==================== ecliptic_converter_arbiter
$ cat config.mk
export PLATFORM = sky130hd
export DESIGN_NAME = ecliptic_converter_arbiter
export DESIGN_NICKNAME = d
export VERILOG_FILES = /design/src/rtl/ecliptic_converter_arbiter.sv
export SDC_FILE = /design/constraint.sdc
export NUM_CORES = 1
export LEC_CHECK = 0
export CORE_AREA = 3 3 104 106
export CTS_CLUSTER_DIAMETER = 150
export CTS_CLUSTER_SIZE = 28
export DETAILED_ROUTE_END_ITERATION = 10
export DIE_AREA = 0 0 107 109
export GPL_ROUTABILITY_DRIVEN = 0
export PLACE_DENSITY = 0.76
export REMOVE_ABC_BUFFERS = 1
export SKIP_LAST_GASP = 1
export SLEW_MARGIN = 20
export SYNTH_ARGS = -nofsm -noshare
export SYNTH_HDL_FRONTEND = slang
export SYNTH_SLANG_ARGS = --single-unit
$ cat constraint.sdc
create_clock -name clk -period 3.2 [get_ports clk]
set_input_delay 0.48 -clock clk [delete_from_list [all_inputs] [get_ports clk]]
set_output_delay 0.48 -clock clk [all_outputs]
set_load 0.005 [all_outputs]
$ cat src/rtl/ecliptic_converter_arbiter.sv
// Round-robin arbiter that shares one single-issue integer-to-float
// conversion unit among N_REQ requesters.
// It also holds the dynamic rounding-mode register (frm), resolves dynamic
// rounding per request, and tags each issued operation so that the result
// is routed back to the requester that issued it.
module ecliptic_converter_arbiter #(
    parameter int N_REQ        = 4,
    parameter int CONV_LATENCY = 1
) (
    input  logic                 clk,
    input  logic                 rst,
    input  logic                 cfg_we,
    input  logic [1:0]           cfg_rm,
    output logic [1:0]           frm,
    input  logic [N_REQ-1:0]     req_valid,
    output logic [N_REQ-1:0]     req_ready,
    input  logic [32*N_REQ-1:0]  req_src,
    input  logic [2*N_REQ-1:0]   req_rm,
    input  logic [N_REQ-1:0]     req_dyn,
    input  logic [N_REQ-1:0]     req_unsigned,
    output logic [N_REQ-1:0]     rsp_valid,
    output logic [31:0]          rsp_res,
    output logic                 rsp_inexact,
    output logic                 conv_req,
    output logic [31:0]          conv_src,
    output logic [1:0]           conv_rm,
    output logic                 conv_unsigned,
    input  logic                 conv_ack,
    input  logic [31:0]          conv_res,
    input  logic                 conv_inexact,
    output logic                 busy,
    output logic                 err_spurious_ack,
    output logic                 err_missing_ack
);

    localparam int ID_W = (N_REQ > 1) ? $clog2(N_REQ) : 1;

    logic [ID_W-1:0]         ptr_q, ptr_d;
    logic [1:0]              frm_q, frm_d;
    logic [CONV_LATENCY-1:0] tag_vld_q, tag_vld_d;
    logic [ID_W-1:0]         tag_id_q [CONV_LATENCY];
    logic [ID_W-1:0]         tag_id_d [CONV_LATENCY];
    logic                    err_spur_q, err_spur_d;
    logic                    err_miss_q, err_miss_d;

    logic                    grant_vld;
    logic [ID_W-1:0]         grant_id;
    logic                    due_vld;
    logic [ID_W-1:0]         due_id;
    logic [31:0]             src_arr [N_REQ];
    logic [1:0]              rm_arr  [N_REQ];

    for (genvar i = 0; i < N_REQ; i++) begin : g_unpack
        assign src_arr[i] = req_src[32*i +: 32];
        assign rm_arr[i]  = req_rm[2*i +: 2];
    end

    // The last tag stage is the operation whose result is due this cycle.
    assign due_vld = tag_vld_q[CONV_LATENCY-1] & ~rst;
    assign due_id  = tag_id_q[CONV_LATENCY-1];

    assign frm              = rst ? 2'd0 : frm_q;
    assign busy             = (|tag_vld_q) & ~rst;
    assign err_spurious_ack = err_spur_q & ~rst;
    assign err_missing_ack  = err_miss_q & ~rst;

    // Cyclic search for the first valid requester at or after ptr.
    always_comb begin
        grant_vld = 1'b0;
        grant_id  = '0;
        for (int k = 0; k < N_REQ; k++) begin
            int cand;
            cand = int'(ptr_q) + k;
            if (cand >= N_REQ) cand = cand - N_REQ;
            if (!rst && !grant_vld && req_valid[cand[ID_W-1:0]]) begin
                grant_vld = 1'b1;
                grant_id  = cand[ID_W-1:0];
            end
        end
    end

    // Issue the granted request; dynamic rounding uses the pre-write frm.
    always_comb begin
        req_ready     = '0;
        conv_req      = 1'b0;
        conv_src      = '0;
        conv_rm       = '0;
        conv_unsigned = 1'b0;
        if (grant_vld) begin
            req_ready[grant_id] = 1'b1;
            conv_req            = 1'b1;
            conv_src            = src_arr[grant_id];
            conv_unsigned       = req_unsigned[grant_id];
            conv_rm             = req_dyn[grant_id] ? frm_q : rm_arr[grant_id];
        end
    end

    // Route an acknowledged result to the requester that owns the due tag.
    always_comb begin
        rsp_valid   = '0;
        rsp_res     = '0;
        rsp_inexact = 1'b0;
        if (due_vld && conv_ack) begin
            rsp_valid[due_id] = 1'b1;
            rsp_res           = conv_res;
            rsp_inexact       = conv_inexact;
        end
    end

    // Next-state: pointer advance, frm write, tag shift, sticky error flags.
    always_comb begin
        ptr_d = ptr_q;
        if (grant_vld) begin
            ptr_d = (grant_id == ID_W'(N_REQ - 1)) ? '0 : grant_id + ID_W'(1);
        end
        frm_d = cfg_we ? cfg_rm : frm_q;
        tag_vld_d[0] = grant_vld;
        tag_id_d[0]  = grant_id;
        for (int k = 1; k < CONV_LATENCY; k++) begin
            tag_vld_d[k] = tag_vld_q[k-1];
            tag_id_d[k]  = tag_id_q[k-1];
        end
        err_spur_d = err_spur_q | (conv_ack & ~due_vld);
        err_miss_d = err_miss_q | (due_vld & ~conv_ack);
    end

    // Control state; reset drops every in-flight tag.
    always_ff @(posedge clk) begin
        if (rst) begin
            ptr_q      <= '0;
            frm_q      <= 2'd0;
            tag_vld_q  <= '0;
            err_spur_q <= 1'b0;
            err_miss_q <= 1'b0;
        end else begin
            ptr_q      <= ptr_d;
            frm_q      <= frm_d;
            tag_vld_q  <= tag_vld_d;
            err_spur_q <= err_spur_d;
            err_miss_q <= err_miss_d;
        end
    end

    // Tag ids are qualified by the valid bits, so they carry no reset.
    always_ff @(posedge clk) begin
        tag_id_q <= tag_id_d;
    end

endmodule

ecliptic_converter_arbiter/floorplan.png
Bar = 20 um. Pins as bars on the die edge. Tap cells in gray.
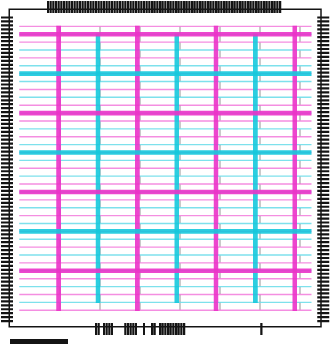
Magenta shows VSS. Cyan shows VDD.
7 straps on met5. The core has 36 rows.
largest vdd supply drop: 0.000132 V
Die X-Extent: 107 um
area of the core: 9860 um^2

==> flow_summary.rst <==
Physical design figures
=======================

.. list-table::
   :header-rows: 1

   * - Metric
     - Value
   * - Top cells by count, synth
     - and2_1, mux4_2, nor2_1, clkbuf_1, dfxtp_1
   * - Gate count of the mapped netlist
     - 217
   * - Starting utilization of the core area
     - 21.0%
   * - Tmin final
     - 3260 ps
   * - H-tree level count
     - 1
   * - Quantity of hold-fixing buffers added after cts
     - 0
   * - Hold depth
     - 2
   * - Post-synth tally of flip-flops with integrated enable
     - 0
   * - Overall global routing resource usage
     - 19.2%
   * - Largest net degree at the start of global routing
     - 37
   * - Critical path endpoint
     - conv_rm[1]
   * - Kind of end point of the critical path
     - output pin
   * - Most area-hungry cell type in the Yosys netlist
     - mux4_2
   * - Violated checks
     - setup timing
   * - Clock buffer and inverter area fraction after layout
     - 0.833%
   * - Post-placement cell count
     - 631
   * - Top cell type by instance count after synthesis
     - and2_1
   * - Total of warnings raised by yosys
     - 0
   * - Worst min-delay path endpoint
     - err_spur_q
   * - Setup slack on the worst flop-to-flop path
     - 990 ps
   * - Worst-Skew Late Latency
     - 230 ps
   * - Sum of negative setup slack
     - -503 ps
   * - Area fraction of the dominant cell type after synthesis
     - 37.0%
   * - Chip area
     - 11,700 um^2
   * - Layout overhead on the synthesized area
     - 161%
   * - Cells on worst reg2reg path
     - 8
   * - Status
     - finished with violations
   * - Achievable frequency
     - 0.307 GHz
   * - # Max-Cap Violations
     - 0
   * - Leading cell category by total area
     - buffers
   * - Data arrival, critical path
     - 2780 ps
   * - Inverter count
     - 6
   * - Final worst-path setup slack
     - -60.6 ps
   * - Proportion of register bits with asynchronous set or reset after synthesis
     - 0%
   * - Antenna fix cells
     - 1
   * - DRC Markers
     - 0
   * - Synthesized cell area
     - 2070 um^2
   * - Maximum fanout along the worst path
     - 5
   * - Total of endpoints with negative setup slack in the final report
     - 16
   * - Critical Path, Cell by Cell
     - clkdlybuf4s15_2 > nand2b_4 > a221o_1 > a2111oi_4 > o21bai_4 > buf_4 > and3_4 > or4b_4 > o21ai_2 > buf_2
   * - TritonCTS buffer count
     - 3
   * - Clock tree from TritonCTS
     - done
   * - Part of the cycle the worst path needs
     - 102%
   * - Total number of multi-input combinational cells
     - 181
   * - Via count of the first global-routing pass
     - 3,367
   * - Detail-routed net length per standard cell
     - 18.6 um
   * - Synthesized registers
     - 9
ecliptic_converter_arbiter/class_map.png
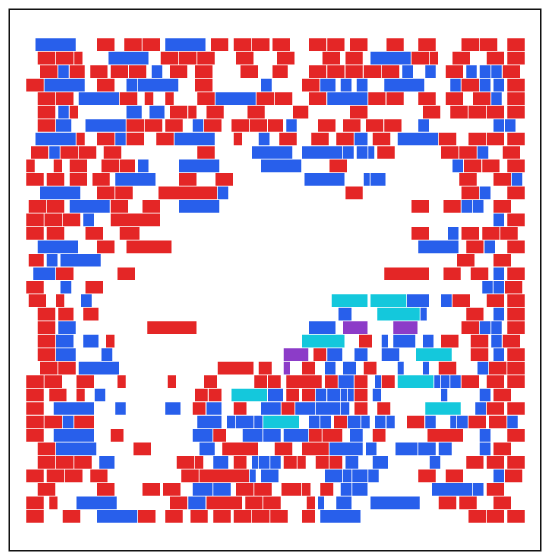
Purple shows clock drivers and dummy loads, cells 4, share of their area 0.86%. Cyan shows registers, cells 9, share of their area 3.6%. Blue shows remaining logic cells, cells 187, share of their area 36%. Red shows remaining buffers and delay cells, cells 314, share of their area 60%.
register share of the cell area: 3.47%
Layout Cell Area excl Fill: 5410 um^2
row cnt: 36
share of the core filled with cells in the final layout: 54.8%

where the power goes:
| group | internal [mW] | switching (mW) | total, mW |
|---|---|---|---|
| combinational | 0.698 | 0.335 | 1.03 |
| sequential | 0.126 | 0.0170 | 0.144 |
| clock | 0.0868 | 0.0445 | 0.131 |
state kept, by name, summed over array words and instances (netlist names):
signal      flops
tag_vld_q       1
err_spur_q      1
frm_q           2
err_miss_q      1
ptr_q           2
due_id          2
layer usage:
layer | wire, um | GRT usage [%] | up-vias
li1 | - | - | 1397
met1 | 4080 | 19.3 | 1418
met2 | 6740 | 39.2 | 182
met3 | 1080 | 5.57 | 12
met4 | 136 | 3.47 | 0
met5 | 0 | 0 | -
logic make-up after synthesis:
logic type,after synthesis,synth area share [%]
buf+inv,27,5.74
compound gates,25,9.55
mux,43,41.5
simple gates,109,32.1
fa+ha+maj,4,2.42
flops,9,8.71
per-stage QoR:
stage | hold slack (ps) | cell area, um^2
4_1_cts | 465 | 5330
3_5_place_dp | 453 | 5120
3_3_place_gp | 444 | 5120
2_1_floorplan | 429 | 1970
5_1_grt | 497 | 5410
6_report | 457 | 5410

==================== mmc_boot_sequencer
File: src/rtl/mmc_boot_sequencer.sv
// FPGA configuration sequencer for an MMC boot core: pulses PROGRAM, waits for INIT,
// releases the boot core until DONE, and retries on core error or watchdog timeout.
module mmc_boot_sequencer #(
    parameter int PROG_CYCLES = 16,
    parameter int MAX_TRIES   = 3,
    parameter int TO_W        = 20
) (
    input  logic       cclk,
    input  logic       rst,
    input  logic       start,
    input  logic       init_in,
    input  logic       done_in,
    input  logic       core_error,
    output logic       prog_b,
    output logic       core_dis,
    output logic       busy,
    output logic       boot_ok,
    output logic       boot_fail,
    output logic [3:0] attempt,
    output logic [2:0] state_dbg
);

    typedef enum logic [2:0] {
        S_IDLE      = 3'd0,
        S_PROG      = 3'd1,
        S_WAIT_INIT = 3'd2,
        S_RUN       = 3'd3,
        S_RETRY     = 3'd4,
        S_OK        = 3'd5,
        S_FAIL      = 3'd6
    } state_t;

    localparam logic [TO_W-1:0] TIMER_MAX = '1;
    localparam logic [TO_W-1:0] PROG_LAST = TO_W'(PROG_CYCLES - 1);
    localparam logic [3:0]      LAST_TRY  = 4'(MAX_TRIES);

    state_t          state;
    state_t          state_nxt;
    logic [TO_W-1:0] timer;
    logic [3:0]      attempt_nxt;
    logic            timeout;
    logic            prog_done;

    assign timeout   = (timer == TIMER_MAX);
    assign prog_done = (timer == PROG_LAST);

    // start is sampled as a plain level: it only matters in IDLE/OK/FAIL and
    // is ignored while a sequence is in flight, so no hold or acknowledge exists.
    always_comb begin
        state_nxt   = state;
        attempt_nxt = attempt;
        case (state)
            S_IDLE, S_OK, S_FAIL: begin
                if (start) begin
                    attempt_nxt = 4'd1;
                    state_nxt   = S_PROG;
                end
            end
            S_PROG: begin
                if (prog_done) begin
                    state_nxt = S_WAIT_INIT;
                end
            end
            S_WAIT_INIT: begin
                if (init_in) begin
                    state_nxt = S_RUN;
                end else if (timeout) begin
                    state_nxt = S_RETRY;
                end
            end
            S_RUN: begin
                // DONE outranks a simultaneous core error: the FPGA is configured.
                if (done_in) begin
                    state_nxt = S_OK;
                end else if (core_error || timeout) begin
                    state_nxt = S_RETRY;
                end
            end
            S_RETRY: begin
                if (attempt >= LAST_TRY) begin
                    state_nxt = S_FAIL;
                end else begin
                    attempt_nxt = attempt + 4'd1;
                    state_nxt   = S_PROG;
                end
            end
            default: begin
                state_nxt = S_IDLE;
            end
        endcase
    end

    always_ff @(posedge cclk) begin
        if (rst) begin
            state   <= S_IDLE;
            timer   <= '0;
            attempt <= 4'd0;
        end else begin
            state   <= state_nxt;
            attempt <= attempt_nxt;
            if (state_nxt != state) begin
                timer <= '0;
            end else if (!timeout) begin
                timer <= timer + 1'b1;
            end
        end
    end

    assign prog_b    = (state != S_PROG);
    assign core_dis  = (state != S_RUN);
    assign busy      = (state == S_PROG) || (state == S_WAIT_INIT) ||
                       (state == S_RUN)  || (state == S_RETRY);
    assign boot_ok   = (state == S_OK);
    assign boot_fail = (state == S_FAIL);
    assign state_dbg = state;

endmodule

File: config.mk
export PLATFORM = sky130hd
export DESIGN_NAME = mmc_boot_sequencer
export DESIGN_NICKNAME = d
export VERILOG_FILES = /design/src/rtl/mmc_boot_sequencer.sv
export SDC_FILE = /design/constraint.sdc
export NUM_CORES = 1
export LEC_CHECK = 0
export ABC_AREA = 1
export CAP_MARGIN = 20
export CORE_MARGIN = 2
export CORE_UTILIZATION = 30
export CTS_BUF_LIST = sky130_fd_sc_hd__clkbuf_2
export CTS_CLUSTER_DIAMETER = 120
export DETAILED_ROUTE_END_ITERATION = 8
export MAX_ROUTING_LAYER = met4
export PLACE_DENSITY_LB_ADDON = 0.05
export REMOVE_ABC_BUFFERS = 1
export SLEW_MARGIN = 20
export SYNTH_ARGS = -nofsm -noshare
export SYNTH_HDL_FRONTEND = slang
export SYNTH_SLANG_ARGS = --single-unit
File: constraint.sdc
create_clock -name cclk -period 2.35 [get_ports cclk]
set_clock_uncertainty 0.15 [all_clocks]
set_input_delay 0.47 -clock cclk [delete_from_list [all_inputs] [get_ports cclk]]
set_output_delay 0.47 -clock cclk [all_outputs]
set_load 0.005 [all_outputs]
==> flow_summary.rst <==
Physical design figures
=======================

.. list-table::
   :header-rows: 1

   * - Metric
     - Value
   * - Status
     - finished clean
   * - Number of distinct library cells after synthesis
     - 25
   * - Share of the core filled with cells in the final layout
     - 38.5%
   * - Clk pin slew, worst setup/hold paths
     - 300 ps
   * - Dominant Register Cell
     - dfxtp_1
   * - Post-DP HPWL
     - 3430 um
   * - Comb area
     - 1120 um^2
   * - Number of hold violations in the final report
     - 0
   * - Maximum fanout along the worst path
     - 8
   * - Final Max Slew Viols
     - 0
   * - Post-layout total power
     - 0.859 mW
   * - Via count
     - 1,658
   * - Critical path required time
     - 1730 ps
   * - Sum of negative setup slack
     - 0 ps
   * - Final RePlAce weighted congestion
     - 0.796
   * - Worst-Skew Late Latency
     - 410 ps
   * - First-pass GRT wire length
     - 7760 um
   * - Highest-count logic cell in the final layout
     - nand2_1
   * - Part of the cycle the worst path needs
     - 94.8%
   * - Clock buffer and inverter area fraction after layout
     - 0.994%
   * - Clk sinks
     - 27
   * - Top cells by count, synth
     - nand2_1, nor2_1, inv_1, dfxtp_1, nor3_2
   * - Post-synth tally of flip-flops with integrated enable
     - 0
## sequential cells by signal (all words and copies together), names as in the netlist
name / cells
attempt: 4
timer: 20
state_dbg: 3
## path summary, 6_finish.rpt
check | startpoint | end | slack [ps] | cells after the start
setup reg to reg | timer[0] | timer[3] | 220 | 14
hold / removal | attempt[3] | attempt[3] | 330 | 2
setup / recovery | state_dbg[2] | core_dis | 120 | 3
hold reg to reg | attempt[3] | attempt[3] | 330 | 2
## critical path: stages, from the launching register on
cell and delay, ps:
dfxtp_4 460, nor3_2 210, inv_1 80, clkdlybuf4s50_1 450
## power breakdown
part / switching [mW] / internal [mW]
Sequential: 0.00769 / 0.465
Combinational: 0.0999 / 0.0826
Clock: 0.164 / 0.0394
Total: 0.272 / 0.587
## repair_timing
item                       CTS  global route
resized                     10             5
pin swaps                    1             1
gates cloned                 0             0
setup buffers                7             2
setup endpoints to repair    5             4
## kinds of logic (layout without fill, tap and decap cells)
group,after synthesis,count (layout),synth area share (%)
AND-OR/OR-AND,9,9,2.67
adder cells (fa/ha/maj),2,2,1.37
buffers and inverters,42,75,10.3
AND/OR/NAND/NOR,162,162,47.5
flip-flops,27,27,29.6
XOR/XNOR,18,18,8.63
mmc_boot_sequencer/floorplan.png
Bar = 20 um. Pins as bars on the die edge. Tap cells in gray.
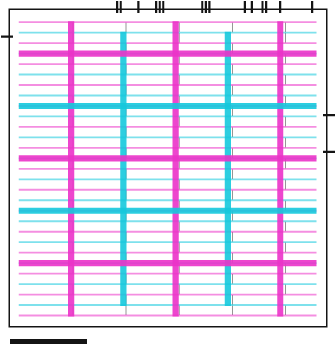
Cyan shows VDD. Magenta shows VSS.
29 met1 rails follow the rows. 18 signal pins sit on the boundary.
overall die height: 82.0 um
area of the core: 5890 um^2
largest vdd supply drop: 0.000233 V
Die X-Extent: 82.0 um


==================== dlx_ifetch_stage_flat
dlx_ifetch_stage_flat/layers.png
Bar = 50 um. Only two layers are drawn.
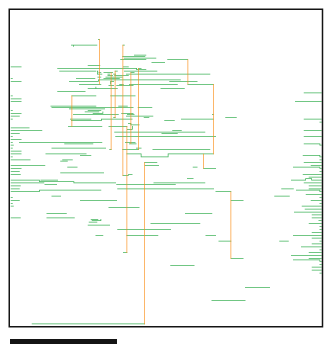
dlx_ifetch_stage_flat/floorplan.png
Bar = 50 um. Pins as bars on the die edge. Tap cells in gray.
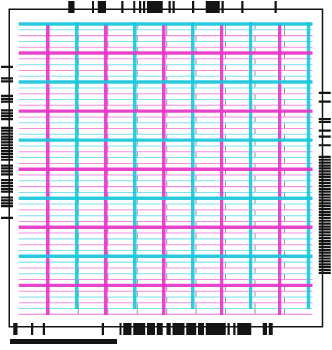
==> config.mk <==
export PLATFORM = sky130hd
export DESIGN_NAME = dlx_ifetch_stage_flat
export DESIGN_NICKNAME = d
export VERILOG_FILES = /design/src/rtl/dlx_ifetch_stage_if.sv /design/src/rtl/dlx_ifetch_stage.sv /design/src/flat_wrapper.sv
export SDC_FILE = /design/constraint.sdc
export NUM_CORES = 1
export LEC_CHECK = 0
export CAP_MARGIN = 0
export CORE_AREA = 4 4 142 144
export CTS_BUF_LIST = sky130_fd_sc_hd__clkbuf_4
export DETAILED_ROUTE_END_ITERATION = 12
export DIE_AREA = 0 0 146 148
export PLACE_DENSITY = 0.78
export SYNTH_ARGS = -nofsm -noshare
export SYNTH_HDL_FRONTEND = slang
export SYNTH_SLANG_ARGS = --single-unit
==> constraint.sdc <==
create_clock -name clk -period 2.6 [get_ports clk]
set_clock_uncertainty 0.2 [all_clocks]
set_input_delay 0.52 -clock clk [delete_from_list [all_inputs] [get_ports clk]]
set_output_delay 0.52 -clock clk [all_outputs]
set_load 0.01 [all_outputs]
==> src/rtl/dlx_ifetch_stage_if.sv <==
// Bundle between the DLX fetch stage, instruction memory and the decode stage.
// The master side is the fetch stage; the slave side is the memory/decode environment.
interface dlx_ifetch_stage_if;
    logic        imem_req;
    logic [31:0] imem_addr;
    logic        imem_ready;
    logic [31:0] imem_rdata;
    logic        id_stall;
    logic        redirect;
    logic [31:0] redirect_pc;
    logic        id_valid;
    logic [31:0] id_instr;
    logic [31:0] id_pc4;
    logic [5:0]  id_opcode;
    logic [5:0]  id_function;

    modport master (
        output imem_req, imem_addr, id_valid, id_instr, id_pc4, id_opcode, id_function,
        input  imem_ready, imem_rdata, id_stall, redirect, redirect_pc
    );

    modport slave (
        input  imem_req, imem_addr, id_valid, id_instr, id_pc4, id_opcode, id_function,
        output imem_ready, imem_rdata, id_stall, redirect, redirect_pc
    );
endinterface

==> src/rtl/dlx_ifetch_stage.sv <==
// DLX instruction-fetch stage with IF/ID pipeline register: single outstanding
// imem request, one-entry skid buffer for ID stalls, and redirect handling.
module dlx_ifetch_stage #(
    parameter logic [31:0] RESET_PC  = 32'h0000_0000,
    parameter logic [31:0] NOP_INSTR = 32'h0000_0000
) (
    input  logic               clk,
    input  logic               rst_n,
    dlx_ifetch_stage_if.master bus
);

    typedef enum logic [1:0] {
        IDLE    = 2'd0,
        FETCH   = 2'd1,
        DISCARD = 2'd2,
        HOLD    = 2'd3
    } state_t;

    function automatic logic [31:0] word_align(input logic [31:0] addr);
        return addr & 32'hFFFF_FFFC;
    endfunction

    state_t      state_r;
    logic [31:0] pc_r;
    logic        req_r;
    logic        pend_r;
    logic [31:0] pend_pc_r;
    logic        skid_valid_r;
    logic [31:0] skid_instr_r;
    logic [31:0] skid_pc4_r;
    logic        id_valid_r;
    logic [31:0] id_instr_r;
    logic [31:0] id_pc4_r;

    logic [31:0] redir_tgt_s;
    logic [31:0] pc_inc_s;

    assign redir_tgt_s = word_align(bus.redirect_pc);
    assign pc_inc_s    = pc_r + 32'd4;

    // Fetch FSM, PC, pending redirect, skid buffer and IF/ID register.
    always_ff @(posedge clk or negedge rst_n) begin
        if (!rst_n) begin
            state_r      <= IDLE;
            pc_r         <= RESET_PC;
            req_r        <= 1'b0;
            pend_r       <= 1'b0;
            pend_pc_r    <= 32'h0000_0000;
            skid_valid_r <= 1'b0;
            skid_instr_r <= NOP_INSTR;
            skid_pc4_r   <= 32'h0000_0000;
            id_valid_r   <= 1'b0;
            id_instr_r   <= NOP_INSTR;
            id_pc4_r     <= 32'h0000_0000;
        end else begin
            // Redirect squashes IF/ID; otherwise a non-stalled ID sees a bubble
            // unless a state below loads a fresh instruction. id_pc4 holds.
            if (bus.redirect || !bus.id_stall) begin
                id_valid_r <= 1'b0;
                id_instr_r <= NOP_INSTR;
            end

            case (state_r)
                IDLE: begin
                    if (bus.redirect) begin
                        pc_r <= redir_tgt_s;
                    end
                    state_r <= FETCH;
                    req_r   <= 1'b1;
                end

                FETCH: begin
                    if (bus.imem_ready) begin
                        if (bus.redirect) begin
                            pc_r <= redir_tgt_s;
                        end else if (!bus.id_stall) begin
                            id_valid_r <= 1'b1;
                            id_instr_r <= bus.imem_rdata;
                            id_pc4_r   <= pc_inc_s;
                            pc_r       <= pc_inc_s;
                        end else begin
                            skid_valid_r <= 1'b1;
                            skid_instr_r <= bus.imem_rdata;
                            skid_pc4_r   <= pc_inc_s;
                            pc_r         <= pc_inc_s;
                            state_r      <= HOLD;
                            req_r        <= 1'b0;
                        end
                    end else if (bus.redirect) begin
                        // Request still outstanding at the old address: remember
                        // the target and throw the response away when it lands.
                        pend_r    <= 1'b1;
                        pend_pc_r <= redir_tgt_s;
                        state_r   <= DISCARD;
                    end
                end

                DISCARD: begin
                    if (bus.imem_ready) begin
                        if (bus.redirect) begin
                            pc_r <= redir_tgt_s;
                        end else if (pend_r) begin
                            pc_r <= pend_pc_r;
                        end
                        pend_r  <= 1'b0;
                        state_r <= FETCH;
                    end else if (bus.redirect) begin
                        pend_pc_r <= redir_tgt_s;
                    end
                end

                HOLD: begin
                    if (bus.redirect) begin
                        skid_valid_r <= 1'b0;
                        pc_r         <= redir_tgt_s;
                        state_r      <= FETCH;
                        req_r        <= 1'b1;
                    end else if (!bus.id_stall) begin
                        id_valid_r   <= skid_valid_r;
                        id_instr_r   <= skid_instr_r;
                        id_pc4_r     <= skid_pc4_r;
                        skid_valid_r <= 1'b0;
                        state_r      <= FETCH;
                        req_r        <= 1'b1;
                    end
                end

                default: begin
                    state_r <= IDLE;
                    req_r   <= 1'b0;
                end
            endcase
        end
    end

    assign bus.imem_req    = req_r;
    assign bus.imem_addr   = pc_r;
    assign bus.id_valid    = id_valid_r;
    assign bus.id_instr    = id_instr_r;
    assign bus.id_pc4      = id_pc4_r;
    assign bus.id_opcode   = id_instr_r[31:26];
    assign bus.id_function = id_instr_r[5:0];

endmodule

==> src/flat_wrapper.sv <==
// flat-port wrapper written by rule: the top's interface ports become plain ports
module dlx_ifetch_stage_flat 
#(
    parameter logic [31:0] RESET_PC  = 32'h0000_0000,
    parameter logic [31:0] NOP_INSTR = 32'h0000_0000
)
  (clk, rst_n, bus_imem_req, bus_imem_addr, bus_id_valid, bus_id_instr, bus_id_pc4, bus_id_opcode, bus_id_function, bus_imem_ready, bus_imem_rdata, bus_id_stall, bus_redirect, bus_redirect_pc);
  dlx_ifetch_stage_if bus_i ();
  input  logic clk;
  input  logic rst_n;
  output wire logic [$bits(bus_i.imem_req)-1:0] bus_imem_req;
  output wire logic [$bits(bus_i.imem_addr)-1:0] bus_imem_addr;
  output wire logic [$bits(bus_i.id_valid)-1:0] bus_id_valid;
  output wire logic [$bits(bus_i.id_instr)-1:0] bus_id_instr;
  output wire logic [$bits(bus_i.id_pc4)-1:0] bus_id_pc4;
  output wire logic [$bits(bus_i.id_opcode)-1:0] bus_id_opcode;
  output wire logic [$bits(bus_i.id_function)-1:0] bus_id_function;
  input wire logic [$bits(bus_i.imem_ready)-1:0] bus_imem_ready;
  input wire logic [$bits(bus_i.imem_rdata)-1:0] bus_imem_rdata;
  input wire logic [$bits(bus_i.id_stall)-1:0] bus_id_stall;
  input wire logic [$bits(bus_i.redirect)-1:0] bus_redirect;
  input wire logic [$bits(bus_i.redirect_pc)-1:0] bus_redirect_pc;
  assign bus_imem_req = bus_i.imem_req;
  assign bus_imem_addr = bus_i.imem_addr;
  assign bus_id_valid = bus_i.id_valid;
  assign bus_id_instr = bus_i.id_instr;
  assign bus_id_pc4 = bus_i.id_pc4;
  assign bus_id_opcode = bus_i.id_opcode;
  assign bus_id_function = bus_i.id_function;
  assign bus_i.imem_ready = bus_imem_ready;
  assign bus_i.imem_rdata = bus_imem_rdata;
  assign bus_i.id_stall = bus_id_stall;
  assign bus_i.redirect = bus_redirect;
  assign bus_i.redirect_pc = bus_redirect_pc;
  dlx_ifetch_stage #(.RESET_PC(RESET_PC), .NOP_INSTR(NOP_INSTR)) u_core (.clk(clk), .rst_n(rst_n), .bus(bus_i));
endmodule
==> flow_summary.rst <==
Physical design figures
=======================

.. list-table::
   :header-rows: 1

   * - Metric
     - Value
   * - TritonCTS buffer count
     - 17
   * - Worst min-delay path category
     - in2async
   * - Cells on worst reg2reg path
     - 8
   * - Clock power share
     - 13.8%
   * - Via count
     - 7,511
   * - Synthesized area per cell
     - 10.4 um^2
   * - Total of endpoints with negative setup slack in the final report
     - 0
   * - Sum of negative setup slack
     - 0 ps
   * - FF-to-FF End
     - u_core.bus.id_pc4[26]
   * - Mux cell area share
     - 8.83%
   * - Crit start category
     - flip-flop
   * - Status
     - finished clean
   * - Sequential fraction of design power
     - 41.0%
   * - Antenna violations before repair
     - 1
   * - Post-placement cell count
     - 1,249
   * - Most area-consuming cells after synthesis
     - dfrtp_1, mux2_2, a222oi_1
   * - Pwr Density
     - 1040 nW/um^2
   * - Actual transition at the worst max-transition pin
     - 536 ps
   * - Met2 wire length
     - 11,100 um
   * - Yosys xor share
     - 1.94%
   * - Comb/total area
     - 32.1%
   * - Tool warnings
     - 31
   * - Most numerous logic cells after layout
     - dfrtp_1, clkdlybuf4s50_1, o21ai_0
   * - Row cnt
     - 50
   * - Achievable frequency
     - 0.402 GHz
   * - Clock buffer and inverter area fraction after layout
     - 2.57%
   * - H-tree level count
     - 4
   * - Part of the cycle the worst path needs
     - 95.8%
   * - Largest net degree at the start of global routing
     - 62
   * - Resize count post-CTS
     - 0
   * - First drt pass iteration count
     - 9
   * - Quantity of hold-fixing buffers added after cts
     - 1
   * - Leading cell category by total area
     - sequential cells
   * - Critical path endpoint
     - bus_imem_addr[4]
   * - Switching pwr
     - 4.65 mW
About dlx_ifetch_stage_flat/layers.png:
Orange shows M4, wire length 443 um. Green shows M3, wire length 1,970 um.
Routed WL: 23,900 um
overall global routing resource usage: 22.3%
detail-routed net length per standard cell: 18.7 um

About dlx_ifetch_stage_flat/floorplan.png:
Cyan shows VDD. Magenta shows VSS.
10 straps on met4. 234 tap cells. 179 signal pins sit on the boundary. The core has 50 rows. 51 met1 rails follow the rows.
largest vdd supply drop: 0.000523 V
Die X-Extent: 146 um
overall die height: 148 um
area of the core: 18,700 um^2

[kinds of logic (layout without fill, tap and decap cells)]
kind of cell,Yosys count,in the layout
adder cells (fa/ha/maj),5,5
XOR/XNOR,20,20
multiplexers,71,71
AND/OR/NAND/NOR,203,203
flip-flops,190,190
other,1,5
buffers and inverters,136,315
AND-OR/OR-AND,240,240
[per-stage QoR]
step / hold slack, ps / utilization [%] / worst slack, ps
5_1_grt: 278 / 61.9 / 39.5
3_3_place_gp: 254 / 60.2 / 129
6_report: 239 / 61.9 / 110
4_1_cts: 230 / 61.9 / 57.6
2_1_floorplan: 24.4 / - / 47.2
3_5_place_dp: 263 / 60.2 / 91.8
[sequential cells by signal, indices dropped and copies added, names as in the netlist]
register,cells
u_core.skid_instr_r,32
u_core.pend_pc_r,30
u_core.bus.imem_addr,30
u_core.bus.id_instr,32
u_core.bus.imem_req,1
u_core.pend_r,1
u_core.bus.id_valid,1
u_core.skid_pc4_r,30
u_core.state_r,2
u_core.bus.id_pc4,30
u_core.skid_valid_r,1
[critical path, cell delays in order (launching register included)]
cell and delay (ps):
dfrtp_1 430, buf_4 170, clkdlybuf4s50_1 570

==================== fifo_rd_stream
fifo_rd_stream/layers.png
Bar = 20 um. Only two layers are drawn.
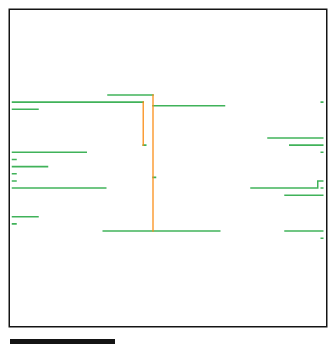
fifo_rd_stream/clock_nets.png
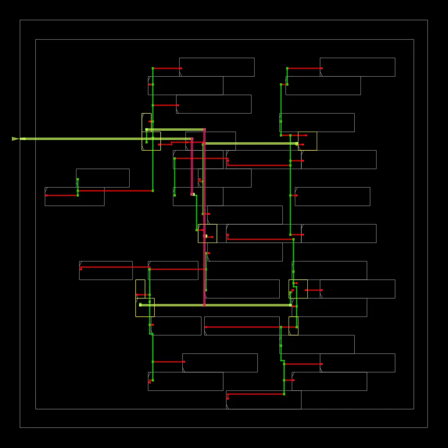
**config.mk**
```make
export PLATFORM = sky130hd
export DESIGN_NAME = fifo_rd_stream
export DESIGN_NICKNAME = d
export VERILOG_FILES = /design/src/rtl/fifo_pkg.sv /design/src/rtl/fifo_rd_skid_buf.sv /design/src/rtl/fifo_rd_stream.sv
export SDC_FILE = /design/constraint.sdc
export NUM_CORES = 1
export LEC_CHECK = 0
export CAP_MARGIN = 10
export CELL_PAD_IN_SITES_DETAIL_PLACEMENT = 0
export CELL_PAD_IN_SITES_GLOBAL_PLACEMENT = 1
export CORE_MARGIN = 2
export CORE_UTILIZATION = 40
export DETAILED_ROUTE_END_ITERATION = 8
export GPL_ROUTABILITY_DRIVEN = 0
export GPL_TIMING_DRIVEN = 0
export HOLD_SLACK_MARGIN = 0.12
export PLACE_DENSITY = 0.83
export SLEW_MARGIN = 15
export SYNTH_ARGS = -nofsm -noshare
export SYNTH_HDL_FRONTEND = slang
export SYNTH_SLANG_ARGS = --single-unit
```
**constraint.sdc**
```tcl
create_clock -name clk -period 1.7 [get_ports clk]
set_input_delay 0.17 -clock clk [delete_from_list [all_inputs] [get_ports clk]]
set_output_delay 0.17 -clock clk [all_outputs]
set_load 0.05 [all_outputs]
```
**src/rtl/fifo_pkg.sv**
```systemverilog
// Shared definitions for the fifo and its read-side adapter.
package fifo_pkg;

  localparam int DEFAULT_DATA_WIDTH = 8;

  function automatic int clog2p1(input int n);
    return $clog2(n + 1);
  endfunction

endpackage

```
**src/rtl/fifo_rd_skid_buf.sv**
```systemverilog
// Small circular prefetch buffer: push at tail, pop at head, explicit occupancy count.
module fifo_rd_skid_buf
  import fifo_pkg::*;
#(
  parameter int DATA_WIDTH = DEFAULT_DATA_WIDTH,
  parameter int DEPTH      = 3,
  parameter int OCC_W      = clog2p1(DEPTH)
) (
  input  logic                  clk,
  input  logic                  rst,
  input  logic                  push,
  input  logic [DATA_WIDTH-1:0] push_data,
  input  logic                  pop,
  output logic [DATA_WIDTH-1:0] head_data,
  output logic [OCC_W-1:0]      occ
);

  localparam int PTR_W = (DEPTH > 1) ? $clog2(DEPTH) : 1;
  localparam logic [PTR_W-1:0] LAST = PTR_W'(DEPTH - 1);

  logic [DATA_WIDTH-1:0] mem [DEPTH];
  logic [PTR_W-1:0]      head;
  logic [PTR_W-1:0]      tail;

  // Explicit wrap keeps non-power-of-2 depths correct.
  function automatic logic [PTR_W-1:0] wrap_inc(input logic [PTR_W-1:0] p);
    return (p == LAST) ? '0 : p + 1'b1;
  endfunction

  always_ff @(posedge clk) begin
    if (rst) begin
      head <= '0;
      tail <= '0;
      occ  <= '0;
    end else begin
      if (push) tail <= wrap_inc(tail);
      if (pop)  head <= wrap_inc(head);
      case ({push, pop})
        2'b10:   occ <= occ + 1'b1;
        2'b01:   occ <= occ - 1'b1;
        default: occ <= occ;
      endcase
    end
  end

  always_ff @(posedge clk) begin
    if (push) mem[tail] <= push_data;
  end

  assign head_data = mem[head];

endmodule

```
**src/rtl/fifo_rd_stream.sv**
```systemverilog
// Turns the fifo's registered-read port into a valid/ready stream with a prefetch buffer.
module fifo_rd_stream
  import fifo_pkg::*;
#(
  parameter int DATA_WIDTH = DEFAULT_DATA_WIDTH,
  parameter int BUF_DEPTH  = 3,
  localparam int OCC_W     = clog2p1(BUF_DEPTH)
) (
  input  logic                  clk,
  input  logic                  rst,
  input  logic                  fifo_empty,
  input  logic [DATA_WIDTH-1:0] fifo_rdata,
  output logic                  fifo_rd_en,
  output logic                  m_valid,
  output logic [DATA_WIDTH-1:0] m_data,
  input  logic                  m_ready,
  output logic [OCC_W-1:0]      occupancy
);

  localparam logic [OCC_W:0] DEPTH_L = (OCC_W + 1)'(BUF_DEPTH);

  logic             inflight;
  logic             pop;
  logic [OCC_W-1:0] occ;
  logic [OCC_W:0]   reserved;

  // A slot is reserved for every outstanding read, so the buffer can never overflow.
  assign reserved   = {1'b0, occ} + {{OCC_W{1'b0}}, inflight};
  assign fifo_rd_en = !rst && !fifo_empty && (reserved < DEPTH_L);

  always_ff @(posedge clk) begin
    if (rst) inflight <= 1'b0;
    else     inflight <= fifo_rd_en;
  end

  assign m_valid   = (occ != '0);
  assign pop       = m_valid && m_ready;
  assign occupancy = occ;

  fifo_rd_skid_buf #(
    .DATA_WIDTH (DATA_WIDTH),
    .DEPTH      (BUF_DEPTH),
    .OCC_W      (OCC_W)
  ) u_buf (
    .clk       (clk),
    .rst       (rst),
    .push      (inflight),
    .push_data (fifo_rdata),
    .pop       (pop),
    .head_data (m_data),
    .occ       (occ)
  );

`ifndef SYNTHESIS
  a_no_overflow: assert property (@(posedge clk) disable iff (rst) reserved <= DEPTH_L);
  a_hold:        assert property (@(posedge clk) disable iff (rst)
                   m_valid && !m_ready |=> m_valid && $stable(m_data));
  a_no_rd_rst:   assert property (@(posedge clk) rst |-> !fifo_rd_en);

  // Tagged-index scoreboard: the beat landing with index sb_tag must leave with that index.
  logic [7:0]            sb_tag;
  logic [7:0]            sb_in_cnt;
  logic [7:0]            sb_out_cnt;
  logic [DATA_WIDTH-1:0] sb_data;
  logic                  sb_armed;

  always_ff @(posedge clk) sb_tag <= sb_tag;

  always_ff @(posedge clk) begin
    if (rst) begin
      sb_in_cnt  <= '0;
      sb_out_cnt <= '0;
      sb_armed   <= 1'b0;
    end else begin
      if (inflight) begin
        sb_in_cnt <= sb_in_cnt + 1'b1;
        if (sb_in_cnt == sb_tag) begin
          sb_data  <= fifo_rdata;
          sb_armed <= 1'b1;
        end
      end
      if (pop) begin
        sb_out_cnt <= sb_out_cnt + 1'b1;
        if (sb_out_cnt == sb_tag) sb_armed <= 1'b0;
      end
    end
  end

  a_sb_data: assert property (@(posedge clk) disable iff (rst)
               pop && sb_armed && (sb_out_cnt == sb_tag) |-> m_data == sb_data);
`endif

endmodule

```
==> flow_summary.rst <==
Physical design figures
=======================

.. list-table::
   :header-rows: 1

   * - Metric
     - Value
   * - Critical Path, Cell by Cell
     - ha_4 > ha_4 > a2111oi_4 > buf_6
   * - Yosys-reported design area after synthesis
     - 1250 um^2
   * - Clock Skews
     - 12.2 ps
   * - H-tree level count
     - 2
   * - Worst-case headroom to the max-slew limit
     - 50.0%
   * - Actual transition at the worst max-transition pin
     - 746 ps
   * - Number of standard cells in the final layout excluding fillers
     - 165
   * - Layer with the highest usage after global routing
     - met2
   * - Number of hold violations in the final report
     - 0
   * - Fraction of layout instances using a drive strength above 1
     - 23.1%
   * - Synthesized area per cell
     - 14.2 um^2
   * - Most Frequent Cell on Critical Path
     - ha_4
   * - Flop count
     - 33
   * - Number of ordinary and repair buffers in the finished layout
     - 27
   * - Highest-count logic cell in the final layout
     - edfxtp_1
   * - Residual antenna-violating net count after detailed routing
     - 0
   * - Status
     - finished with violations
   * - Synthesized cell area
     - 1250 um^2
   * - Total of endpoints with negative setup slack in the final report
     - 1
   * - Comb area
     - 385 um^2
   * - Area of the core
     - 3030 um^2
   * - Starting utilization of the core area
     - 41.4%
   * - Met3 routed wirelength
     - 166 um
   * - Register share of the cell area
     - 56.0%
   * - Global routing usage on met3
     - 7.79%
   * - Violated checks
     - setup timing
   * - First-pass GRT wire length
     - 3530 um
   * - Post-CTS setup buffer count
     - 0
   * - Fraction of met1 tracks used by global routing
     - 15.7%
   * - Uppermost routed layer
     - met4
   * - Logic depth of the worst setup path including buffers
     - 4
   * - Antenna fix cells
     - 0
   * - Number of distinct library cells after synthesis
     - 23
   * - Post-DR vias/cell
     - 4.78
   * - Routed met1 length
     - 924 um
   * - Kind of end point of the critical path
     - output pin
   * - Hold depth
     - 1
   * - Tmin final
     - 1750 ps
   * - Tally of buffers added on design ports
     - 23
   * - Overall die height
     - 60.0 um
   * - Most numerous logic cells after layout
     - edfxtp_1, nand2_1, clkdlybuf4s50_1
   * - Critical path required time
     - 1530 ps
   * - Part of the cycle the worst path needs
     - 103%
   * - Leading cell category by total area
     - sequential cells
   * - Dominant delay contributor by cell family on the critical path
     - flip-flops
   * - Fillcell total
     - 270
   * - Quantity of hold-fixing buffers added after cts
     - 0
   * - Largest net degree at the start of global routing
     - 11
   * - Number of buffer and inverter instances along the worst setup path
     - 1
   * - Share of the core filled with cells in the final layout
     - 53.6%
   * - Post-layout total power
     - 2.26 mW
   * - Clock buffer and inverter area fraction after layout
     - 3.01%
   * - First drt pass iteration count
     - 4
   * - Top cells by count, synth
     - edfxtp_1, nand2_1, dfxtp_1, mux2i_1, o21ai_0
   * - Clock tree from TritonCTS
     - done
   * - Clock buffer depth
     - 2
   * - Met2 wire length
     - 1080 um
   * - Final worst-path setup slack
     - -46.9 ps
   * - Achievable frequency
     - 0.572 GHz
Notes on fifo_rd_stream/layers.png above:
Green shows M3, wire length 167 um. Orange shows M4, wire length 34.0 um.
detail-routed net length per standard cell: 13.4 um
Routed WL: 2210 um
via count: 788

Notes on fifo_rd_stream/clock_nets.png above:
Worst-Skew Late Latency: 330 ps
clock network power: 0.397 mW
clk sinks: 33
number of clock buffers in the layout: 7

==> cell families (layout without fill, tap and decap cells) <==
kind of cell / count (synthesis) / count (layout) / share of synthesized area, %
AOI/OAI and AO/OA: 17 / 17 / 8.08
DFF: 33 / 33 / 71.9
and+or+nand+nor: 21 / 21 / 7.98
adders and majority gates: 3 / 3 / 2.99
xor gates and xnor gates: 2 / 2 / 1.40
buffers and inverters: 4 / 37 / 1.30
muxes: 8 / 8 / 6.39
==> worst paths after layout <==
path,start,end,slack (ps)
setup / recovery,u_buf.occ[0],fifo_rd_en,-50
hold / removal,fifo_rdata[4],u_buf.mem[1][4],450
setup reg to reg,u_buf.occ[0],u_buf.occ[1],120
hold reg to reg,u_buf.head[1],flip-flop,500
==> flip-flops by register name, summed over array words and instances (netlist names), named ones only <==
register / count
u_buf.mem: 24
u_buf.head: 2
u_buf.occ: 2
u_buf.tail: 2
inflight: 1
==> power by group <==
part | internal [mW] | switching [mW]
Combinational | 0.300 | 0.552
Clock | 0.159 | 0.238
Sequential | 0.944 | 0.0679
Total | 1.40 | 0.858

==================== wb_aperture_ctrl
wb_aperture_ctrl/floorplan.png
Bar = 20 um. Pins as bars on the die edge. Tap cells in gray.
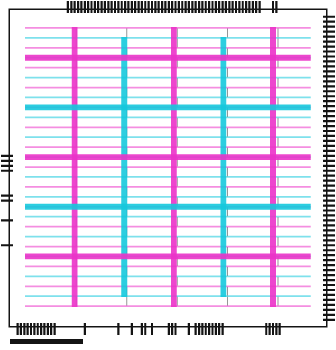
wb_aperture_ctrl/class_map.png
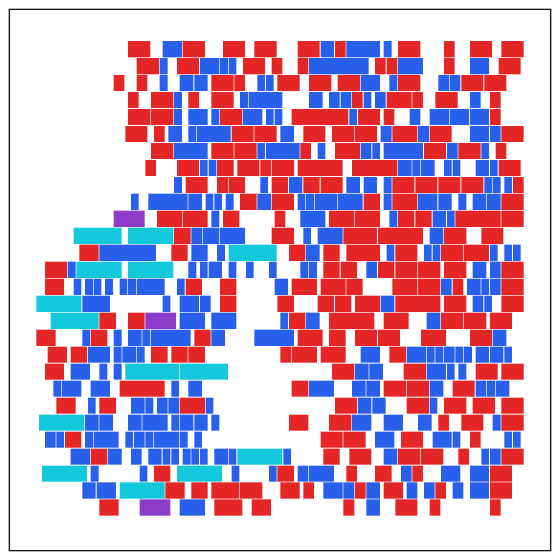
File: src/rtl/wb_aperture_ctrl_pkg.sv
// Shared types, slave indices and aperture decode helper for the Wishbone
// aperture controller.
package wb_aperture_ctrl_pkg;

  localparam int unsigned DATA_WIDTH    = 32;
  localparam int unsigned EVT_CNT_WIDTH = 8;
  localparam int unsigned NUM_SLAVES    = 3;

  localparam int unsigned SLV_FPGA_REG = 0;
  localparam int unsigned SLV_UART0    = 1;
  localparam int unsigned SLV_QL_RSVD  = 2;

  typedef enum logic [1:0] {
    ST_IDLE   = 2'd0,
    ST_ACTIVE = 2'd1,
    ST_DONE   = 2'd2
  } wb_state_e;

  typedef struct packed {
    logic                  ack;
    logic [DATA_WIDTH-1:0] dat;
  } wb_rsp_t;

  // True when adr and base agree on bits [msb:lsb].
  function automatic logic addr_hit(input logic [31:0] adr,
                                    input logic [31:0] base,
                                    input int unsigned lsb,
                                    input int unsigned msb);
    logic [31:0] mask;
    mask = '0;
    for (int unsigned i = 0; i < 32; i++) begin
      mask[i] = (i >= lsb) && (i <= msb);
    end
    return ((adr ^ base) & mask) == 32'd0;
  endfunction

endpackage

File: src/rtl/wb_timeout_cntr.sv
// Per-access cycle counter with terminal-count flag, plus a saturating
// count of timeout events for debug.
module wb_timeout_cntr
  import wb_aperture_ctrl_pkg::*;
#(
  parameter int unsigned CNTR_WIDTH   = 3,
  parameter int unsigned CNTR_TIMEOUT = 7
) (
  input  logic                     clk,
  input  logic                     rst,
  input  logic                     cnt_run,
  output logic                     tc_c,
  input  logic                     evt,
  input  logic                     evt_clr,
  output logic [EVT_CNT_WIDTH-1:0] evt_cnt
);

  logic [CNTR_WIDTH-1:0] cnt;

  // Counts while an access is outstanding, otherwise parks at zero.
  always_ff @(posedge clk) begin
    if (rst) begin
      cnt <= '0;
    end else if (cnt_run) begin
      cnt <= cnt + CNTR_WIDTH'(1);
    end else begin
      cnt <= '0;
    end
  end

  assign tc_c = (cnt == CNTR_WIDTH'(CNTR_TIMEOUT));

  // Clear takes priority over a coincident event.
  always_ff @(posedge clk) begin
    if (rst) begin
      evt_cnt <= '0;
    end else if (evt_clr) begin
      evt_cnt <= '0;
    end else if (evt && (evt_cnt != {EVT_CNT_WIDTH{1'b1}})) begin
      evt_cnt <= evt_cnt + EVT_CNT_WIDTH'(1);
    end
  end

endmodule

File: src/rtl/wb_aperture_ctrl.sv
// Wishbone slave-side aperture decoder with ack forwarding and a bounded
// timeout that answers unmapped or hung accesses with a default response.
module wb_aperture_ctrl
  import wb_aperture_ctrl_pkg::*;
#(
  parameter int unsigned          APERWIDTH                = 17,
  parameter int unsigned          APERSIZE                 = 10,
  parameter logic [APERWIDTH-1:0] FPGA_REG_BASE_ADDRESS    = 17'h00000,
  parameter logic [APERWIDTH-1:0] UART0_BASE_ADDRESS       = 17'h01000,
  parameter logic [APERWIDTH-1:0] QL_RESERVED_BASE_ADDRESS = 17'h03000,
  parameter logic [31:0]          DEFAULT_READ_VALUE       = 32'hBAD_FAB_AC,
  parameter int unsigned          DEFAULT_CNTR_WIDTH       = 3,
  parameter int unsigned          DEFAULT_CNTR_TIMEOUT     = 7
) (
  input  logic                  WB_CLK,
  input  logic                  WB_RST,
  input  logic [APERWIDTH-1:0]  WBs_ADR,
  input  logic                  WBs_CYC,
  input  logic                  WBs_STB,
  output logic                  WBs_ACK,
  output logic [DATA_WIDTH-1:0] WBs_RD_DAT,
  output logic                  FPGA_REG_CYC_o,
  output logic                  UART0_CYC_o,
  output logic                  QL_RESERVED_CYC_o,
  input  logic                  FPGA_REG_ACK_i,
  input  logic                  UART0_ACK_i,
  input  logic                  QL_RESERVED_ACK_i,
  input  logic [DATA_WIDTH-1:0] FPGA_REG_RD_DAT_i,
  input  logic [DATA_WIDTH-1:0] UART0_RD_DAT_i,
  input  logic [DATA_WIDTH-1:0] QL_RESERVED_RD_DAT_i,
  input  logic                  Timeout_Cnt_Clr_i,
  output logic                  Timeout_Pulse_o,
  output logic [7:0]            Timeout_Cnt_o
);

  wb_state_e             state;
  logic                  to_ack_q;
  logic [NUM_SLAVES-1:0] hit_c;
  wb_rsp_t               rsp [NUM_SLAVES];
  logic                  sel_ack_c;
  logic [DATA_WIDTH-1:0] sel_dat_c;
  logic                  start_c;
  logic                  tc_c;
  logic                  cnt_run_c;
  logic                  timeout_evt_c;
  logic                  slave_ack_c;
  logic                  def_ack_c;
  logic                  cyc_gate_c;

  // Aperture decode and selected-slave response mux.
  always_comb begin
    hit_c = '0;
    hit_c[SLV_FPGA_REG] = addr_hit(32'(WBs_ADR), 32'(FPGA_REG_BASE_ADDRESS),
                                   APERSIZE + 2, APERWIDTH - 1);
    hit_c[SLV_UART0]    = addr_hit(32'(WBs_ADR), 32'(UART0_BASE_ADDRESS),
                                   APERSIZE + 2, APERWIDTH - 1);
    hit_c[SLV_QL_RSVD]  = addr_hit(32'(WBs_ADR), 32'(QL_RESERVED_BASE_ADDRESS),
                                   APERSIZE + 2, APERWIDTH - 1);

    rsp[SLV_FPGA_REG] = '{ack: FPGA_REG_ACK_i,    dat: FPGA_REG_RD_DAT_i};
    rsp[SLV_UART0]    = '{ack: UART0_ACK_i,       dat: UART0_RD_DAT_i};
    rsp[SLV_QL_RSVD]  = '{ack: QL_RESERVED_ACK_i, dat: QL_RESERVED_RD_DAT_i};

    sel_ack_c = 1'b0;
    sel_dat_c = '0;
    for (int unsigned i = 0; i < NUM_SLAVES; i++) begin
      if (hit_c[i]) begin
        sel_ack_c = sel_ack_c | rsp[i].ack;
        sel_dat_c = sel_dat_c | rsp[i].dat;
      end
    end
  end

  // Control terms; a slave ack on the terminal cycle suppresses the timeout.
  always_comb begin
    start_c       = WBs_CYC && WBs_STB;
    cnt_run_c     = ((state == ST_IDLE) && start_c) ||
                    ((state == ST_ACTIVE) && WBs_CYC && !sel_ack_c && !tc_c);
    timeout_evt_c = (state == ST_ACTIVE) && WBs_CYC && tc_c && !sel_ack_c;
  end

  wb_timeout_cntr #(
    .CNTR_WIDTH  (DEFAULT_CNTR_WIDTH),
    .CNTR_TIMEOUT(DEFAULT_CNTR_TIMEOUT)
  ) u_timeout_cntr (
    .clk    (WB_CLK),
    .rst    (WB_RST),
    .cnt_run(cnt_run_c),
    .tc_c   (tc_c),
    .evt    (timeout_evt_c),
    .evt_clr(Timeout_Cnt_Clr_i),
    .evt_cnt(Timeout_Cnt_o)
  );

  // Access FSM; DONE holds until the master releases the cycle.
  always_ff @(posedge WB_CLK) begin
    if (WB_RST) begin
      state    <= ST_IDLE;
      to_ack_q <= 1'b0;
    end else begin
      to_ack_q <= timeout_evt_c;
      case (state)
        ST_IDLE: begin
          if (start_c) state <= ST_ACTIVE;
        end
        ST_ACTIVE: begin
          if (!WBs_CYC)                 state <= ST_IDLE;
          else if (sel_ack_c || tc_c)   state <= ST_DONE;
        end
        ST_DONE: begin
          if (!WBs_CYC || !WBs_STB)     state <= ST_IDLE;
        end
        default: state <= ST_IDLE;
      endcase
    end
  end

  // Bus-facing outputs; everything is forced quiet while reset is held.
  always_comb begin
    cyc_gate_c        = WBs_CYC && !WB_RST && (state != ST_DONE);
    FPGA_REG_CYC_o    = cyc_gate_c && hit_c[SLV_FPGA_REG];
    UART0_CYC_o       = cyc_gate_c && hit_c[SLV_UART0];
    QL_RESERVED_CYC_o = cyc_gate_c && hit_c[SLV_QL_RSVD];

    slave_ack_c     = (state == ST_ACTIVE) && WBs_CYC && sel_ack_c && !WB_RST;
    def_ack_c       = to_ack_q && !WB_RST;
    WBs_ACK         = slave_ack_c || def_ack_c;
    Timeout_Pulse_o = def_ack_c;

    WBs_RD_DAT = '0;
    if (slave_ack_c)    WBs_RD_DAT = sel_dat_c;
    else if (def_ack_c) WBs_RD_DAT = DEFAULT_READ_VALUE;
  end

endmodule

File: config.mk
export PLATFORM = sky130hd
export DESIGN_NAME = wb_aperture_ctrl
export DESIGN_NICKNAME = d
export VERILOG_FILES = /design/src/rtl/wb_aperture_ctrl_pkg.sv /design/src/rtl/wb_timeout_cntr.sv /design/src/rtl/wb_aperture_ctrl.sv
export SDC_FILE = /design/constraint.sdc
export NUM_CORES = 1
export LEC_CHECK = 0
export ABC_AREA = 1
export CORE_MARGIN = 4
export CORE_UTILIZATION = 27
export DETAILED_ROUTE_END_ITERATION = 16
export MAX_ROUTING_LAYER = met4
export PLACE_DENSITY = 0.78
export SYNTH_ARGS = -nofsm -noshare
export SYNTH_HDL_FRONTEND = slang
export SYNTH_SLANG_ARGS = --single-unit
File: constraint.sdc
create_clock -name WB_CLK -period 1.4 [get_ports WB_CLK]
set_input_delay 0.21 -clock WB_CLK [delete_from_list [all_inputs] [get_ports WB_CLK]]
set_output_delay 0.21 -clock WB_CLK [all_outputs]
set_load 0.01 [all_outputs]
==> flow_summary.rst <==
Physical design figures
=======================

.. list-table::
   :header-rows: 1

   * - Metric
     - Value
   * - Clock network power
     - 0.339 mW
   * - Status
     - finished with violations
   * - Crit start category
     - input port
   * - Final RePlAce weighted congestion
     - 0.869
   * - Final worst-path setup slack
     - -272 ps
   * - Violated checks
     - setup timing
   * - Via count of the first global-routing pass
     - 2,908
   * - Post-DR vias/cell
     - 5.07
   * - Final net count
     - 628
   * - Switching pwr
     - 0.350 mW
   * - # Max-Cap Violations
     - 0
   * - Uppermost routed layer
     - met4
   * - Smallest hold slack
     - 407 ps
   * - Share of total power consumed by net switching
     - 26.6%
   * - Cells on worst reg2reg path
     - 9
   * - Largest net degree at the start of global routing
     - 23
   * - Critical path endpoint
     - WBs_RD_DAT[30]
   * - Total of endpoints with negative setup slack in the final report
     - 37
   * - Power drawn by the sequential cells
     - 0.404 mW
   * - Met3 routed wirelength
     - 712 um
Notes on wb_aperture_ctrl/floorplan.png above:
Magenta shows VSS. Cyan shows VDD.
29 met1 rails follow the rows. The core has 28 rows.
Die X-Extent: 86.5 um
area of the core: 5960 um^2
overall die height: 86.5 um

Notes on wb_aperture_ctrl/class_map.png above:
Cyan shows registers, cells 14, share of their area 7.3%. Red shows remaining buffers and delay cells, cells 222, share of their area 51%. Purple shows clock-net drivers, cells 3, share of their area 1.0%. Blue shows remaining logic cells, cells 263, share of their area 40%.
Layout Cell Area excl Fill: 4060 um^2
register share of the cell area: 7.13%
share of the core filled with cells in the final layout: 68.1%
row cnt: 28

## placed cells by master (no fill, tap or decap), types with 2 or more instances in the layout
cell type and n:
a221oi_1 5, clkbuf_8 3, nand3_2 2, o21ai_1 14, nand3_4 4, inv_1 26
nor2_2 11, nand4_1 32, ha_1 2, xor2_1 3, dlymetal6s2s_1 2, o21ai_2 8
buf_12 7, nand3_1 4, nor2_4 8, nor2_1 30, a21oi_1 14, dfxtp_1 9
a21oi_2 12, nand2_2 11, buf_4 43, buf_8 2, clkdlybuf4s50_1 98, buf_2 38
inv_2 6, nand2_4 5, dlygate4sd2_1 12, a221oi_2 5, dfxtp_2 4, buf_6 19
nand2_1 54
## registers in the layout, summed over array words and instances, names as in the netlist
register / count
u_timeout_cntr.evt_cnt: 8
u_timeout_cntr.cnt: 3
to_ack_q: 1
state: 2
## area by class of cell
cell class	count	area, um^2	area share (%)
Timing Repair Buffer	222	2030	50.1
Multi-Input combinational cell	230	1470	36.3
Sequential cell	14	289	7.13
Inverter	33	126	3.12
Tap cell	75	93.8	2.31
Clock buffer	3	41.3	1.02

==================== seconds_display_driver
seconds_display_driver/floorplan.png
Bar = 50 um. Pins as bars on the die edge. Tap cells in gray.
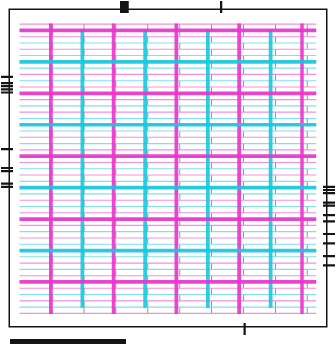
seconds_display_driver/class_map.png
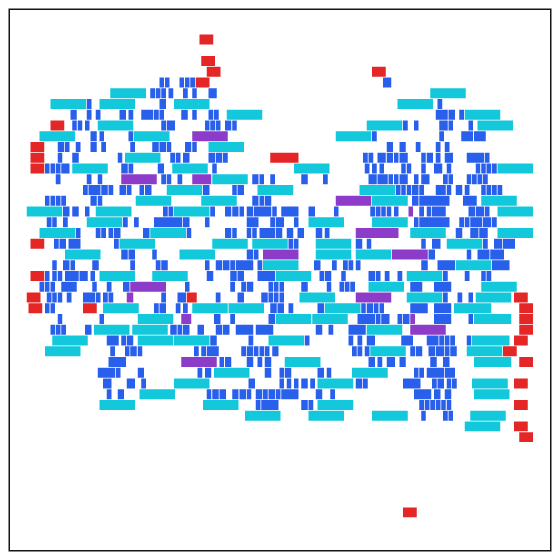
## config.mk

```make
export PLATFORM = sky130hd
export DESIGN_NAME = seconds_display_driver
export DESIGN_NICKNAME = d
export VERILOG_FILES = /design/src/rtl/seconds_display_driver.sv
export SDC_FILE = /design/constraint.sdc
export NUM_CORES = 1
export LEC_CHECK = 0
export ABC_AREA = 1
export CAP_MARGIN = 20
export CORE_MARGIN = 4
export CORE_UTILIZATION = 30
export CTS_CLUSTER_SIZE = 14
export DETAILED_ROUTE_END_ITERATION = 8
export SLEW_MARGIN = 0
export SYNTH_ARGS = -nofsm -noshare
export SYNTH_HDL_FRONTEND = slang
export SYNTH_SLANG_ARGS = --single-unit
```

## constraint.sdc

```tcl
create_clock -name clk -period 3.7 [get_ports clk]
set_input_delay 0.555 -clock clk [delete_from_list [all_inputs] [get_ports clk]]
set_output_delay 0.555 -clock clk [all_outputs]
set_load 0.01 [all_outputs]
```

## src/rtl/seconds_display_driver.sv

```systemverilog
// MM.SS driver for a 4-digit multiplexed common-anode seven-segment display.
// Optional macro LEADING_ZERO_BLANK_EN darkens the minutes-tens digit when it is zero.
module seconds_display_driver #(
    parameter int unsigned REFRESH_DIV = 100000
) (
    input  logic       clk,
    input  logic       rst,
    input  logic [5:0] sec,
    input  logic [5:0] min,
    output logic [3:0] an,
    output logic [6:0] seg,
    output logic       dp,
    output logic       busy
);

    localparam int unsigned CNT_W = (REFRESH_DIV > 2) ? $clog2(REFRESH_DIV) : 1;
    localparam logic [CNT_W-1:0] CNT_LAST = CNT_W'(REFRESH_DIV - 1);

    localparam logic [6:0] SEG_DASH = 7'b0111111;
    localparam logic [6:0] SEG_ZERO = 7'b1000000;

    typedef enum logic [1:0] {
        IDLE,
        SHIFT,
        UPDATE
    } state_t;

    state_t state;

    logic [5:0]  snap_sec;
    logic [5:0]  snap_min;
    logic [13:0] sec_sr;
    logic [13:0] min_sr;
    logic [2:0]  step;
    logic        sec_oor;
    logic        min_oor;

    logic [3:0]  disp_sec_ones;
    logic [3:0]  disp_sec_tens;
    logic [3:0]  disp_min_ones;
    logic [3:0]  disp_min_tens;
    logic        disp_sec_oor;
    logic        disp_min_oor;

    logic [CNT_W-1:0] refresh_cnt;
    logic [1:0]       scan_idx;

    logic [3:0] digit_val;
    logic       digit_dash;
    logic [3:0] an_next;
    logic [6:0] seg_next;

    // One double-dabble iteration: correct each BCD nibble, then shift the whole register.
    function automatic logic [13:0] dabble_step(input logic [13:0] sr);
        logic [13:0] adj;
        adj = sr;
        if (adj[13:10] >= 4'd5) adj[13:10] = adj[13:10] + 4'd3;
        if (adj[9:6] >= 4'd5)   adj[9:6]   = adj[9:6] + 4'd3;
        return {adj[12:0], 1'b0};
    endfunction

    function automatic logic [6:0] seg_decode(input logic [3:0] d);
        logic [6:0] s;
        case (d)
            4'd0:    s = 7'b1000000;
            4'd1:    s = 7'b1111001;
            4'd2:    s = 7'b0100100;
            4'd3:    s = 7'b0110000;
            4'd4:    s = 7'b0011001;
            4'd5:    s = 7'b0010010;
            4'd6:    s = 7'b0000010;
            4'd7:    s = 7'b1111000;
            4'd8:    s = 7'b0000000;
            4'd9:    s = 7'b0010000;
            default: s = SEG_DASH;
        endcase
        return s;
    endfunction

    // NOTE: sequential state uses non-blocking assignments so every register samples pre-edge values.
    always_ff @(posedge clk or posedge rst) begin
        if (rst) begin
            state         <= IDLE;
            busy          <= 1'b0;
            snap_sec      <= '0;
            snap_min      <= '0;
            sec_sr        <= '0;
            min_sr        <= '0;
            step          <= '0;
            sec_oor       <= 1'b0;
            min_oor       <= 1'b0;
            disp_sec_ones <= '0;
            disp_sec_tens <= '0;
            disp_min_ones <= '0;
            disp_min_tens <= '0;
            disp_sec_oor  <= 1'b0;
            disp_min_oor  <= 1'b0;
        end else begin
            case (state)
                IDLE: begin
                    if ({min, sec} != {snap_min, snap_sec}) begin
                        snap_sec <= sec;
                        snap_min <= min;
                        sec_sr   <= {8'd0, sec};
                        min_sr   <= {8'd0, min};
                        sec_oor  <= (sec > 6'd59);
                        min_oor  <= (min > 6'd59);
                        step     <= '0;
                        busy     <= 1'b1;
                        state    <= SHIFT;
                    end else begin
                        busy <= 1'b0;
                    end
                end
                SHIFT: begin
                    sec_sr <= dabble_step(sec_sr);
                    min_sr <= dabble_step(min_sr);
                    step   <= step + 3'd1;
                    if (step == 3'd5) state <= UPDATE;
                end
                UPDATE: begin
                    disp_sec_tens <= sec_sr[13:10];
                    disp_sec_ones <= sec_sr[9:6];
                    disp_min_tens <= min_sr[13:10];
                    disp_min_ones <= min_sr[9:6];
                    disp_sec_oor  <= sec_oor;
                    disp_min_oor  <= min_oor;
                    state         <= IDLE;
                end
                default: state <= IDLE;
            endcase
        end
    end

    always_ff @(posedge clk or posedge rst) begin
        if (rst) begin
            refresh_cnt <= '0;
            scan_idx    <= '0;
        end else if (refresh_cnt == CNT_LAST) begin
            refresh_cnt <= '0;
            scan_idx    <= scan_idx + 2'd1;
        end else begin
            refresh_cnt <= refresh_cnt + 1'b1;
        end
    end

    // NOTE: every always_comb output gets a default first so no path can infer a latch.
    always_comb begin
        digit_val  = disp_sec_ones;
        digit_dash = disp_sec_oor;
        case (scan_idx)
            2'd0: begin digit_val = disp_sec_ones; digit_dash = disp_sec_oor; end
            2'd1: begin digit_val = disp_sec_tens; digit_dash = disp_sec_oor; end
            2'd2: begin digit_val = disp_min_ones; digit_dash = disp_min_oor; end
            2'd3: begin digit_val = disp_min_tens; digit_dash = disp_min_oor; end
            default: ;
        endcase

        seg_next = digit_dash ? SEG_DASH : seg_decode(digit_val);
        an_next  = ~(4'b0001 << scan_idx);
`ifdef LEADING_ZERO_BLANK_EN
        if (scan_idx == 2'd3 && disp_min_tens == 4'd0 && !disp_min_oor) an_next = 4'b1111;
`endif
    end

    always_ff @(posedge clk or posedge rst) begin
        if (rst) begin
            an  <= 4'b1110;
            seg <= SEG_ZERO;
            dp  <= 1'b1;
        end else begin
            an  <= an_next;
            seg <= seg_next;
            dp  <= (scan_idx != 2'd2);
        end
    end

endmodule
```

==> flow_summary.rst <==
Physical design figures
=======================

.. list-table::
   :header-rows: 1

   * - Metric
     - Value
   * - Status
     - finished clean
   * - Synthesized cell area
     - 4970 um^2
   * - Hold depth
     - 1
   * - Total number of multi-input combinational cells
     - 412
   * - H-tree level count
     - 3
   * - Critical path required time
     - 3930 ps
   * - Crit start category
     - input port
   * - Area fraction in full adders, half adders and majority gates
     - 4.79%
   * - Quantity of hold-fixing buffers added after cts
     - 0
   * - Aoi/oai-family share of the synthesized area
     - 8.42%
   * - DRC Markers
     - 0
   * - Fraction of the yosys area taken by sequential cells
     - 48.5%
   * - Clk pin slew, worst setup/hold paths
     - 60 ps
   * - Most numerous logic cells after layout
     - nand2_1, dfrtp_1, inv_1
   * - Global routing met2 resource utilization
     - 16.6%
   * - Non-clock buffer share of cell area
     - 5.05%
Notes on seconds_display_driver/floorplan.png above:
Magenta shows VSS. Cyan shows VDD.
216 tap cells. 9 straps on met5. The core has 46 rows. 27 signal pins sit on the boundary.
largest vdd supply drop: 0.000519 V
Die X-Extent: 137 um
area of the core: 16,100 um^2
overall die height: 137 um

Notes on seconds_display_driver/class_map.png above:
Purple shows clock drivers and dummy loads, cells 15, share of their area 5.3%. Cyan shows registers, cells 96, share of their area 44%. Red shows remaining buffers and delay cells, cells 28, share of their area 5.3%. Blue shows remaining logic cells, cells 492, share of their area 45%.
Layout Cell Area excl Fill: 5700 um^2
row cnt: 46
share of the core filled with cells in the final layout: 35.5%

## cells in the mapped netlist, types with 3 or more instances
master,number,area [um^2]
nand2_1,184,691
inv_1,70,263
dfrtp_1,92,2300
nand2_2,6,37.5
xor2_1,10,87.6
nor2_1,28,105
buf_4,4,30.0
xnor2_1,4,35.0
clkbuf_1,4,15.0
nand3_2,3,30.0
buf_2,5,25.0
nand3_1,49,245
ha_1,19,238
nor2_2,7,43.8
dfstp_2,4,105
o21ai_1,4,20.0
o21ai_0,55,275
nor3_1,3,15.0
a21oi_1,13,65.1
nand4_1,9,56.3
inv_2,10,37.5
## worst paths after layout
| check | startpoint | endpoint | slack (ps) |
|---|---|---|---|
| setup / recovery | min[2] | min_sr[1] | 1560 |
| hold / removal | refresh_cnt[0] | refresh_cnt[0] | 480 |
| setup reg to reg | scan_idx[0] | seg[5] | 1850 |
| hold reg to reg | refresh_cnt[0] | refresh_cnt[0] | 480 |
| max in group asynchronous | rst | seg[6] | 2330 |
| min in group asynchronous | rst | refresh_cnt[15] | 630 |
## worst max-delay path: cells and delay by family
family	cells	cell delay [ps]
simple gates	7	1120
buf+inv	1	540
xor+xnor	1	140

==================== lcd_write_scheduler
$ cat src/rtl/lcd_write_scheduler.sv
// Round-robin scheduler for the shared 8-bit character-LCD write bus.
// Each accepted byte gets setup, enable pulse, hold and an execution wait.
module lcd_write_scheduler #(
    parameter int SETUP_CYCLES     = 2,
    parameter int PULSE_CYCLES     = 12,
    parameter int HOLD_CYCLES      = 2,
    parameter int WAIT_CYCLES      = 2000,
    parameter int LONG_WAIT_CYCLES = 82000
) (
    input  logic        fpga_clk_i,
    input  logic        fpga_reset_i,
    input  logic [1:0]  req_valid_i,
    input  logic [1:0]  req_rs_i,
    input  logic [15:0] req_data_i,
    output logic [1:0]  req_ready_o,
    output logic        grant_o,
    output logic        busy_o,
    output logic [7:0]  lcd_data_o,
    output logic        lcd_rs_o,
    output logic        lcd_enable_o
);

    localparam int CNT_W = $clog2(LONG_WAIT_CYCLES + 1);

    // The final wait cycle overlaps the IDLE cycle in which the next byte can be
    // accepted, so the WAIT state itself lasts one cycle less than the wait.
    localparam logic [CNT_W-1:0] SETUP_LOAD = CNT_W'(SETUP_CYCLES - 1);
    localparam logic [CNT_W-1:0] PULSE_LOAD = CNT_W'(PULSE_CYCLES - 1);
    localparam logic [CNT_W-1:0] HOLD_LOAD  = CNT_W'(HOLD_CYCLES - 1);
    localparam logic [CNT_W-1:0] SHORT_LOAD = CNT_W'((WAIT_CYCLES > 1) ? WAIT_CYCLES - 2 : 0);
    localparam logic [CNT_W-1:0] LONG_LOAD  = CNT_W'((LONG_WAIT_CYCLES > 1) ? LONG_WAIT_CYCLES - 2 : 0);
    localparam logic             SHORT_SKIP = (WAIT_CYCLES == 1);
    localparam logic             LONG_SKIP  = (LONG_WAIT_CYCLES == 1);

    typedef enum logic [2:0] {
        IDLE,
        SETUP,
        PULSE,
        HOLD,
        WAIT
    } state_t;

    state_t           state_q, state_d;
    logic [CNT_W-1:0] cnt_q, cnt_d;
    logic             rr_favour_q;
    logic             accept;
    logic             accept_idx;
    logic             is_long;
    logic             wait_skip;
    logic [CNT_W-1:0] wait_load;

    // Clear (0x01) and home (0x02/0x03) commands need the extended execution wait.
    assign is_long   = !lcd_rs_o && (lcd_data_o[7:2] == 6'd0) && (lcd_data_o[1:0] != 2'd0);
    assign wait_skip = is_long ? LONG_SKIP : SHORT_SKIP;
    assign wait_load = is_long ? LONG_LOAD : SHORT_LOAD;

    // NOTE: every signal gets a default at the top of always_comb so no path leaves it unassigned (no latch).
    always_comb begin
        req_ready_o = 2'b00;
        if (state_q == IDLE && !fpga_reset_i) begin
            case (req_valid_i)
                2'b01:   req_ready_o = 2'b01;
                2'b10:   req_ready_o = 2'b10;
                2'b11:   req_ready_o = rr_favour_q ? 2'b10 : 2'b01;
                default: req_ready_o = 2'b00;
            endcase
        end
        accept     = |(req_ready_o & req_valid_i);
        accept_idx = req_ready_o[1];

        state_d = state_q;
        cnt_d   = cnt_q;
        case (state_q)
            IDLE: begin
                if (accept) begin
                    state_d = SETUP;
                    cnt_d   = SETUP_LOAD;
                end
            end
            SETUP: begin
                if (cnt_q == '0) begin
                    state_d = PULSE;
                    cnt_d   = PULSE_LOAD;
                end else begin
                    cnt_d = cnt_q - 1'b1;
                end
            end
            PULSE: begin
                if (cnt_q == '0) begin
                    state_d = HOLD;
                    cnt_d   = HOLD_LOAD;
                end else begin
                    cnt_d = cnt_q - 1'b1;
                end
            end
            HOLD: begin
                if (cnt_q == '0) begin
                    state_d = wait_skip ? IDLE : WAIT;
                    cnt_d   = wait_skip ? '0 : wait_load;
                end else begin
                    cnt_d = cnt_q - 1'b1;
                end
            end
            WAIT: begin
                if (cnt_q == '0) begin
                    state_d = IDLE;
                end else begin
                    cnt_d = cnt_q - 1'b1;
                end
            end
            default: begin
                state_d = IDLE;
                cnt_d   = '0;
            end
        endcase
    end

    // NOTE: sequential state uses non-blocking assignments so every register samples pre-edge values.
    always_ff @(posedge fpga_clk_i) begin
        if (fpga_reset_i) begin
            state_q      <= IDLE;
            cnt_q        <= '0;
            rr_favour_q  <= 1'b0;
            lcd_data_o   <= 8'h00;
            lcd_rs_o     <= 1'b0;
            lcd_enable_o <= 1'b0;
            busy_o       <= 1'b0;
            grant_o      <= 1'b0;
        end else begin
            state_q      <= state_d;
            cnt_q        <= cnt_d;
            lcd_enable_o <= (state_d == PULSE);
            busy_o       <= (state_d != IDLE);
            if (accept) begin
                lcd_data_o  <= accept_idx ? req_data_i[15:8] : req_data_i[7:0];
                lcd_rs_o    <= req_rs_i[accept_idx];
                grant_o     <= accept_idx;
                rr_favour_q <= ~accept_idx;
            end
        end
    end

endmodule

$ cat config.mk
export PLATFORM = sky130hd
export DESIGN_NAME = lcd_write_scheduler
export DESIGN_NICKNAME = d
export VERILOG_FILES = /design/src/rtl/lcd_write_scheduler.sv
export SDC_FILE = /design/constraint.sdc
export NUM_CORES = 1
export LEC_CHECK = 0
export CAP_MARGIN = 20
export CELL_PAD_IN_SITES_DETAIL_PLACEMENT = 0
export CELL_PAD_IN_SITES_GLOBAL_PLACEMENT = 1
export CORE_MARGIN = 5
export CORE_UTILIZATION = 30
export CTS_CLUSTER_DIAMETER = 50
export DETAILED_ROUTE_END_ITERATION = 12
export PLACE_DENSITY_LB_ADDON = 0.1
export REMOVE_ABC_BUFFERS = 1
export SETUP_SLACK_MARGIN = 0.02
export SYNTH_ARGS = -nofsm -noshare
export SYNTH_HDL_FRONTEND = slang
export SYNTH_SLANG_ARGS = --single-unit
$ cat constraint.sdc
create_clock -name fpga_clk_i -period 3.5 [get_ports fpga_clk_i]
set_input_delay 0.7 -clock fpga_clk_i [delete_from_list [all_inputs] [get_ports fpga_clk_i]]
set_output_delay 0.7 -clock fpga_clk_i [all_outputs]
set_load 0.005 [all_outputs]
==> flow_summary.rst <==
Physical design figures
=======================

.. list-table::
   :header-rows: 1

   * - Metric
     - Value
   * - First-iteration detailed-routing DRC count
     - 87
   * - Worst-case headroom to the max-slew limit
     - 29.8%
   * - Crit path kind
     - in2out
   * - Sequential fraction of design power
     - 23.1%
   * - Quantity of hold-fixing buffers added after cts
     - 0
   * - Met2 wire length
     - 2860 um
   * - Total internal power
     - 1.41 mW
   * - DRC Markers
     - 0
   * - Met3 routed wirelength
     - 310 um
   * - Critical path endpoint
     - req_ready_o[1]
   * - Simple-gate share of the synthesized area
     - 26.2%
   * - Total of warnings raised by yosys
     - 0
   * - Tally of buffers added on design ports
     - 35
   * - RSZ-0062 raised after global routing
     - false
   * - Detail-routed net length per standard cell
     - 17.2 um
   * - Global routing met2 resource utilization
     - 24.1%
   * - Actual transition at the worst max-transition pin
     - 1040 ps
   * - Layer with the highest usage after global routing
     - met2
   * - Switching pwr
     - 1.32 mW
   * - Most area-hungry cell type in the Yosys netlist
     - dfxtp_1
   * - Area of all sequential standard cells
     - 661 um^2
   * - First-pass GRT wire length
     - 10,500 um
   * - Critical Path, Cell by Cell
     - clkdlybuf4s50_1 > or2_1 > or3_1 > nor2_1 > clkdlybuf4s50_1
   * - Worst-Skew Late Latency
     - 290 ps
   * - Clock buffer depth
     - 2
   * - Top cells by count, synth
     - dfxtp_1, a21oi_1, clkbuf_1, o21ai_0, nand2_1
   * - Status
     - finished clean
   * - Total number of multi-input combinational cells
     - 193
   * - Final RePlAce weighted congestion
     - 0.814
   * - Clock Skews
     - 7.16 ps
   * - Clk pin slew, worst setup/hold paths
     - 80 ps
   * - Top register by number of flip-flops
     - cnt_q
   * - Mux cell area share
     - 0%
   * - Leading cell category by total area
     - logic gates
   * - Flop count
     - 33
   * - Main logic family after synthesis
     - AND-OR/OR-AND gates
   * - Number of buffer and inverter instances along the worst setup path
     - 2
   * - Global routing usage on met3
     - 3.01%
## cell usage in the layout, fill, tap and decap left out, types with 8 or more instances in the layout
cell type | netlist | routed
buf_4 | 0 | 10
or3_1 | 9 | 9
o21ai_0 | 13 | 13
or4_1 | 9 | 9
and3_1 | 11 | 11
o22ai_1 | 11 | 11
nor2_1 | 10 | 10
nor3_1 | 8 | 8
dfxtp_1 | 33 | 33
a21oi_1 | 19 | 19
clkdlybuf4s50_1 | 0 | 35
nand2_1 | 12 | 12
## worst register-to-register path, delay by kind of cell (launching register included)
family	cells	cell delay, ps
DFF	1	340
AOI/OAI and AO/OA	3	1010
adders and majority gates	1	190
buffers and inverters	1	120
and+or+nand+nor	2	1140
## metrics by stage
| step | utilization [%] | hold WS (ps) | setup slack [ps] | area, um^2 |
|---|---|---|---|---|
| after floorplan | - | 449 | 787 | 1950 |
| after global placement | 36.8 | 478 | 225 | 2470 |
| after detailed placement | 36.8 | 481 | 241 | 2470 |
| after CTS | 38.3 | 493 | 228 | 2570 |
| after global routing | 38.3 | 520 | 139 | 2570 |
| final | 38.3 | 494 | 241 | 2570 |
lcd_write_scheduler/floorplan.png
Bar = 20 um. Pins as bars on the die edge. Tap cells in gray.
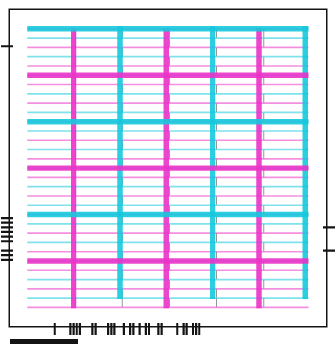
Cyan shows VDD. Magenta shows VSS.
80 tap cells. 6 straps on met4. 31 met1 rails follow the rows.
largest vdd supply drop: 0.000380 V
overall die height: 92.6 um

lcd_write_scheduler/class_map.png
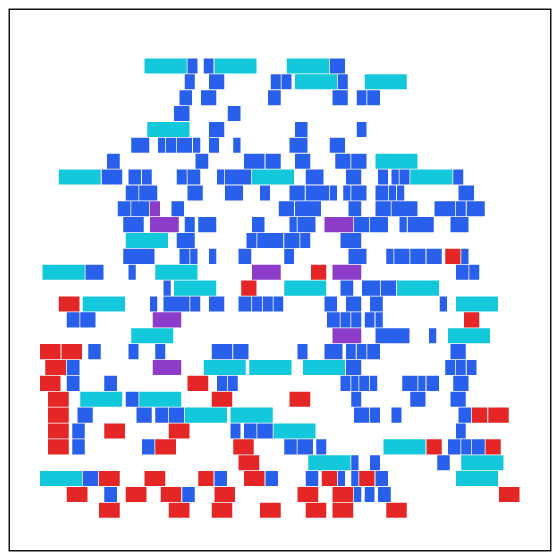
Red shows remaining buffers and delay cells, cells 45, share of their area 17%. Cyan shows registers, cells 33, share of their area 27%. Purple shows clock drivers and dummy loads, cells 8, share of their area 4.1%. Blue shows remaining logic cells, cells 199, share of their area 52%.
area of the core: 6720 um^2
row cnt: 30
Layout Cell Area excl Fill: 2570 um^2
share of the core filled with cells in the final layout: 38.3%
register share of the cell area: 25.7%


==================== cp_dispatch_unit
cp_dispatch_unit/floorplan.png
Bar = 100 um. Pins as bars on the die edge. Tap cells in gray.
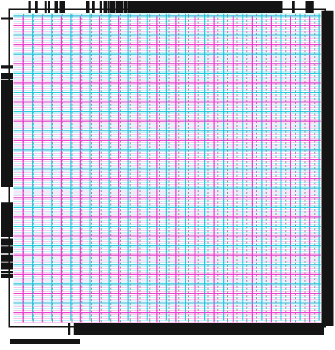
cp_dispatch_unit/class_map.png
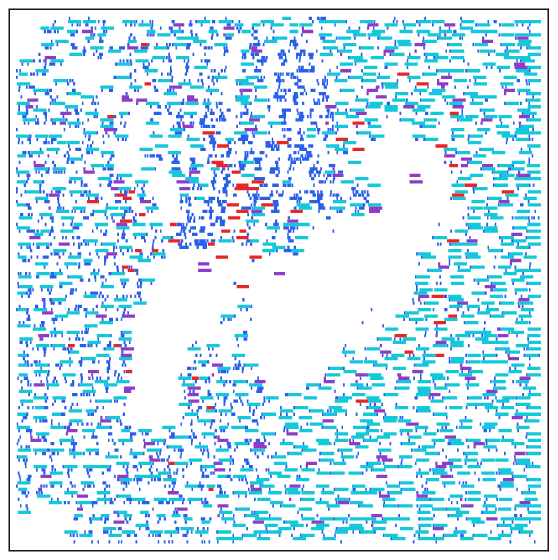
## config.mk

```make
export PLATFORM = sky130hd
export DESIGN_NAME = cp_dispatch_unit
export DESIGN_NICKNAME = d
export VERILOG_FILES = /design/src/rtl/cp_dispatch_pkg.sv /design/src/rtl/cp_dispatch_unit_arb.sv /design/src/rtl/cp_dispatch_unit.sv
export SDC_FILE = /design/constraint.sdc
export NUM_CORES = 1
export LEC_CHECK = 0
export ABC_AREA = 1
export CORE_AREA = 5 5 442 444
export CTS_CLUSTER_SIZE = 25
export DETAILED_ROUTE_END_ITERATION = 6
export DIE_AREA = 0 0 447 449
export DONT_BUFFER_PORTS = 1
export GPL_TIMING_DRIVEN = 0
export PLACE_DENSITY_LB_ADDON = 0.05
export REMOVE_ABC_BUFFERS = 1
export SYNTH_ARGS = -nofsm -noshare
export SYNTH_HDL_FRONTEND = slang
export SYNTH_SLANG_ARGS = --single-unit
```

## constraint.sdc

```tcl
create_clock -name clk -period 8 [get_ports clk]
set_input_delay 1.6 -clock clk [delete_from_list [all_inputs] [get_ports clk]]
set_output_delay 1.6 -clock clk [all_outputs]
set_load 0.01 [all_outputs]
```

## src/rtl/cp_dispatch_pkg.sv

```systemverilog
// Shared types and instruction-field constants for the coprocessor dispatcher.
package cp_dispatch_pkg;

    typedef enum logic [1:0] {
        IDLE  = 2'b00,
        ISSUE = 2'b01,
        WAIT  = 2'b10,
        DONE  = 2'b11
    } cp_state_t;

    typedef enum logic [1:0] {
        NONE    = 2'b00,
        ILLEGAL = 2'b01,
        TIMEOUT = 2'b10,
        CPERR   = 2'b11
    } cp_exc_t;

    localparam logic [6:0] CP_OPCODE_DEFAULT = 7'b0001011;

    localparam int unsigned RD_LSB     = 7;
    localparam int unsigned FUNCT3_LSB = 12;
    localparam int unsigned RS1_LSB    = 15;
    localparam int unsigned RS2_LSB    = 20;

endpackage

```

## src/rtl/cp_dispatch_unit_arb.sv

```systemverilog
// N-way round-robin arbiter: grants the first requester at or after the
// pointer (wrapping); advance moves the pointer to one past the grant.
module cp_rr_arbiter #(
    parameter int N     = 4,
    parameter int SEL_W = (N > 1) ? $clog2(N) : 1
) (
    input  logic             clk,
    input  logic             reset,
    input  logic [N-1:0]     req,
    input  logic             advance,
    output logic [N-1:0]     grant,
    output logic [SEL_W-1:0] grant_idx
);

    logic [SEL_W-1:0] ptr_q;
    logic             found;
    int unsigned      idx;

    always_comb begin
        grant     = '0;
        grant_idx = '0;
        found     = 1'b0;
        idx       = 0;
        for (int unsigned k = 0; k < N; k++) begin
            idx = (32'(ptr_q) + k) % N;
            if (!found && req[idx]) begin
                found      = 1'b1;
                grant[idx] = 1'b1;
                grant_idx  = SEL_W'(idx);
            end
        end
    end

    always_ff @(posedge clk) begin
        if (reset) begin
            ptr_q <= '0;
        end else if (advance) begin
            ptr_q <= SEL_W'((32'(grant_idx) + 1) % N);
        end
    end

endmodule

```

## src/rtl/cp_dispatch_unit.sv

```systemverilog
// Multi-channel coprocessor dispatcher: per-channel issue/wait FSMs with timeout,
// pending-rd hazard scoreboard, round-robin writeback and exception reporting.
module cp_dispatch_unit
    import cp_dispatch_pkg::*;
#(
    parameter int         DATA_WIDTH     = 64,
    parameter int         INST_WIDTH     = 32,
    parameter int         CP_NUM         = 4,
    parameter int         CP_SEL_W       = $clog2(CP_NUM),
    parameter logic [6:0] CP_OPCODE      = CP_OPCODE_DEFAULT,
    parameter int         TIMEOUT_CYCLES = 256
) (
    input  logic                         clk,
    input  logic                         reset,
    input  logic                         in_valid,
    output logic                         in_ready,
    input  logic [INST_WIDTH-1:0]        in_inst,
    input  logic [DATA_WIDTH-1:0]        in_rs1_data,
    input  logic [DATA_WIDTH-1:0]        in_rs2_data,
    input  logic                         flush,
    output logic                         cp_stall_req,
    output logic [CP_NUM-1:0]            cp_req_valid,
    input  logic [CP_NUM-1:0]            cp_req_ready,
    output logic [CP_NUM*INST_WIDTH-1:0] cp_req_inst,
    output logic [CP_NUM*DATA_WIDTH-1:0] cp_req_data_a,
    output logic [CP_NUM*DATA_WIDTH-1:0] cp_req_data_b,
    input  logic [CP_NUM-1:0]            cp_resp_valid,
    input  logic [CP_NUM*DATA_WIDTH-1:0] cp_resp_data,
    input  logic [CP_NUM-1:0]            cp_resp_error,
    output logic                         wb_valid,
    input  logic                         wb_ready,
    output logic [4:0]                   wb_rd,
    output logic [DATA_WIDTH-1:0]        wb_data,
    output logic                         exc_valid,
    output logic [1:0]                   exc_cause,
    output logic [CP_SEL_W-1:0]          exc_channel,
    output logic [CP_NUM-1:0]            busy
);

    localparam int TO_W = (TIMEOUT_CYCLES > 1) ? $clog2(TIMEOUT_CYCLES) : 1;
    localparam logic [TO_W-1:0] TO_LAST = TO_W'((TIMEOUT_CYCLES > 0) ? TIMEOUT_CYCLES - 1 : 0);

    cp_state_t             state  [CP_NUM];
    logic [TO_W-1:0]       cnt    [CP_NUM];
    logic [INST_WIDTH-1:0] inst_q [CP_NUM];
    logic [DATA_WIDTH-1:0] op_a   [CP_NUM];
    logic [DATA_WIDTH-1:0] op_b   [CP_NUM];
    logic [DATA_WIDTH-1:0] res_q  [CP_NUM];
    logic [CP_NUM-1:0]     kill;

    logic       is_cp, ch_illegal, ch_idle, hazard, accept;
    logic [2:0] ch_field;
    logic [4:0] dec_rd, dec_rs1, dec_rs2;

    assign is_cp      = in_inst[6:0] == CP_OPCODE;
    assign ch_field   = in_inst[FUNCT3_LSB +: 3];
    assign dec_rd     = in_inst[RD_LSB +: 5];
    assign dec_rs1    = in_inst[RS1_LSB +: 5];
    assign dec_rs2    = in_inst[RS2_LSB +: 5];
    assign ch_illegal = 32'(ch_field) >= 32'(CP_NUM);

    // Killed (flushed) channels no longer hold a live destination register.
    always_comb begin
        hazard  = 1'b0;
        ch_idle = 1'b0;
        for (int unsigned i = 0; i < CP_NUM; i++) begin
            if (state[i] != IDLE && !kill[i] && inst_q[i][RD_LSB +: 5] != 5'd0 &&
                (inst_q[i][RD_LSB +: 5] == dec_rs1 || inst_q[i][RD_LSB +: 5] == dec_rs2 ||
                 inst_q[i][RD_LSB +: 5] == dec_rd))
                hazard = 1'b1;
            if (32'(ch_field) == i && state[i] == IDLE)
                ch_idle = 1'b1;
        end
    end

    assign in_ready     = !is_cp || (!flush && (ch_illegal || (ch_idle && !hazard)));
    assign cp_stall_req = in_valid && is_cp && !in_ready;
    assign accept       = in_valid && is_cp && in_ready;

    logic [CP_NUM-1:0]   hs, rsp, to_hit, live, err_ev, to_ev, complete, arb_req, arb_grant;
    logic [CP_SEL_W-1:0] grant_idx, wb_ch;
    logic                load_en;

    always_comb begin
        hs = '0; rsp = '0; to_hit = '0; live = '0;
        err_ev = '0; to_ev = '0; complete = '0; arb_req = '0;
        for (int unsigned i = 0; i < CP_NUM; i++) begin
            hs[i]       = state[i] == ISSUE && cp_req_ready[i];
            rsp[i]      = state[i] == WAIT && cp_resp_valid[i];
            to_hit[i]   = TIMEOUT_CYCLES != 0 && (state[i] == ISSUE || state[i] == WAIT) &&
                          cnt[i] == TO_LAST && !hs[i] && !rsp[i];
            live[i]     = !kill[i] && !flush;
            err_ev[i]   = rsp[i] && cp_resp_error[i] && live[i];
            to_ev[i]    = to_hit[i] && live[i];
            complete[i] = rsp[i] && !cp_resp_error[i] && live[i] &&
                          inst_q[i][RD_LSB +: 5] != 5'd0;
            // A DONE channel whose result already sits in the wb register stays
            // DONE until that transfer completes, but must not be granted again.
            arb_req[i]  = complete[i] ||
                          (state[i] == DONE && !flush && !(wb_valid && wb_ch == CP_SEL_W'(i)));
        end
    end

    assign load_en = !wb_valid || wb_ready;

    cp_rr_arbiter #(
        .N     (CP_NUM),
        .SEL_W (CP_SEL_W)
    ) u_arb (
        .clk       (clk),
        .reset     (reset),
        .req       (arb_req),
        .advance   (load_en && |arb_req),
        .grant     (arb_grant),
        .grant_idx (grant_idx)
    );

    logic [4:0]            wb_rd_nxt;
    logic [DATA_WIDTH-1:0] wb_data_nxt;

    always_comb begin
        wb_rd_nxt   = '0;
        wb_data_nxt = '0;
        for (int unsigned i = 0; i < CP_NUM; i++) begin
            if (arb_grant[i]) begin
                wb_rd_nxt   = inst_q[i][RD_LSB +: 5];
                wb_data_nxt = (state[i] == DONE) ? res_q[i]
                                                 : cp_resp_data[i*DATA_WIDTH +: DATA_WIDTH];
            end
        end
    end

    logic                exc_v_nxt;
    cp_exc_t             exc_c_nxt, exc_cause_q;
    logic [CP_SEL_W-1:0] exc_ch_nxt;

    always_comb begin
        exc_v_nxt  = 1'b0;
        exc_c_nxt  = NONE;
        exc_ch_nxt = '0;
        if (accept && ch_illegal) begin
            exc_v_nxt  = 1'b1;
            exc_c_nxt  = ILLEGAL;
            exc_ch_nxt = in_inst[FUNCT3_LSB +: CP_SEL_W];
        end else begin
            for (int unsigned i = 0; i < CP_NUM; i++) begin
                if (!exc_v_nxt && (to_ev[i] || err_ev[i])) begin
                    exc_v_nxt  = 1'b1;
                    exc_c_nxt  = to_ev[i] ? TIMEOUT : CPERR;
                    exc_ch_nxt = CP_SEL_W'(i);
                end
            end
        end
    end

    always_ff @(posedge clk) begin
        if (reset) begin
            kill <= '0;
            for (int unsigned i = 0; i < CP_NUM; i++) begin
                state[i]  <= IDLE;
                cnt[i]    <= '0;
                inst_q[i] <= '0;
                op_a[i]   <= '0;
                op_b[i]   <= '0;
                res_q[i]  <= '0;
            end
        end else begin
            for (int unsigned i = 0; i < CP_NUM; i++) begin
                case (state[i])
                    IDLE: begin
                        if (accept && !ch_illegal && 32'(ch_field) == i) begin
                            state[i]  <= ISSUE;
                            cnt[i]    <= '0;
                            kill[i]   <= 1'b0;
                            inst_q[i] <= in_inst;
                            op_a[i]   <= in_rs1_data;
                            op_b[i]   <= in_rs2_data;
                        end
                    end
                    ISSUE: begin
                        if (flush || (to_hit[i] && !hs[i])) begin
                            state[i] <= IDLE;
                        end else begin
                            if (hs[i]) state[i] <= WAIT;
                            cnt[i] <= cnt[i] + 1'b1;
                        end
                    end
                    WAIT: begin
                        if (complete[i]) begin
                            state[i] <= DONE;
                            res_q[i] <= cp_resp_data[i*DATA_WIDTH +: DATA_WIDTH];
                        end else if (rsp[i] || to_hit[i]) begin
                            state[i] <= IDLE;
                            kill[i]  <= 1'b0;
                        end else begin
                            cnt[i] <= cnt[i] + 1'b1;
                            if (flush) kill[i] <= 1'b1;
                        end
                    end
                    DONE: begin
                        if (flush || (wb_valid && wb_ready && wb_ch == CP_SEL_W'(i)))
                            state[i] <= IDLE;
                    end
                    default: state[i] <= IDLE;
                endcase
            end
        end
    end

    always_ff @(posedge clk) begin
        if (reset) begin
            wb_valid <= 1'b0;
            wb_rd    <= '0;
            wb_data  <= '0;
            wb_ch    <= '0;
        end else if (flush) begin
            wb_valid <= 1'b0;
        end else if (load_en) begin
            wb_valid <= |arb_req;
            if (|arb_req) begin
                wb_rd   <= wb_rd_nxt;
                wb_data <= wb_data_nxt;
                wb_ch   <= grant_idx;
            end
        end
    end

    always_ff @(posedge clk) begin
        if (reset) begin
            exc_valid   <= 1'b0;
            exc_cause_q <= NONE;
            exc_channel <= '0;
        end else begin
            exc_valid   <= exc_v_nxt;
            exc_cause_q <= exc_c_nxt;
            exc_channel <= exc_ch_nxt;
        end
    end

    assign exc_cause = exc_cause_q;

    always_comb begin
        cp_req_valid  = '0;
        busy          = '0;
        cp_req_inst   = '0;
        cp_req_data_a = '0;
        cp_req_data_b = '0;
        for (int unsigned i = 0; i < CP_NUM; i++) begin
            cp_req_valid[i] = state[i] == ISSUE;
            busy[i]         = state[i] != IDLE;
            cp_req_inst[i*INST_WIDTH +: INST_WIDTH]   = inst_q[i];
            cp_req_data_a[i*DATA_WIDTH +: DATA_WIDTH] = op_a[i];
            cp_req_data_b[i*DATA_WIDTH +: DATA_WIDTH] = op_b[i];
        end
    end

endmodule

```

==> flow_summary.rst <==
Physical design figures
=======================

.. list-table::
   :header-rows: 1

   * - Metric
     - Value
   * - Status
     - finished clean
   * - Yosys xor share
     - 0.951%
   * - Chip area
     - 201,000 um^2
   * - Mux cell area share
     - 0%
   * - Combinational cell fraction of total power
     - 15.8%
   * - Quantity of hold-fixing buffers added after cts
     - 0
   * - Most numerous logic cells after layout
     - nor2_1, edfxtp_1, nand2_1
   * - First drt pass iteration count
     - 5
   * - DRC Markers
     - 0
   * - Critical Path, Cell by Cell
     - inv_1 > nand2_1 > nand2_1 > nor2_1 > nand3_1 > nand3_1 > nand2_1 > nand3_1 > o21bai_4 > nand2_1 > nand2_1 > nor2_1
   * - Number of buffer and inverter instances along the worst setup path
     - 1
   * - Synthesized cell area
     - 44,200 um^2
   * - Most Frequent Cell on Critical Path
     - nand2_1
   * - Setup slack on the worst flop-to-flop path
     - 3430 ps
   * - Final Max Slew Viols
     - 0
   * - # Max-Cap Violations
     - 0
   * - Top cell type by instance count after synthesis
     - nor2_1
   * - Residual antenna-violating net count after detailed routing
     - 0
   * - Largest stage delay on the critical path
     - 220 ps
   * - Clock tree from TritonCTS
     - done
   * - Total internal power
     - 10.2 mW
   * - Uppermost routed layer
     - met5
About cp_dispatch_unit/floorplan.png:
Cyan shows VDD. Magenta shows VSS.
162 met1 rails follow the rows. 1,158 signal pins sit on the boundary.
area of the core: 191,000 um^2
Die X-Extent: 447 um
overall die height: 449 um

About cp_dispatch_unit/class_map.png:
Purple shows clock drivers and dummy loads, cells 243, share of their area 8.6%. Blue shows remaining logic cells, cells 3,065, share of their area 28%. Red shows remaining buffers and delay cells, cells 63, share of their area 2.9%. Cyan shows registers, cells 1,019, share of their area 61%.
row cnt: 161
register share of the cell area: 57.0%

[cell type report]
type	instances	share of cell area, %
clock buffer	187	6.96
clock inverter	56	1.14
antenna	35	0.168
sequential	1019	57.0
inverter	538	3.95
timing repair buffer	63	2.73
multi-input combinational	2527	22.0
tap	2526	6.05
[layer usage]
metal / global-route usage [%] / vias to the layer above
met5: 0 / -
met3: 6.84 / 304
met4: 7.12 / 22
met1: 22.1 / 15098
li1: - / 14178
met2: 36.2 / 1075
[through the flow]
step / setup slack, ps / TNS [ps] / hold WS [ps] / instance area, um^2 / power [mW]
2_1_floorplan: 219 / 0 / 433 / 43200 / 7.77
3_3_place_gp: -9760 / -8549700 / 448 / 46300 / 8.96
3_5_place_dp: 2540 / 0 / 446 / 47900 / 8.94
4_1_cts: 3050 / 0 / 454 / 52200 / 15.0
5_1_grt: 2980 / 0 / 483 / 52200 / 15.4
6_report: 3120 / 0 / 451 / 52300 / 14.7
[sequential cells by signal, summed over array words and instances (netlist names), 4 cells and up]
name and count:
op_b 256, wb_data 64, kill 4, wb_rd 5, cnt 32, op_a 256
state 8, inst_q 128, res_q 256

==================== pipe_stage_reg
`config.mk`:
```
export PLATFORM = sky130hd
export DESIGN_NAME = pipe_stage_reg
export DESIGN_NICKNAME = d
export VERILOG_FILES = /design/src/rtl/pipe_stage_reg.sv
export SDC_FILE = /design/constraint.sdc
export NUM_CORES = 1
export LEC_CHECK = 0
export CELL_PAD_IN_SITES_DETAIL_PLACEMENT = 2
export CELL_PAD_IN_SITES_GLOBAL_PLACEMENT = 2
export CORE_MARGIN = 3
export CORE_UTILIZATION = 34
export CTS_CLUSTER_SIZE = 25
export DETAILED_ROUTE_END_ITERATION = 6
export PLACE_DENSITY_LB_ADDON = 0.1
export SYNTH_ARGS = -nofsm -noshare
export SYNTH_HDL_FRONTEND = slang
export SYNTH_SLANG_ARGS = --single-unit
```
`constraint.sdc`:
```
create_clock -name CLK -period 5.7 [get_ports CLK]
set_clock_uncertainty 0.2 [all_clocks]
set_input_delay 1.14 -clock CLK [delete_from_list [all_inputs] [get_ports CLK]]
set_output_delay 1.14 -clock CLK [all_outputs]
set_load 0.01 [all_outputs]
```
`src/rtl/pipe_stage_reg.sv`:
```
// Elastic pipeline register: valid/ready handshake, optional two-entry skid buffer,
// flush-to-NOP and a saturating count of downstream bubble cycles.
module pipe_stage_reg #(
  parameter int unsigned      WIDTH   = 32,
  parameter logic [WIDTH-1:0] NOP_VAL = '0,
  parameter int unsigned      SKID    = 1
) (
  input  logic             CLK,
  input  logic             RST,
  input  logic             flush,
  input  logic             in_valid,
  output logic             in_ready,
  input  logic [WIDTH-1:0] in_data,
  output logic             out_valid,
  input  logic             out_ready,
  output logic [WIDTH-1:0] out_data,
  output logic [15:0]      bubble_cnt
);

  typedef enum logic [1:0] {
    EMPTY = 2'd0,
    ONE   = 2'd1,
    FULL  = 2'd2
  } state_t;

  state_t           state;
  state_t           state_nxt;
  logic [WIDTH-1:0] main_nxt;
  logic [WIDTH-1:0] skid_q;
  logic [WIDTH-1:0] skid_nxt;
  logic             ready_q;
  logic             ready_nxt;
  logic             valid_nxt;
  logic             in_fire;
  logic             out_fire;

  // With a skid entry, ready comes from a flop so it never sees out_ready combinationally.
  assign in_ready = (SKID != 0) ? ready_q : (~out_valid | out_ready);
  assign in_fire  = in_valid & in_ready;
  assign out_fire = out_valid & out_ready;

  // Next-state and next-payload selection; flush overrides all handshake activity.
  always_comb begin
    state_nxt = state;
    main_nxt  = out_data;
    skid_nxt  = skid_q;
    if (flush) begin
      state_nxt = EMPTY;
      main_nxt  = NOP_VAL;
      skid_nxt  = NOP_VAL;
    end else begin
      case (state)
        EMPTY: begin
          if (in_fire) begin
            main_nxt  = in_data;
            state_nxt = ONE;
          end else begin
            state_nxt = EMPTY;
          end
        end
        ONE: begin
          if (in_fire && out_fire) begin
            main_nxt = in_data;
          end else if (in_fire) begin
            // Without a skid entry ready implies out_ready, so this arm is SKID-only.
            if (SKID != 0) begin
              skid_nxt  = in_data;
              state_nxt = FULL;
            end else begin
              main_nxt = in_data;
            end
          end else if (out_fire) begin
            main_nxt  = NOP_VAL;
            state_nxt = EMPTY;
          end else begin
            state_nxt = ONE;
          end
        end
        FULL: begin
          if (out_fire) begin
            main_nxt  = skid_q;
            skid_nxt  = NOP_VAL;
            state_nxt = ONE;
          end else begin
            state_nxt = FULL;
          end
        end
        default: begin
          state_nxt = EMPTY;
          main_nxt  = NOP_VAL;
          skid_nxt  = NOP_VAL;
        end
      endcase
    end
    ready_nxt = (state_nxt != FULL);
    valid_nxt = (state_nxt != EMPTY);
  end

  // State, payload and registered handshake outputs.
  always_ff @(posedge CLK or posedge RST) begin
    if (RST) begin
      state     <= EMPTY;
      out_valid <= 1'b0;
      out_data  <= NOP_VAL;
      skid_q    <= NOP_VAL;
      ready_q   <= 1'b1;
    end else begin
      state     <= state_nxt;
      out_valid <= valid_nxt;
      out_data  <= main_nxt;
      skid_q    <= skid_nxt;
      ready_q   <= ready_nxt;
    end
  end

  // Saturating bubble counter; flush does not clear it.
  always_ff @(posedge CLK or posedge RST) begin
    if (RST) begin
      bubble_cnt <= 16'd0;
    end else if (out_ready && !out_valid && (bubble_cnt != 16'hFFFF)) begin
      bubble_cnt <= bubble_cnt + 16'd1;
    end else begin
      bubble_cnt <= bubble_cnt;
    end
  end

endmodule

```
pipe_stage_reg/floorplan.png
Bar = 20 um. Pins as bars on the die edge. Tap cells in gray.
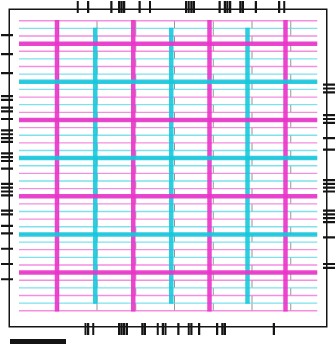
Cyan shows VDD. Magenta shows VSS.
7 straps on met5. 39 met1 rails follow the rows. 140 tap cells. 7 straps on met4.
Die X-Extent: 113 um
area of the core: 11,000 um^2
largest vdd supply drop: 0.000136 V

pipe_stage_reg/class_map.png
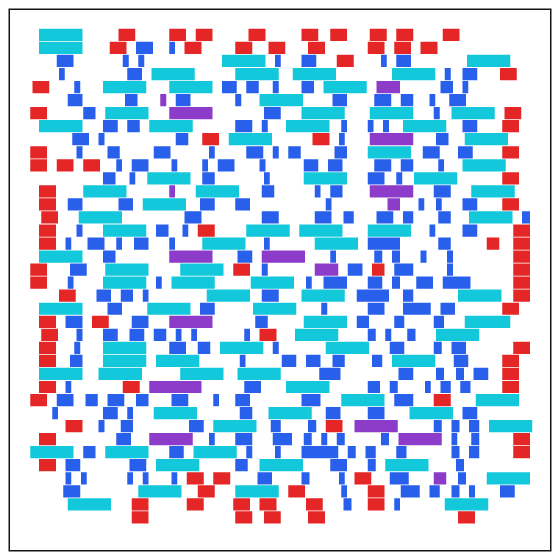
Blue shows remaining logic cells, cells 248, share of their area 34%. Cyan shows registers, cells 84, share of their area 42%. Red shows remaining buffers and delay cells, cells 88, share of their area 18%. Purple shows clock drivers and dummy loads, cells 16, share of their area 6.1%.
Layout Cell Area excl Fill: 5180 um^2
share of the core filled with cells in the final layout: 47.2%
row cnt: 38

pipe_stage_reg/clock_wires.png
Bar = 20 um.
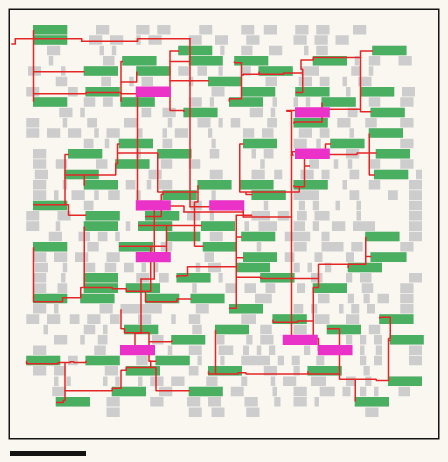
Magenta shows clock-net drivers, count 9. Red shows clock wires, length 1,200 um. Green shows flip-flops, count 84.
Position of the flops: widely spread. There are 10 routed clock nets.
Worst-Skew Late Latency: 340 ps
clock network power: 0.602 mW
clock power share: 35.4%

==> flow_summary.rst <==
Physical design figures
=======================

.. list-table::
   :header-rows: 1

   * - Metric
     - Value
   * - Status
     - finished clean
   * - Worst-case headroom to the max-slew limit
     - 32.9%
   * - Post-Syn Nets
     - 393
   * - Overall global routing resource usage
     - 19.1%
   * - Leak pwr
     - 2.26 nW
   * - Routed met1 length
     - 5180 um
   * - Critical path endpoint
     - out_data[0]
   * - Power of the combinational group
     - 0.371 mW
   * - Critical Path, Cell by Cell
     - clkdlybuf4s50_1 > nand4_1 > a21oi_4 > a22oi_1 > o2bb2ai_1
   * - Synthesized registers
     - 84
   * - Clk pin slew, worst setup/hold paths
     - 60 ps
   * - Most numerous logic cells after layout
     - clkdlybuf4s50_1, dfrtp_1, nand2_1
   * - Achievable frequency
     - 0.304 GHz
   * - Met3 routed wirelength
     - 418 um
   * - Register share of the cell area
     - 40.6%
   * - Comb/total area
     - 30.7%
   * - Final net count
     - 469
kinds of logic after synthesis:
family	after synthesis	share of synthesized area, %
fa+ha+maj	1	0.324
buf+inv	58	6.08
compound gates	88	17.2
simple gates	77	10.0
mux	37	9.71
flops	84	54.4
xor+xnor	10	2.27
synthesized netlist by cell type (all sizes together):
library cell,count,area [um^2]
and4,1,8.76
and3b,1,8.76
o22a,1,8.76
nand4,5,31.3
o2bb2ai,32,280
a221o,1,10.0
nand3b,1,7.51
and4b,1,10.0
nor4,2,27.5
buf,9,51.3
nand2,39,146
or2,1,6.26
a21boi,1,7.51
dfstp,1,26.3
nor2,7,26.3
mux2,4,45.0
ha,1,12.5
nor3,5,30.0
o21bai,2,15.0
nand2b,4,25.0
a22o,1,8.76
dfrtp,83,2080
mux2i,33,330
o21a,1,7.51
xor2,10,87.6
o21ai,1,5.00
nand3,7,35.0
nor2b,1,6.26
a31oi,2,12.5
inv,35,131
a22oi,32,240
clkbuf,14,52.6
and3,1,6.26
or3b,1,11.3
a21oi,14,70.1
layer usage:
layer / vias up / track usage [%]
met5: - / 0
met4: 0 / 6.41
met3: 10 / 3.34
met2: 73 / 31.6
met1: 1609 / 25.4
li1: 1402 / -

==================== wb_arbiter
$ cat src/rtl/wb_arbiter.sv
// rtl/wb_arbiter.sv - three-requester round-robin arbiter onto two register-file write ports (M, E)
module wb_arbiter (
  input  logic       clk,
  input  logic       rst_n,
  input  logic       flush,
  input  logic [2:0] req_v,
  input  logic [2:0] req_dst0,
  input  logic [2:0] req_dst1,
  input  logic [2:0] req_dst2,
  input  logic [7:0] req_data0,
  input  logic [7:0] req_data1,
  input  logic [7:0] req_data2,
  output logic [2:0] req_rdy,
  output logic [2:0] dstM,
  output logic [2:0] dstE,
  output logic [7:0] M,
  output logic [7:0] E,
  output logic [7:0] conflict_cnt
);

  logic [2:0] dst_a  [3];
  logic [7:0] data_a [3];

  logic [1:0] rr_ptr_q, rr_ptr_d;
  logic [2:0] dst_m_q, dst_m_d, dst_e_q, dst_e_d;
  logic [7:0] m_q, m_d, e_q, e_d;
  logic [7:0] cnt_q, cnt_d;

  logic [2:0] rdy_c;
  logic       m_v, e_v, conflict;
  logic [2:0] m_dst, e_dst;
  logic [7:0] m_data, e_data;
  logic [1:0] last_idx, idx;
  logic [2:0] sum;

  assign dst_a[0]  = req_dst0;
  assign dst_a[1]  = req_dst1;
  assign dst_a[2]  = req_dst2;
  assign data_a[0] = req_data0;
  assign data_a[1] = req_data1;
  assign data_a[2] = req_data2;

  // Scan from rr_ptr; dst 0 is a free accept, nonzero dst competes for M then E.
  always_comb begin
    rdy_c    = '0;
    m_v      = 1'b0;
    e_v      = 1'b0;
    m_dst    = '0;
    e_dst    = '0;
    m_data   = '0;
    e_data   = '0;
    last_idx = rr_ptr_q;
    conflict = 1'b0;
    idx      = '0;
    sum      = '0;
    for (int k = 0; k < 3; k++) begin
      sum = {1'b0, rr_ptr_q} + 3'(k);
      idx = (sum >= 3'd3) ? 2'(sum - 3'd3) : sum[1:0];
      if (req_v[idx]) begin
        if (dst_a[idx] == 3'd0) begin
          rdy_c[idx] = 1'b1;
        end else if (!m_v) begin
          m_v        = 1'b1;
          m_dst      = dst_a[idx];
          m_data     = data_a[idx];
          rdy_c[idx] = 1'b1;
          last_idx   = idx;
        end else if (!e_v) begin
          if (dst_a[idx] == m_dst) begin
            conflict = 1'b1;
          end else begin
            e_v        = 1'b1;
            e_dst      = dst_a[idx];
            e_data     = data_a[idx];
            rdy_c[idx] = 1'b1;
            last_idx   = idx;
          end
        end
      end
    end
    if (flush || !rst_n) rdy_c = '0;
  end

  always_comb begin
    rr_ptr_d = rr_ptr_q;
    cnt_d    = cnt_q;
    dst_m_d  = '0;
    dst_e_d  = '0;
    m_d      = '0;
    e_d      = '0;
    if (!flush) begin
      dst_m_d = m_dst;
      m_d     = m_data;
      dst_e_d = e_dst;
      e_d     = e_data;
      if (m_v) rr_ptr_d = (last_idx == 2'd2) ? 2'd0 : last_idx + 2'd1;
      if (conflict && cnt_q != 8'hFF) cnt_d = cnt_q + 8'd1;
    end
  end

  always_ff @(posedge clk or negedge rst_n) begin
    if (!rst_n) begin
      rr_ptr_q <= '0;
      dst_m_q  <= '0;
      dst_e_q  <= '0;
      m_q      <= '0;
      e_q      <= '0;
      cnt_q    <= '0;
    end else begin
      rr_ptr_q <= rr_ptr_d;
      dst_m_q  <= dst_m_d;
      dst_e_q  <= dst_e_d;
      m_q      <= m_d;
      e_q      <= e_d;
      cnt_q    <= cnt_d;
    end
  end

  assign req_rdy      = rdy_c;
  assign dstM         = dst_m_q;
  assign dstE         = dst_e_q;
  assign M            = m_q;
  assign E            = e_q;
  assign conflict_cnt = cnt_q;

endmodule
$ cat config.mk
export PLATFORM = sky130hd
export DESIGN_NAME = wb_arbiter
export DESIGN_NICKNAME = d
export VERILOG_FILES = /design/src/rtl/wb_arbiter.sv
export SDC_FILE = /design/constraint.sdc
export NUM_CORES = 1
export LEC_CHECK = 0
export ABC_AREA = 1
export CORE_MARGIN = 2
export CORE_UTILIZATION = 45
export DETAILED_ROUTE_END_ITERATION = 8
export GPL_TIMING_DRIVEN = 1
export PLACE_DENSITY = 0.72
export SLEW_MARGIN = 40
export SYNTH_ARGS = -nofsm -noshare
export SYNTH_HDL_FRONTEND = slang
export SYNTH_SLANG_ARGS = --single-unit
$ cat constraint.sdc
create_clock -name clk -period 3.05 [get_ports clk]
set_input_delay 0.61 -clock clk [delete_from_list [all_inputs] [get_ports clk]]
set_output_delay 0.61 -clock clk [all_outputs]
set_load 0.05 [all_outputs]
==> flow_summary.rst <==
Physical design figures
=======================

.. list-table::
   :header-rows: 1

   * - Metric
     - Value
   * - Status
     - finished with violations
   * - Violated checks
     - setup timing
   * - Clock tree from TritonCTS
     - done
   * - Cells on worst reg2reg path
     - 24
   * - Gate count of the mapped netlist
     - 413
   * - Part of the cycle the worst path needs
     - 111%
   * - Crit start category
     - flip-flop
   * - Via count
     - 3,575
   * - Synthesized registers
     - 32
   * - Comb area
     - 2140 um^2
   * - Comb/total area
     - 44.8%
   * - Largest net degree at the start of global routing
     - 33
   * - Hold depth
     - 2
   * - Global routing met2 resource utilization
     - 45.2%
   * - Share of the core filled with cells in the final layout
     - 79.3%
   * - Total of endpoints with negative setup slack in the final report
     - 5
   * - Final worst-path setup slack
     - -335 ps
   * - Tool warnings
     - 31
   * - Number of cells in the yosys synthesis report
     - 413
   * - Total of warnings raised by yosys
     - 0
   * - RSZ-0062 raised after global routing
     - true
   * - Number of tapcells
     - 75
   * - Post-synth tally of flip-flops with integrated enable
     - 0
   * - First-pass GRT wire length
     - 15,400 um
   * - Post-DP HPWL
     - 6940 um
   * - First drt pass iteration count
     - 5
   * - Number of distinct library cells after synthesis
     - 39
   * - Number of buffer and inverter instances along the worst setup path
     - 5
worst max-delay path by stage:
stage                     depth (start not counted)        start         end
after detailed placement                         14     req_v[2]  req_rdy[1]
after CTS                                        17  rr_ptr_q[0]  req_rdy[1]
after floorplan                                  19  rr_ptr_q[0]  req_rdy[0]
after global placement                           14     req_v[2]  req_rdy[0]
after global routing                             15  rr_ptr_q[0]  req_rdy[0]
final                                            15  rr_ptr_q[0]  req_rdy[0]
layout by cell type, fill, tap and decap left out, drive strengths merged, types with 2 or more instances in the layout:
master         count
a21oi             26
a221oi             8
a31oi              4
a32oi              2
buf               86
clkbuf             8
clkdlybuf4s50     64
dfrtp             32
dlymetal6s2s       3
ha                 5
inv               52
nand2            101
nand3             27
nand4              6
nor2              31
nor3               5
o21ai             41
o22ai             26
or2               13
xnor2              2
xor2               8
through the flow:
stage	setup TNS (ps)	hold slack (ps)	worst slack [ps]
5_1_grt	-1800	583	-399
4_1_cts	-681	564	-150
3_3_place_gp	-498	536	-181
2_1_floorplan	0	314	48.2
6_report	-1340	564	-335
3_5_place_dp	-533	551	-194
wb_arbiter/floorplan.png
Bar = 20 um. Pins as bars on the die edge. Tap cells in gray.
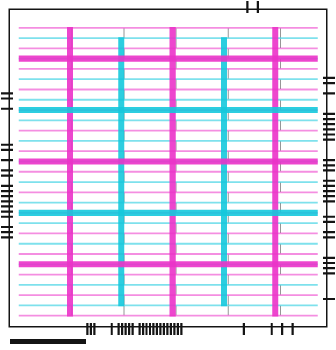
Magenta shows VSS. Cyan shows VDD.
5 straps on met5. 5 straps on met4.
Die X-Extent: 83.6 um
area of the core: 6030 um^2


==================== cla_multiword_seq
cla_multiword_seq/class_map.png
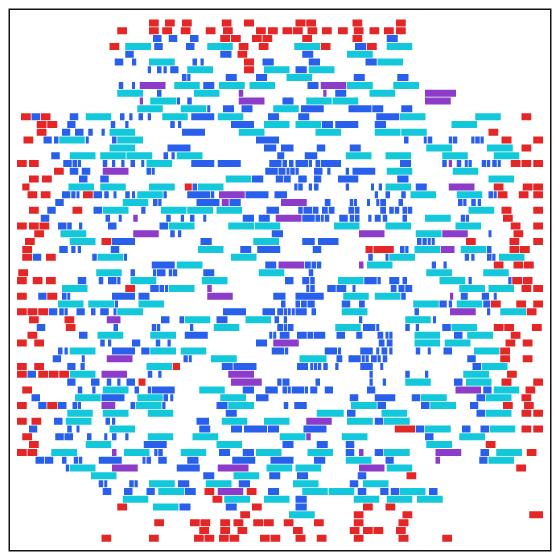
cla_multiword_seq/floorplan.png
Bar = 50 um. Pins as bars on the die edge. Tap cells in gray.
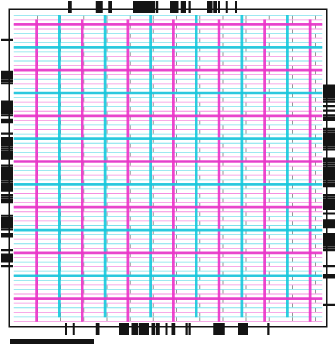
===== src/rtl/cla_multiword_seq.sv =====
// Sequential multi-precision add/subtract built around one 16-bit
// carry-lookahead slice that is reused for NSLICE cycles per operation.

// 16-bit carry-lookahead adder: four 4-bit groups with group generate and
// propagate, plus a second lookahead level across the groups.
module cla_16bit (
  input  logic [15:0] a,
  input  logic [15:0] b,
  input  logic        cin,
  output logic [15:0] sum,
  output logic        cout
);
  logic [15:0] g;
  logic [15:0] p;
  logic [15:0] c;
  logic [3:0]  gg;
  logic [3:0]  gp;
  logic [4:0]  gc;

  assign g = a & b;
  assign p = a ^ b;

  // Group carries resolved in parallel from group generate/propagate.
  assign gc[0] = cin;
  assign gc[1] = gg[0] | (gp[0] & cin);
  assign gc[2] = gg[1] | (gp[1] & gg[0]) | (gp[1] & gp[0] & cin);
  assign gc[3] = gg[2] | (gp[2] & gg[1]) | (gp[2] & gp[1] & gg[0])
               | (gp[2] & gp[1] & gp[0] & cin);
  assign gc[4] = gg[3] | (gp[3] & gg[2]) | (gp[3] & gp[2] & gg[1])
               | (gp[3] & gp[2] & gp[1] & gg[0])
               | (gp[3] & gp[2] & gp[1] & gp[0] & cin);

  for (genvar j = 0; j < 4; j++) begin : g_grp
    localparam int B = 4 * j;
    assign gg[j]  = g[B+3] | (p[B+3] & g[B+2]) | (p[B+3] & p[B+2] & g[B+1])
                  | (p[B+3] & p[B+2] & p[B+1] & g[B]);
    assign gp[j]  = &p[B +: 4];
    assign c[B]   = gc[j];
    assign c[B+1] = g[B] | (p[B] & gc[j]);
    assign c[B+2] = g[B+1] | (p[B+1] & g[B]) | (p[B+1] & p[B] & gc[j]);
    assign c[B+3] = g[B+2] | (p[B+2] & g[B+1]) | (p[B+2] & p[B+1] & g[B])
                  | (p[B+2] & p[B+1] & p[B] & gc[j]);
  end

  assign sum  = p ^ c;
  assign cout = gc[4];
endmodule

module cla_multiword_seq #(
  parameter int NSLICE = 4
) (
  input  logic                 clk,
  input  logic                 rst_n,
  input  logic                 in_valid,
  output logic                 in_ready,
  input  logic                 op_sub,
  input  logic [16*NSLICE-1:0] a,
  input  logic [16*NSLICE-1:0] b,
  output logic                 out_valid,
  input  logic                 out_ready,
  output logic [16*NSLICE-1:0] sum,
  output logic                 cout,
  output logic                 ovf
);
  localparam int W  = 16 * NSLICE;
  localparam int IW = $clog2(NSLICE);

  localparam logic [1:0] S_IDLE = 2'd0;
  localparam logic [1:0] S_RUN  = 2'd1;
  localparam logic [1:0] S_DONE = 2'd2;

  logic [1:0]    state_q, state_d;
  logic [IW-1:0] idx_q, idx_d;
  logic          carry_q, carry_d;
  logic [W-1:0]  a_q, a_d;
  logic [W-1:0]  b_q, b_d;
  logic [W-1:0]  sum_q, sum_d;
  logic          cout_q, cout_d;
  logic          ovf_q, ovf_d;
  logic          in_ready_q, in_ready_d;
  logic          out_valid_q, out_valid_d;

  logic [IW+3:0] base;
  logic [15:0]   slice_sum;
  logic          slice_cout;
  logic          last;

  // Bit offset of the slice being processed this cycle.
  assign base = {idx_q, 4'b0000};
  assign last = (idx_q == IW'(NSLICE - 1));

  cla_16bit u_cla (
    .a    (a_q[base +: 16]),
    .b    (b_q[base +: 16]),
    .cin  (carry_q),
    .sum  (slice_sum),
    .cout (slice_cout)
  );

  // Next-state logic: accept in IDLE, one slice per RUN cycle, hold in DONE.
  always_comb begin
    // NOTE: every signal gets its hold value first so no path leaves it unassigned (no latch).
    state_d = state_q;
    idx_d   = idx_q;
    carry_d = carry_q;
    a_d     = a_q;
    b_d     = b_q;
    sum_d   = sum_q;
    cout_d  = cout_q;
    ovf_d   = ovf_q;
    case (state_q)
      S_IDLE: begin
        if (in_valid && in_ready_q) begin
          // Subtract as a + ~b + 1: invert b here, inject the +1 as the first carry.
          a_d     = a;
          b_d     = b ^ {W{op_sub}};
          carry_d = op_sub;
          idx_d   = '0;
          state_d = S_RUN;
        end
      end
      S_RUN: begin
        sum_d[base +: 16] = slice_sum;
        carry_d           = slice_cout;
        if (last) begin
          cout_d  = slice_cout;
          ovf_d   = (a_q[W-1] == b_q[W-1]) && (slice_sum[15] != a_q[W-1]);
          state_d = S_DONE;
        end else begin
          idx_d = idx_q + IW'(1);
        end
      end
      S_DONE: begin
        if (out_ready) state_d = S_IDLE;
      end
      default: state_d = S_IDLE;
    endcase
    in_ready_d  = (state_d == S_IDLE);
    out_valid_d = (state_d == S_DONE);
  end

  // State and datapath registers; everything, including the wide operand
  // registers, is cleared so an aborted operation leaves nothing behind.
  always_ff @(posedge clk or negedge rst_n) begin
    if (!rst_n) begin
      state_q     <= S_IDLE;
      idx_q       <= '0;
      carry_q     <= 1'b0;
      a_q         <= '0;
      b_q         <= '0;
      sum_q       <= '0;
      cout_q      <= 1'b0;
      ovf_q       <= 1'b0;
      in_ready_q  <= 1'b0;
      out_valid_q <= 1'b0;
    end else begin
      // NOTE: non-blocking so every flop samples pre-edge values regardless of statement order.
      state_q     <= state_d;
      idx_q       <= idx_d;
      carry_q     <= carry_d;
      a_q         <= a_d;
      b_q         <= b_d;
      sum_q       <= sum_d;
      cout_q      <= cout_d;
      ovf_q       <= ovf_d;
      in_ready_q  <= in_ready_d;
      out_valid_q <= out_valid_d;
    end
  end

  assign in_ready  = in_ready_q;
  assign out_valid = out_valid_q;
  assign sum       = sum_q;
  assign cout      = cout_q;
  assign ovf       = ovf_q;
endmodule


===== config.mk =====
export PLATFORM = sky130hd
export DESIGN_NAME = cla_multiword_seq
export DESIGN_NICKNAME = d
export VERILOG_FILES = /design/src/rtl/cla_multiword_seq.sv
export SDC_FILE = /design/constraint.sdc
export NUM_CORES = 1
export LEC_CHECK = 0
export ABC_CLOCK_PERIOD_IN_PS = 6200
export CAP_MARGIN = 10
export CORE_MARGIN = 2
export CORE_UTILIZATION = 28
export CTS_CLUSTER_SIZE = 30
export DETAILED_ROUTE_END_ITERATION = 8
export PLACE_DENSITY_LB_ADDON = 0.08
export SETUP_SLACK_MARGIN = 0.1
export SYNTH_ARGS = -nofsm -noshare
export SYNTH_HDL_FRONTEND = slang
export SYNTH_SLANG_ARGS = --single-unit

===== constraint.sdc =====
create_clock -name clk -period 6.2 [get_ports clk]
set_clock_uncertainty 0.15 [all_clocks]
set_input_delay 1.24 -clock clk [delete_from_list [all_inputs] [get_ports clk]]
set_output_delay 1.24 -clock clk [all_outputs]
set_load 0.1 [all_outputs]

==> flow_summary.rst <==
Physical design figures
=======================

.. list-table::
   :header-rows: 1

   * - Metric
     - Value
   * - Worst slack, placed
     - 1660 ps
   * - Tool warnings
     - 35
   * - Number of distinct library cells after synthesis
     - 43
   * - Fraction of the yosys area taken by sequential cells
     - 53.0%
   * - DRC Markers
     - 0
   * - Comb/total area
     - 33.3%
   * - Detail-routed net length per standard cell
     - 18.8 um
   * - Antenna fix cells
     - 0
   * - Synthesized registers
     - 201
   * - Worst-Skew Late Latency
     - 510 ps
   * - Final worst-path setup slack
     - 1730 ps
   * - Simple-gate share of the synthesized area
     - 7.92%
   * - Layout Cell Area excl Fill
     - 12,800 um^2
   * - # Max-Cap Violations
     - 0
   * - Post-DP HPWL
     - 19,400 um
   * - Resize count post-CTS
     - 0
   * - Global route total overflow
     - 0
   * - Number of cells in the yosys synthesis report
     - 790
   * - Yosys xor share
     - 6.55%
   * - Maximum fanout along the worst path
     - 22
   * - Crit start category
     - flip-flop
   * - Kind of end point of the critical path
     - flip-flop
   * - Overall global routing resource usage
     - 15.3%
   * - Worst-case headroom to the max-slew limit
     - 20.7%
   * - Synthesized area per cell
     - 12.0 um^2
   * - Via count of the first global-routing pass
     - 6,927
   * - Antenna violations before repair
     - 0
   * - Number of top-level design ports
     - 201
   * - Total number of multi-input combinational cells
     - 536
   * - H-tree level count
     - 1
   * - Critical Path, Cell by Cell
     - buf_4 > mux4_2 > ha_1 > a211oi_1 > o21bai_1 > a21oi_1 > o21a_1 > o21ai_0 > fa_1 > xnor2_1 > o21ai_0
   * - RSZ-0062 raised after global routing
     - false
   * - Tally of buffers added on design ports
     - 200
   * - Inverter count
     - 9
   * - Part of the cycle the worst path needs
     - 72.1%
   * - Top cell type by instance count after synthesis
     - dfrtp_1
   * - Achievable frequency
     - 0.224 GHz
   * - Area fraction of the dominant cell type after synthesis
     - 53.0%
   * - First-pass GRT wire length
     - 41,900 um
   * - Comb area
     - 4250 um^2
   * - Actual transition at the worst max-transition pin
     - 1180 ps
   * - Dominant Register Cell
     - dfrtp_1
   * - Gate count of the mapped netlist
     - 790
   * - Top cells by count, synth
     - dfrtp_1, nor2_1, a21oi_1, xnor2_1, mux2_2
   * - Status
     - finished clean
   * - First-iteration detailed-routing DRC count
     - 388
   * - Clock tree from TritonCTS
     - done
   * - Final RePlAce weighted congestion
     - 0.753
Notes on cla_multiword_seq/class_map.png above:
Blue shows remaining logic cells, cells 545, share of their area 35%. Cyan shows registers, cells 201, share of their area 41%. Purple shows clock drivers and dummy loads, cells 44, share of their area 6.7%. Red shows remaining buffers and delay cells, cells 206, share of their area 17%.
share of the core filled with cells in the final layout: 38.2%
area of the core: 33,400 um^2

Notes on cla_multiword_seq/floorplan.png above:
Magenta shows VSS. Cyan shows VDD.
13 straps on met4. 68 met1 rails follow the rows. 201 signal pins sit on the boundary.
Die X-Extent: 188 um
overall die height: 188 um

-- worst reg2reg max path: cells and delay by family, from the launching register on --
family	cells	cell delay, ps
DFF	1	810
buffers and inverters	1	360
muxes	1	570
xor gates and xnor gates	1	320
AOI/OAI and AO/OA	6	1350
adders and majority gates	2	780
-- metal layers --
layer  up-vias  part of all wire, %  GRT usage (%)
met1      3257                   50           23.0
met4         0                  2.5           4.24
li1       3196                    -              -
met2       204                   43           22.8
met3        38                  4.8           2.43
met5         -                    0              0
-- path summary, 6_finish.rpt --
kind                           from      end  slack, ps  cells past startpoint
max                        idx_q[0]  sum[57]       1730                     11
min                         sum[16]  sum[16]        340                      2
max reg2reg                idx_q[0]  sum[57]       1730                     11
min reg2reg                 sum[16]  sum[16]        340                      2
max in group asynchronous     rst_n   b_q[5]       4180                      2
min in group asynchronous     rst_n  sum[34]        660                      1


==> layout pictures side by side <==
Clock distribution.
(a)
Bar = 50 um.
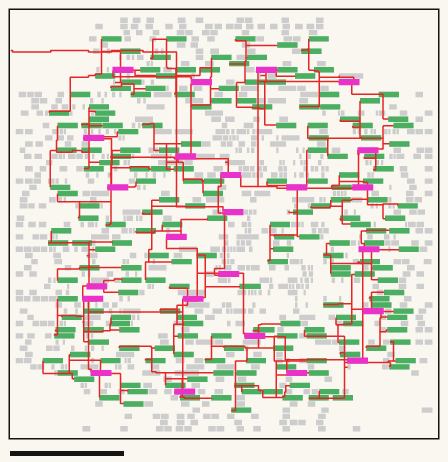
(b)
Bar = 20 um.
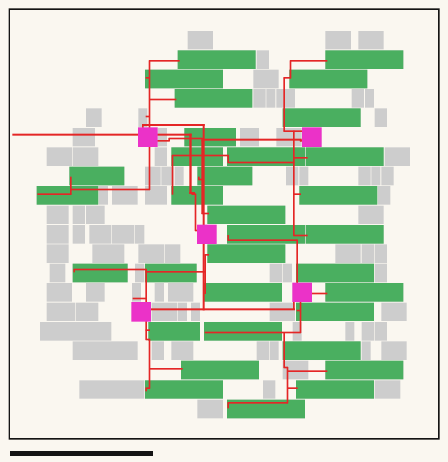
(c)
Bar = 20 um.
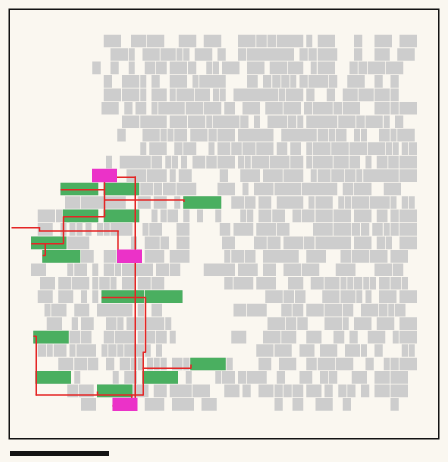
(d)
Bar = 20 um.
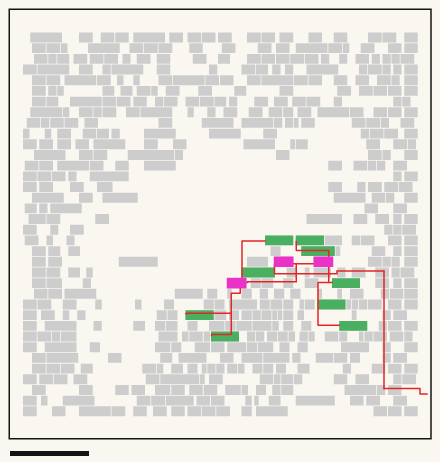
(e)
Bar = 20 um.
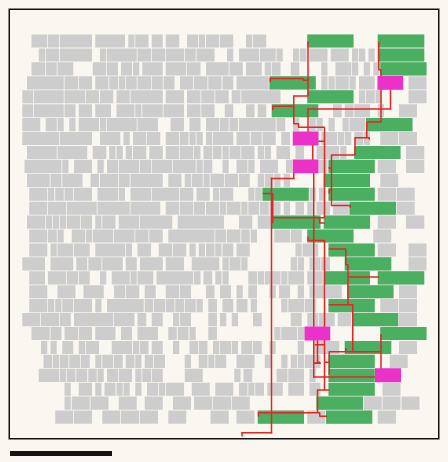
(f)
Bar = 50 um.
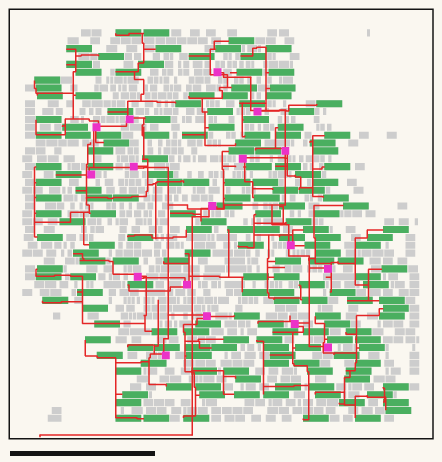
cla_multiword_seq: (a)
ecliptic_converter_arbiter: (d)
fifo_rd_stream: (b)
dlx_ifetch_stage_flat: (f)
wb_arbiter: (e)
wb_aperture_ctrl: (c)

Key to (b):
Green shows flip-flops, count 33. Red shows clock wires, length 359 um. Magenta shows clock-net drivers, count 5.
There are 6 routed clock nets.


==> screenshots <==
Cell classes on the final placement.
panel A
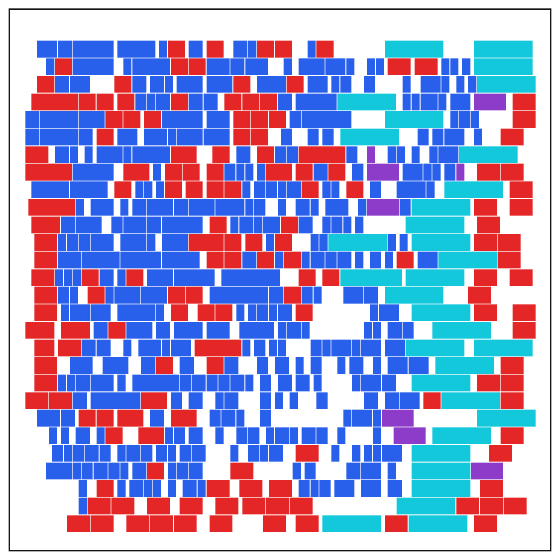
panel B
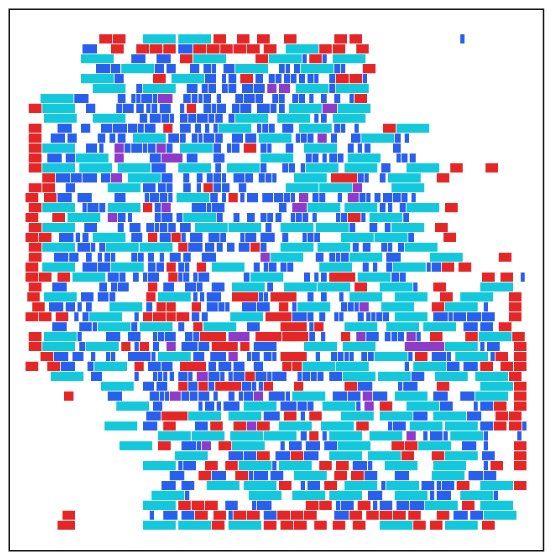
panel C
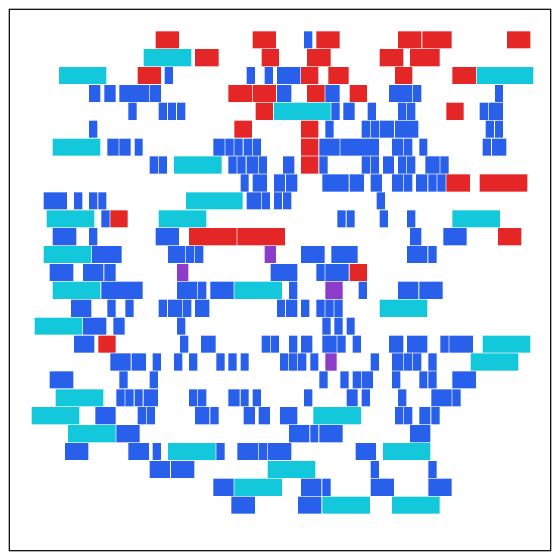
panel D
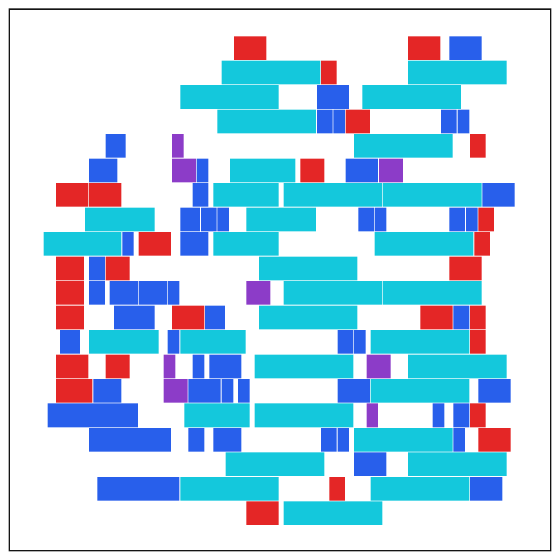
- most cells: panel B
| picture | from |
|---|---|
| panel C | mmc_boot_sequencer |
| panel B | dlx_ifetch_stage_flat |
| panel D | fifo_rd_stream |
| panel A | wb_arbiter |

Key to panel A:
Red shows remaining buffers and delay cells, cells 154, share of their area 31%. Cyan shows registers, cells 32, share of their area 17%. Purple shows clock drivers and dummy loads, cells 8, share of their area 1.9%. Blue shows remaining logic cells, cells 362, share of their area 50%.

No activity file was given, so power comes from the tool's default toggle rates.
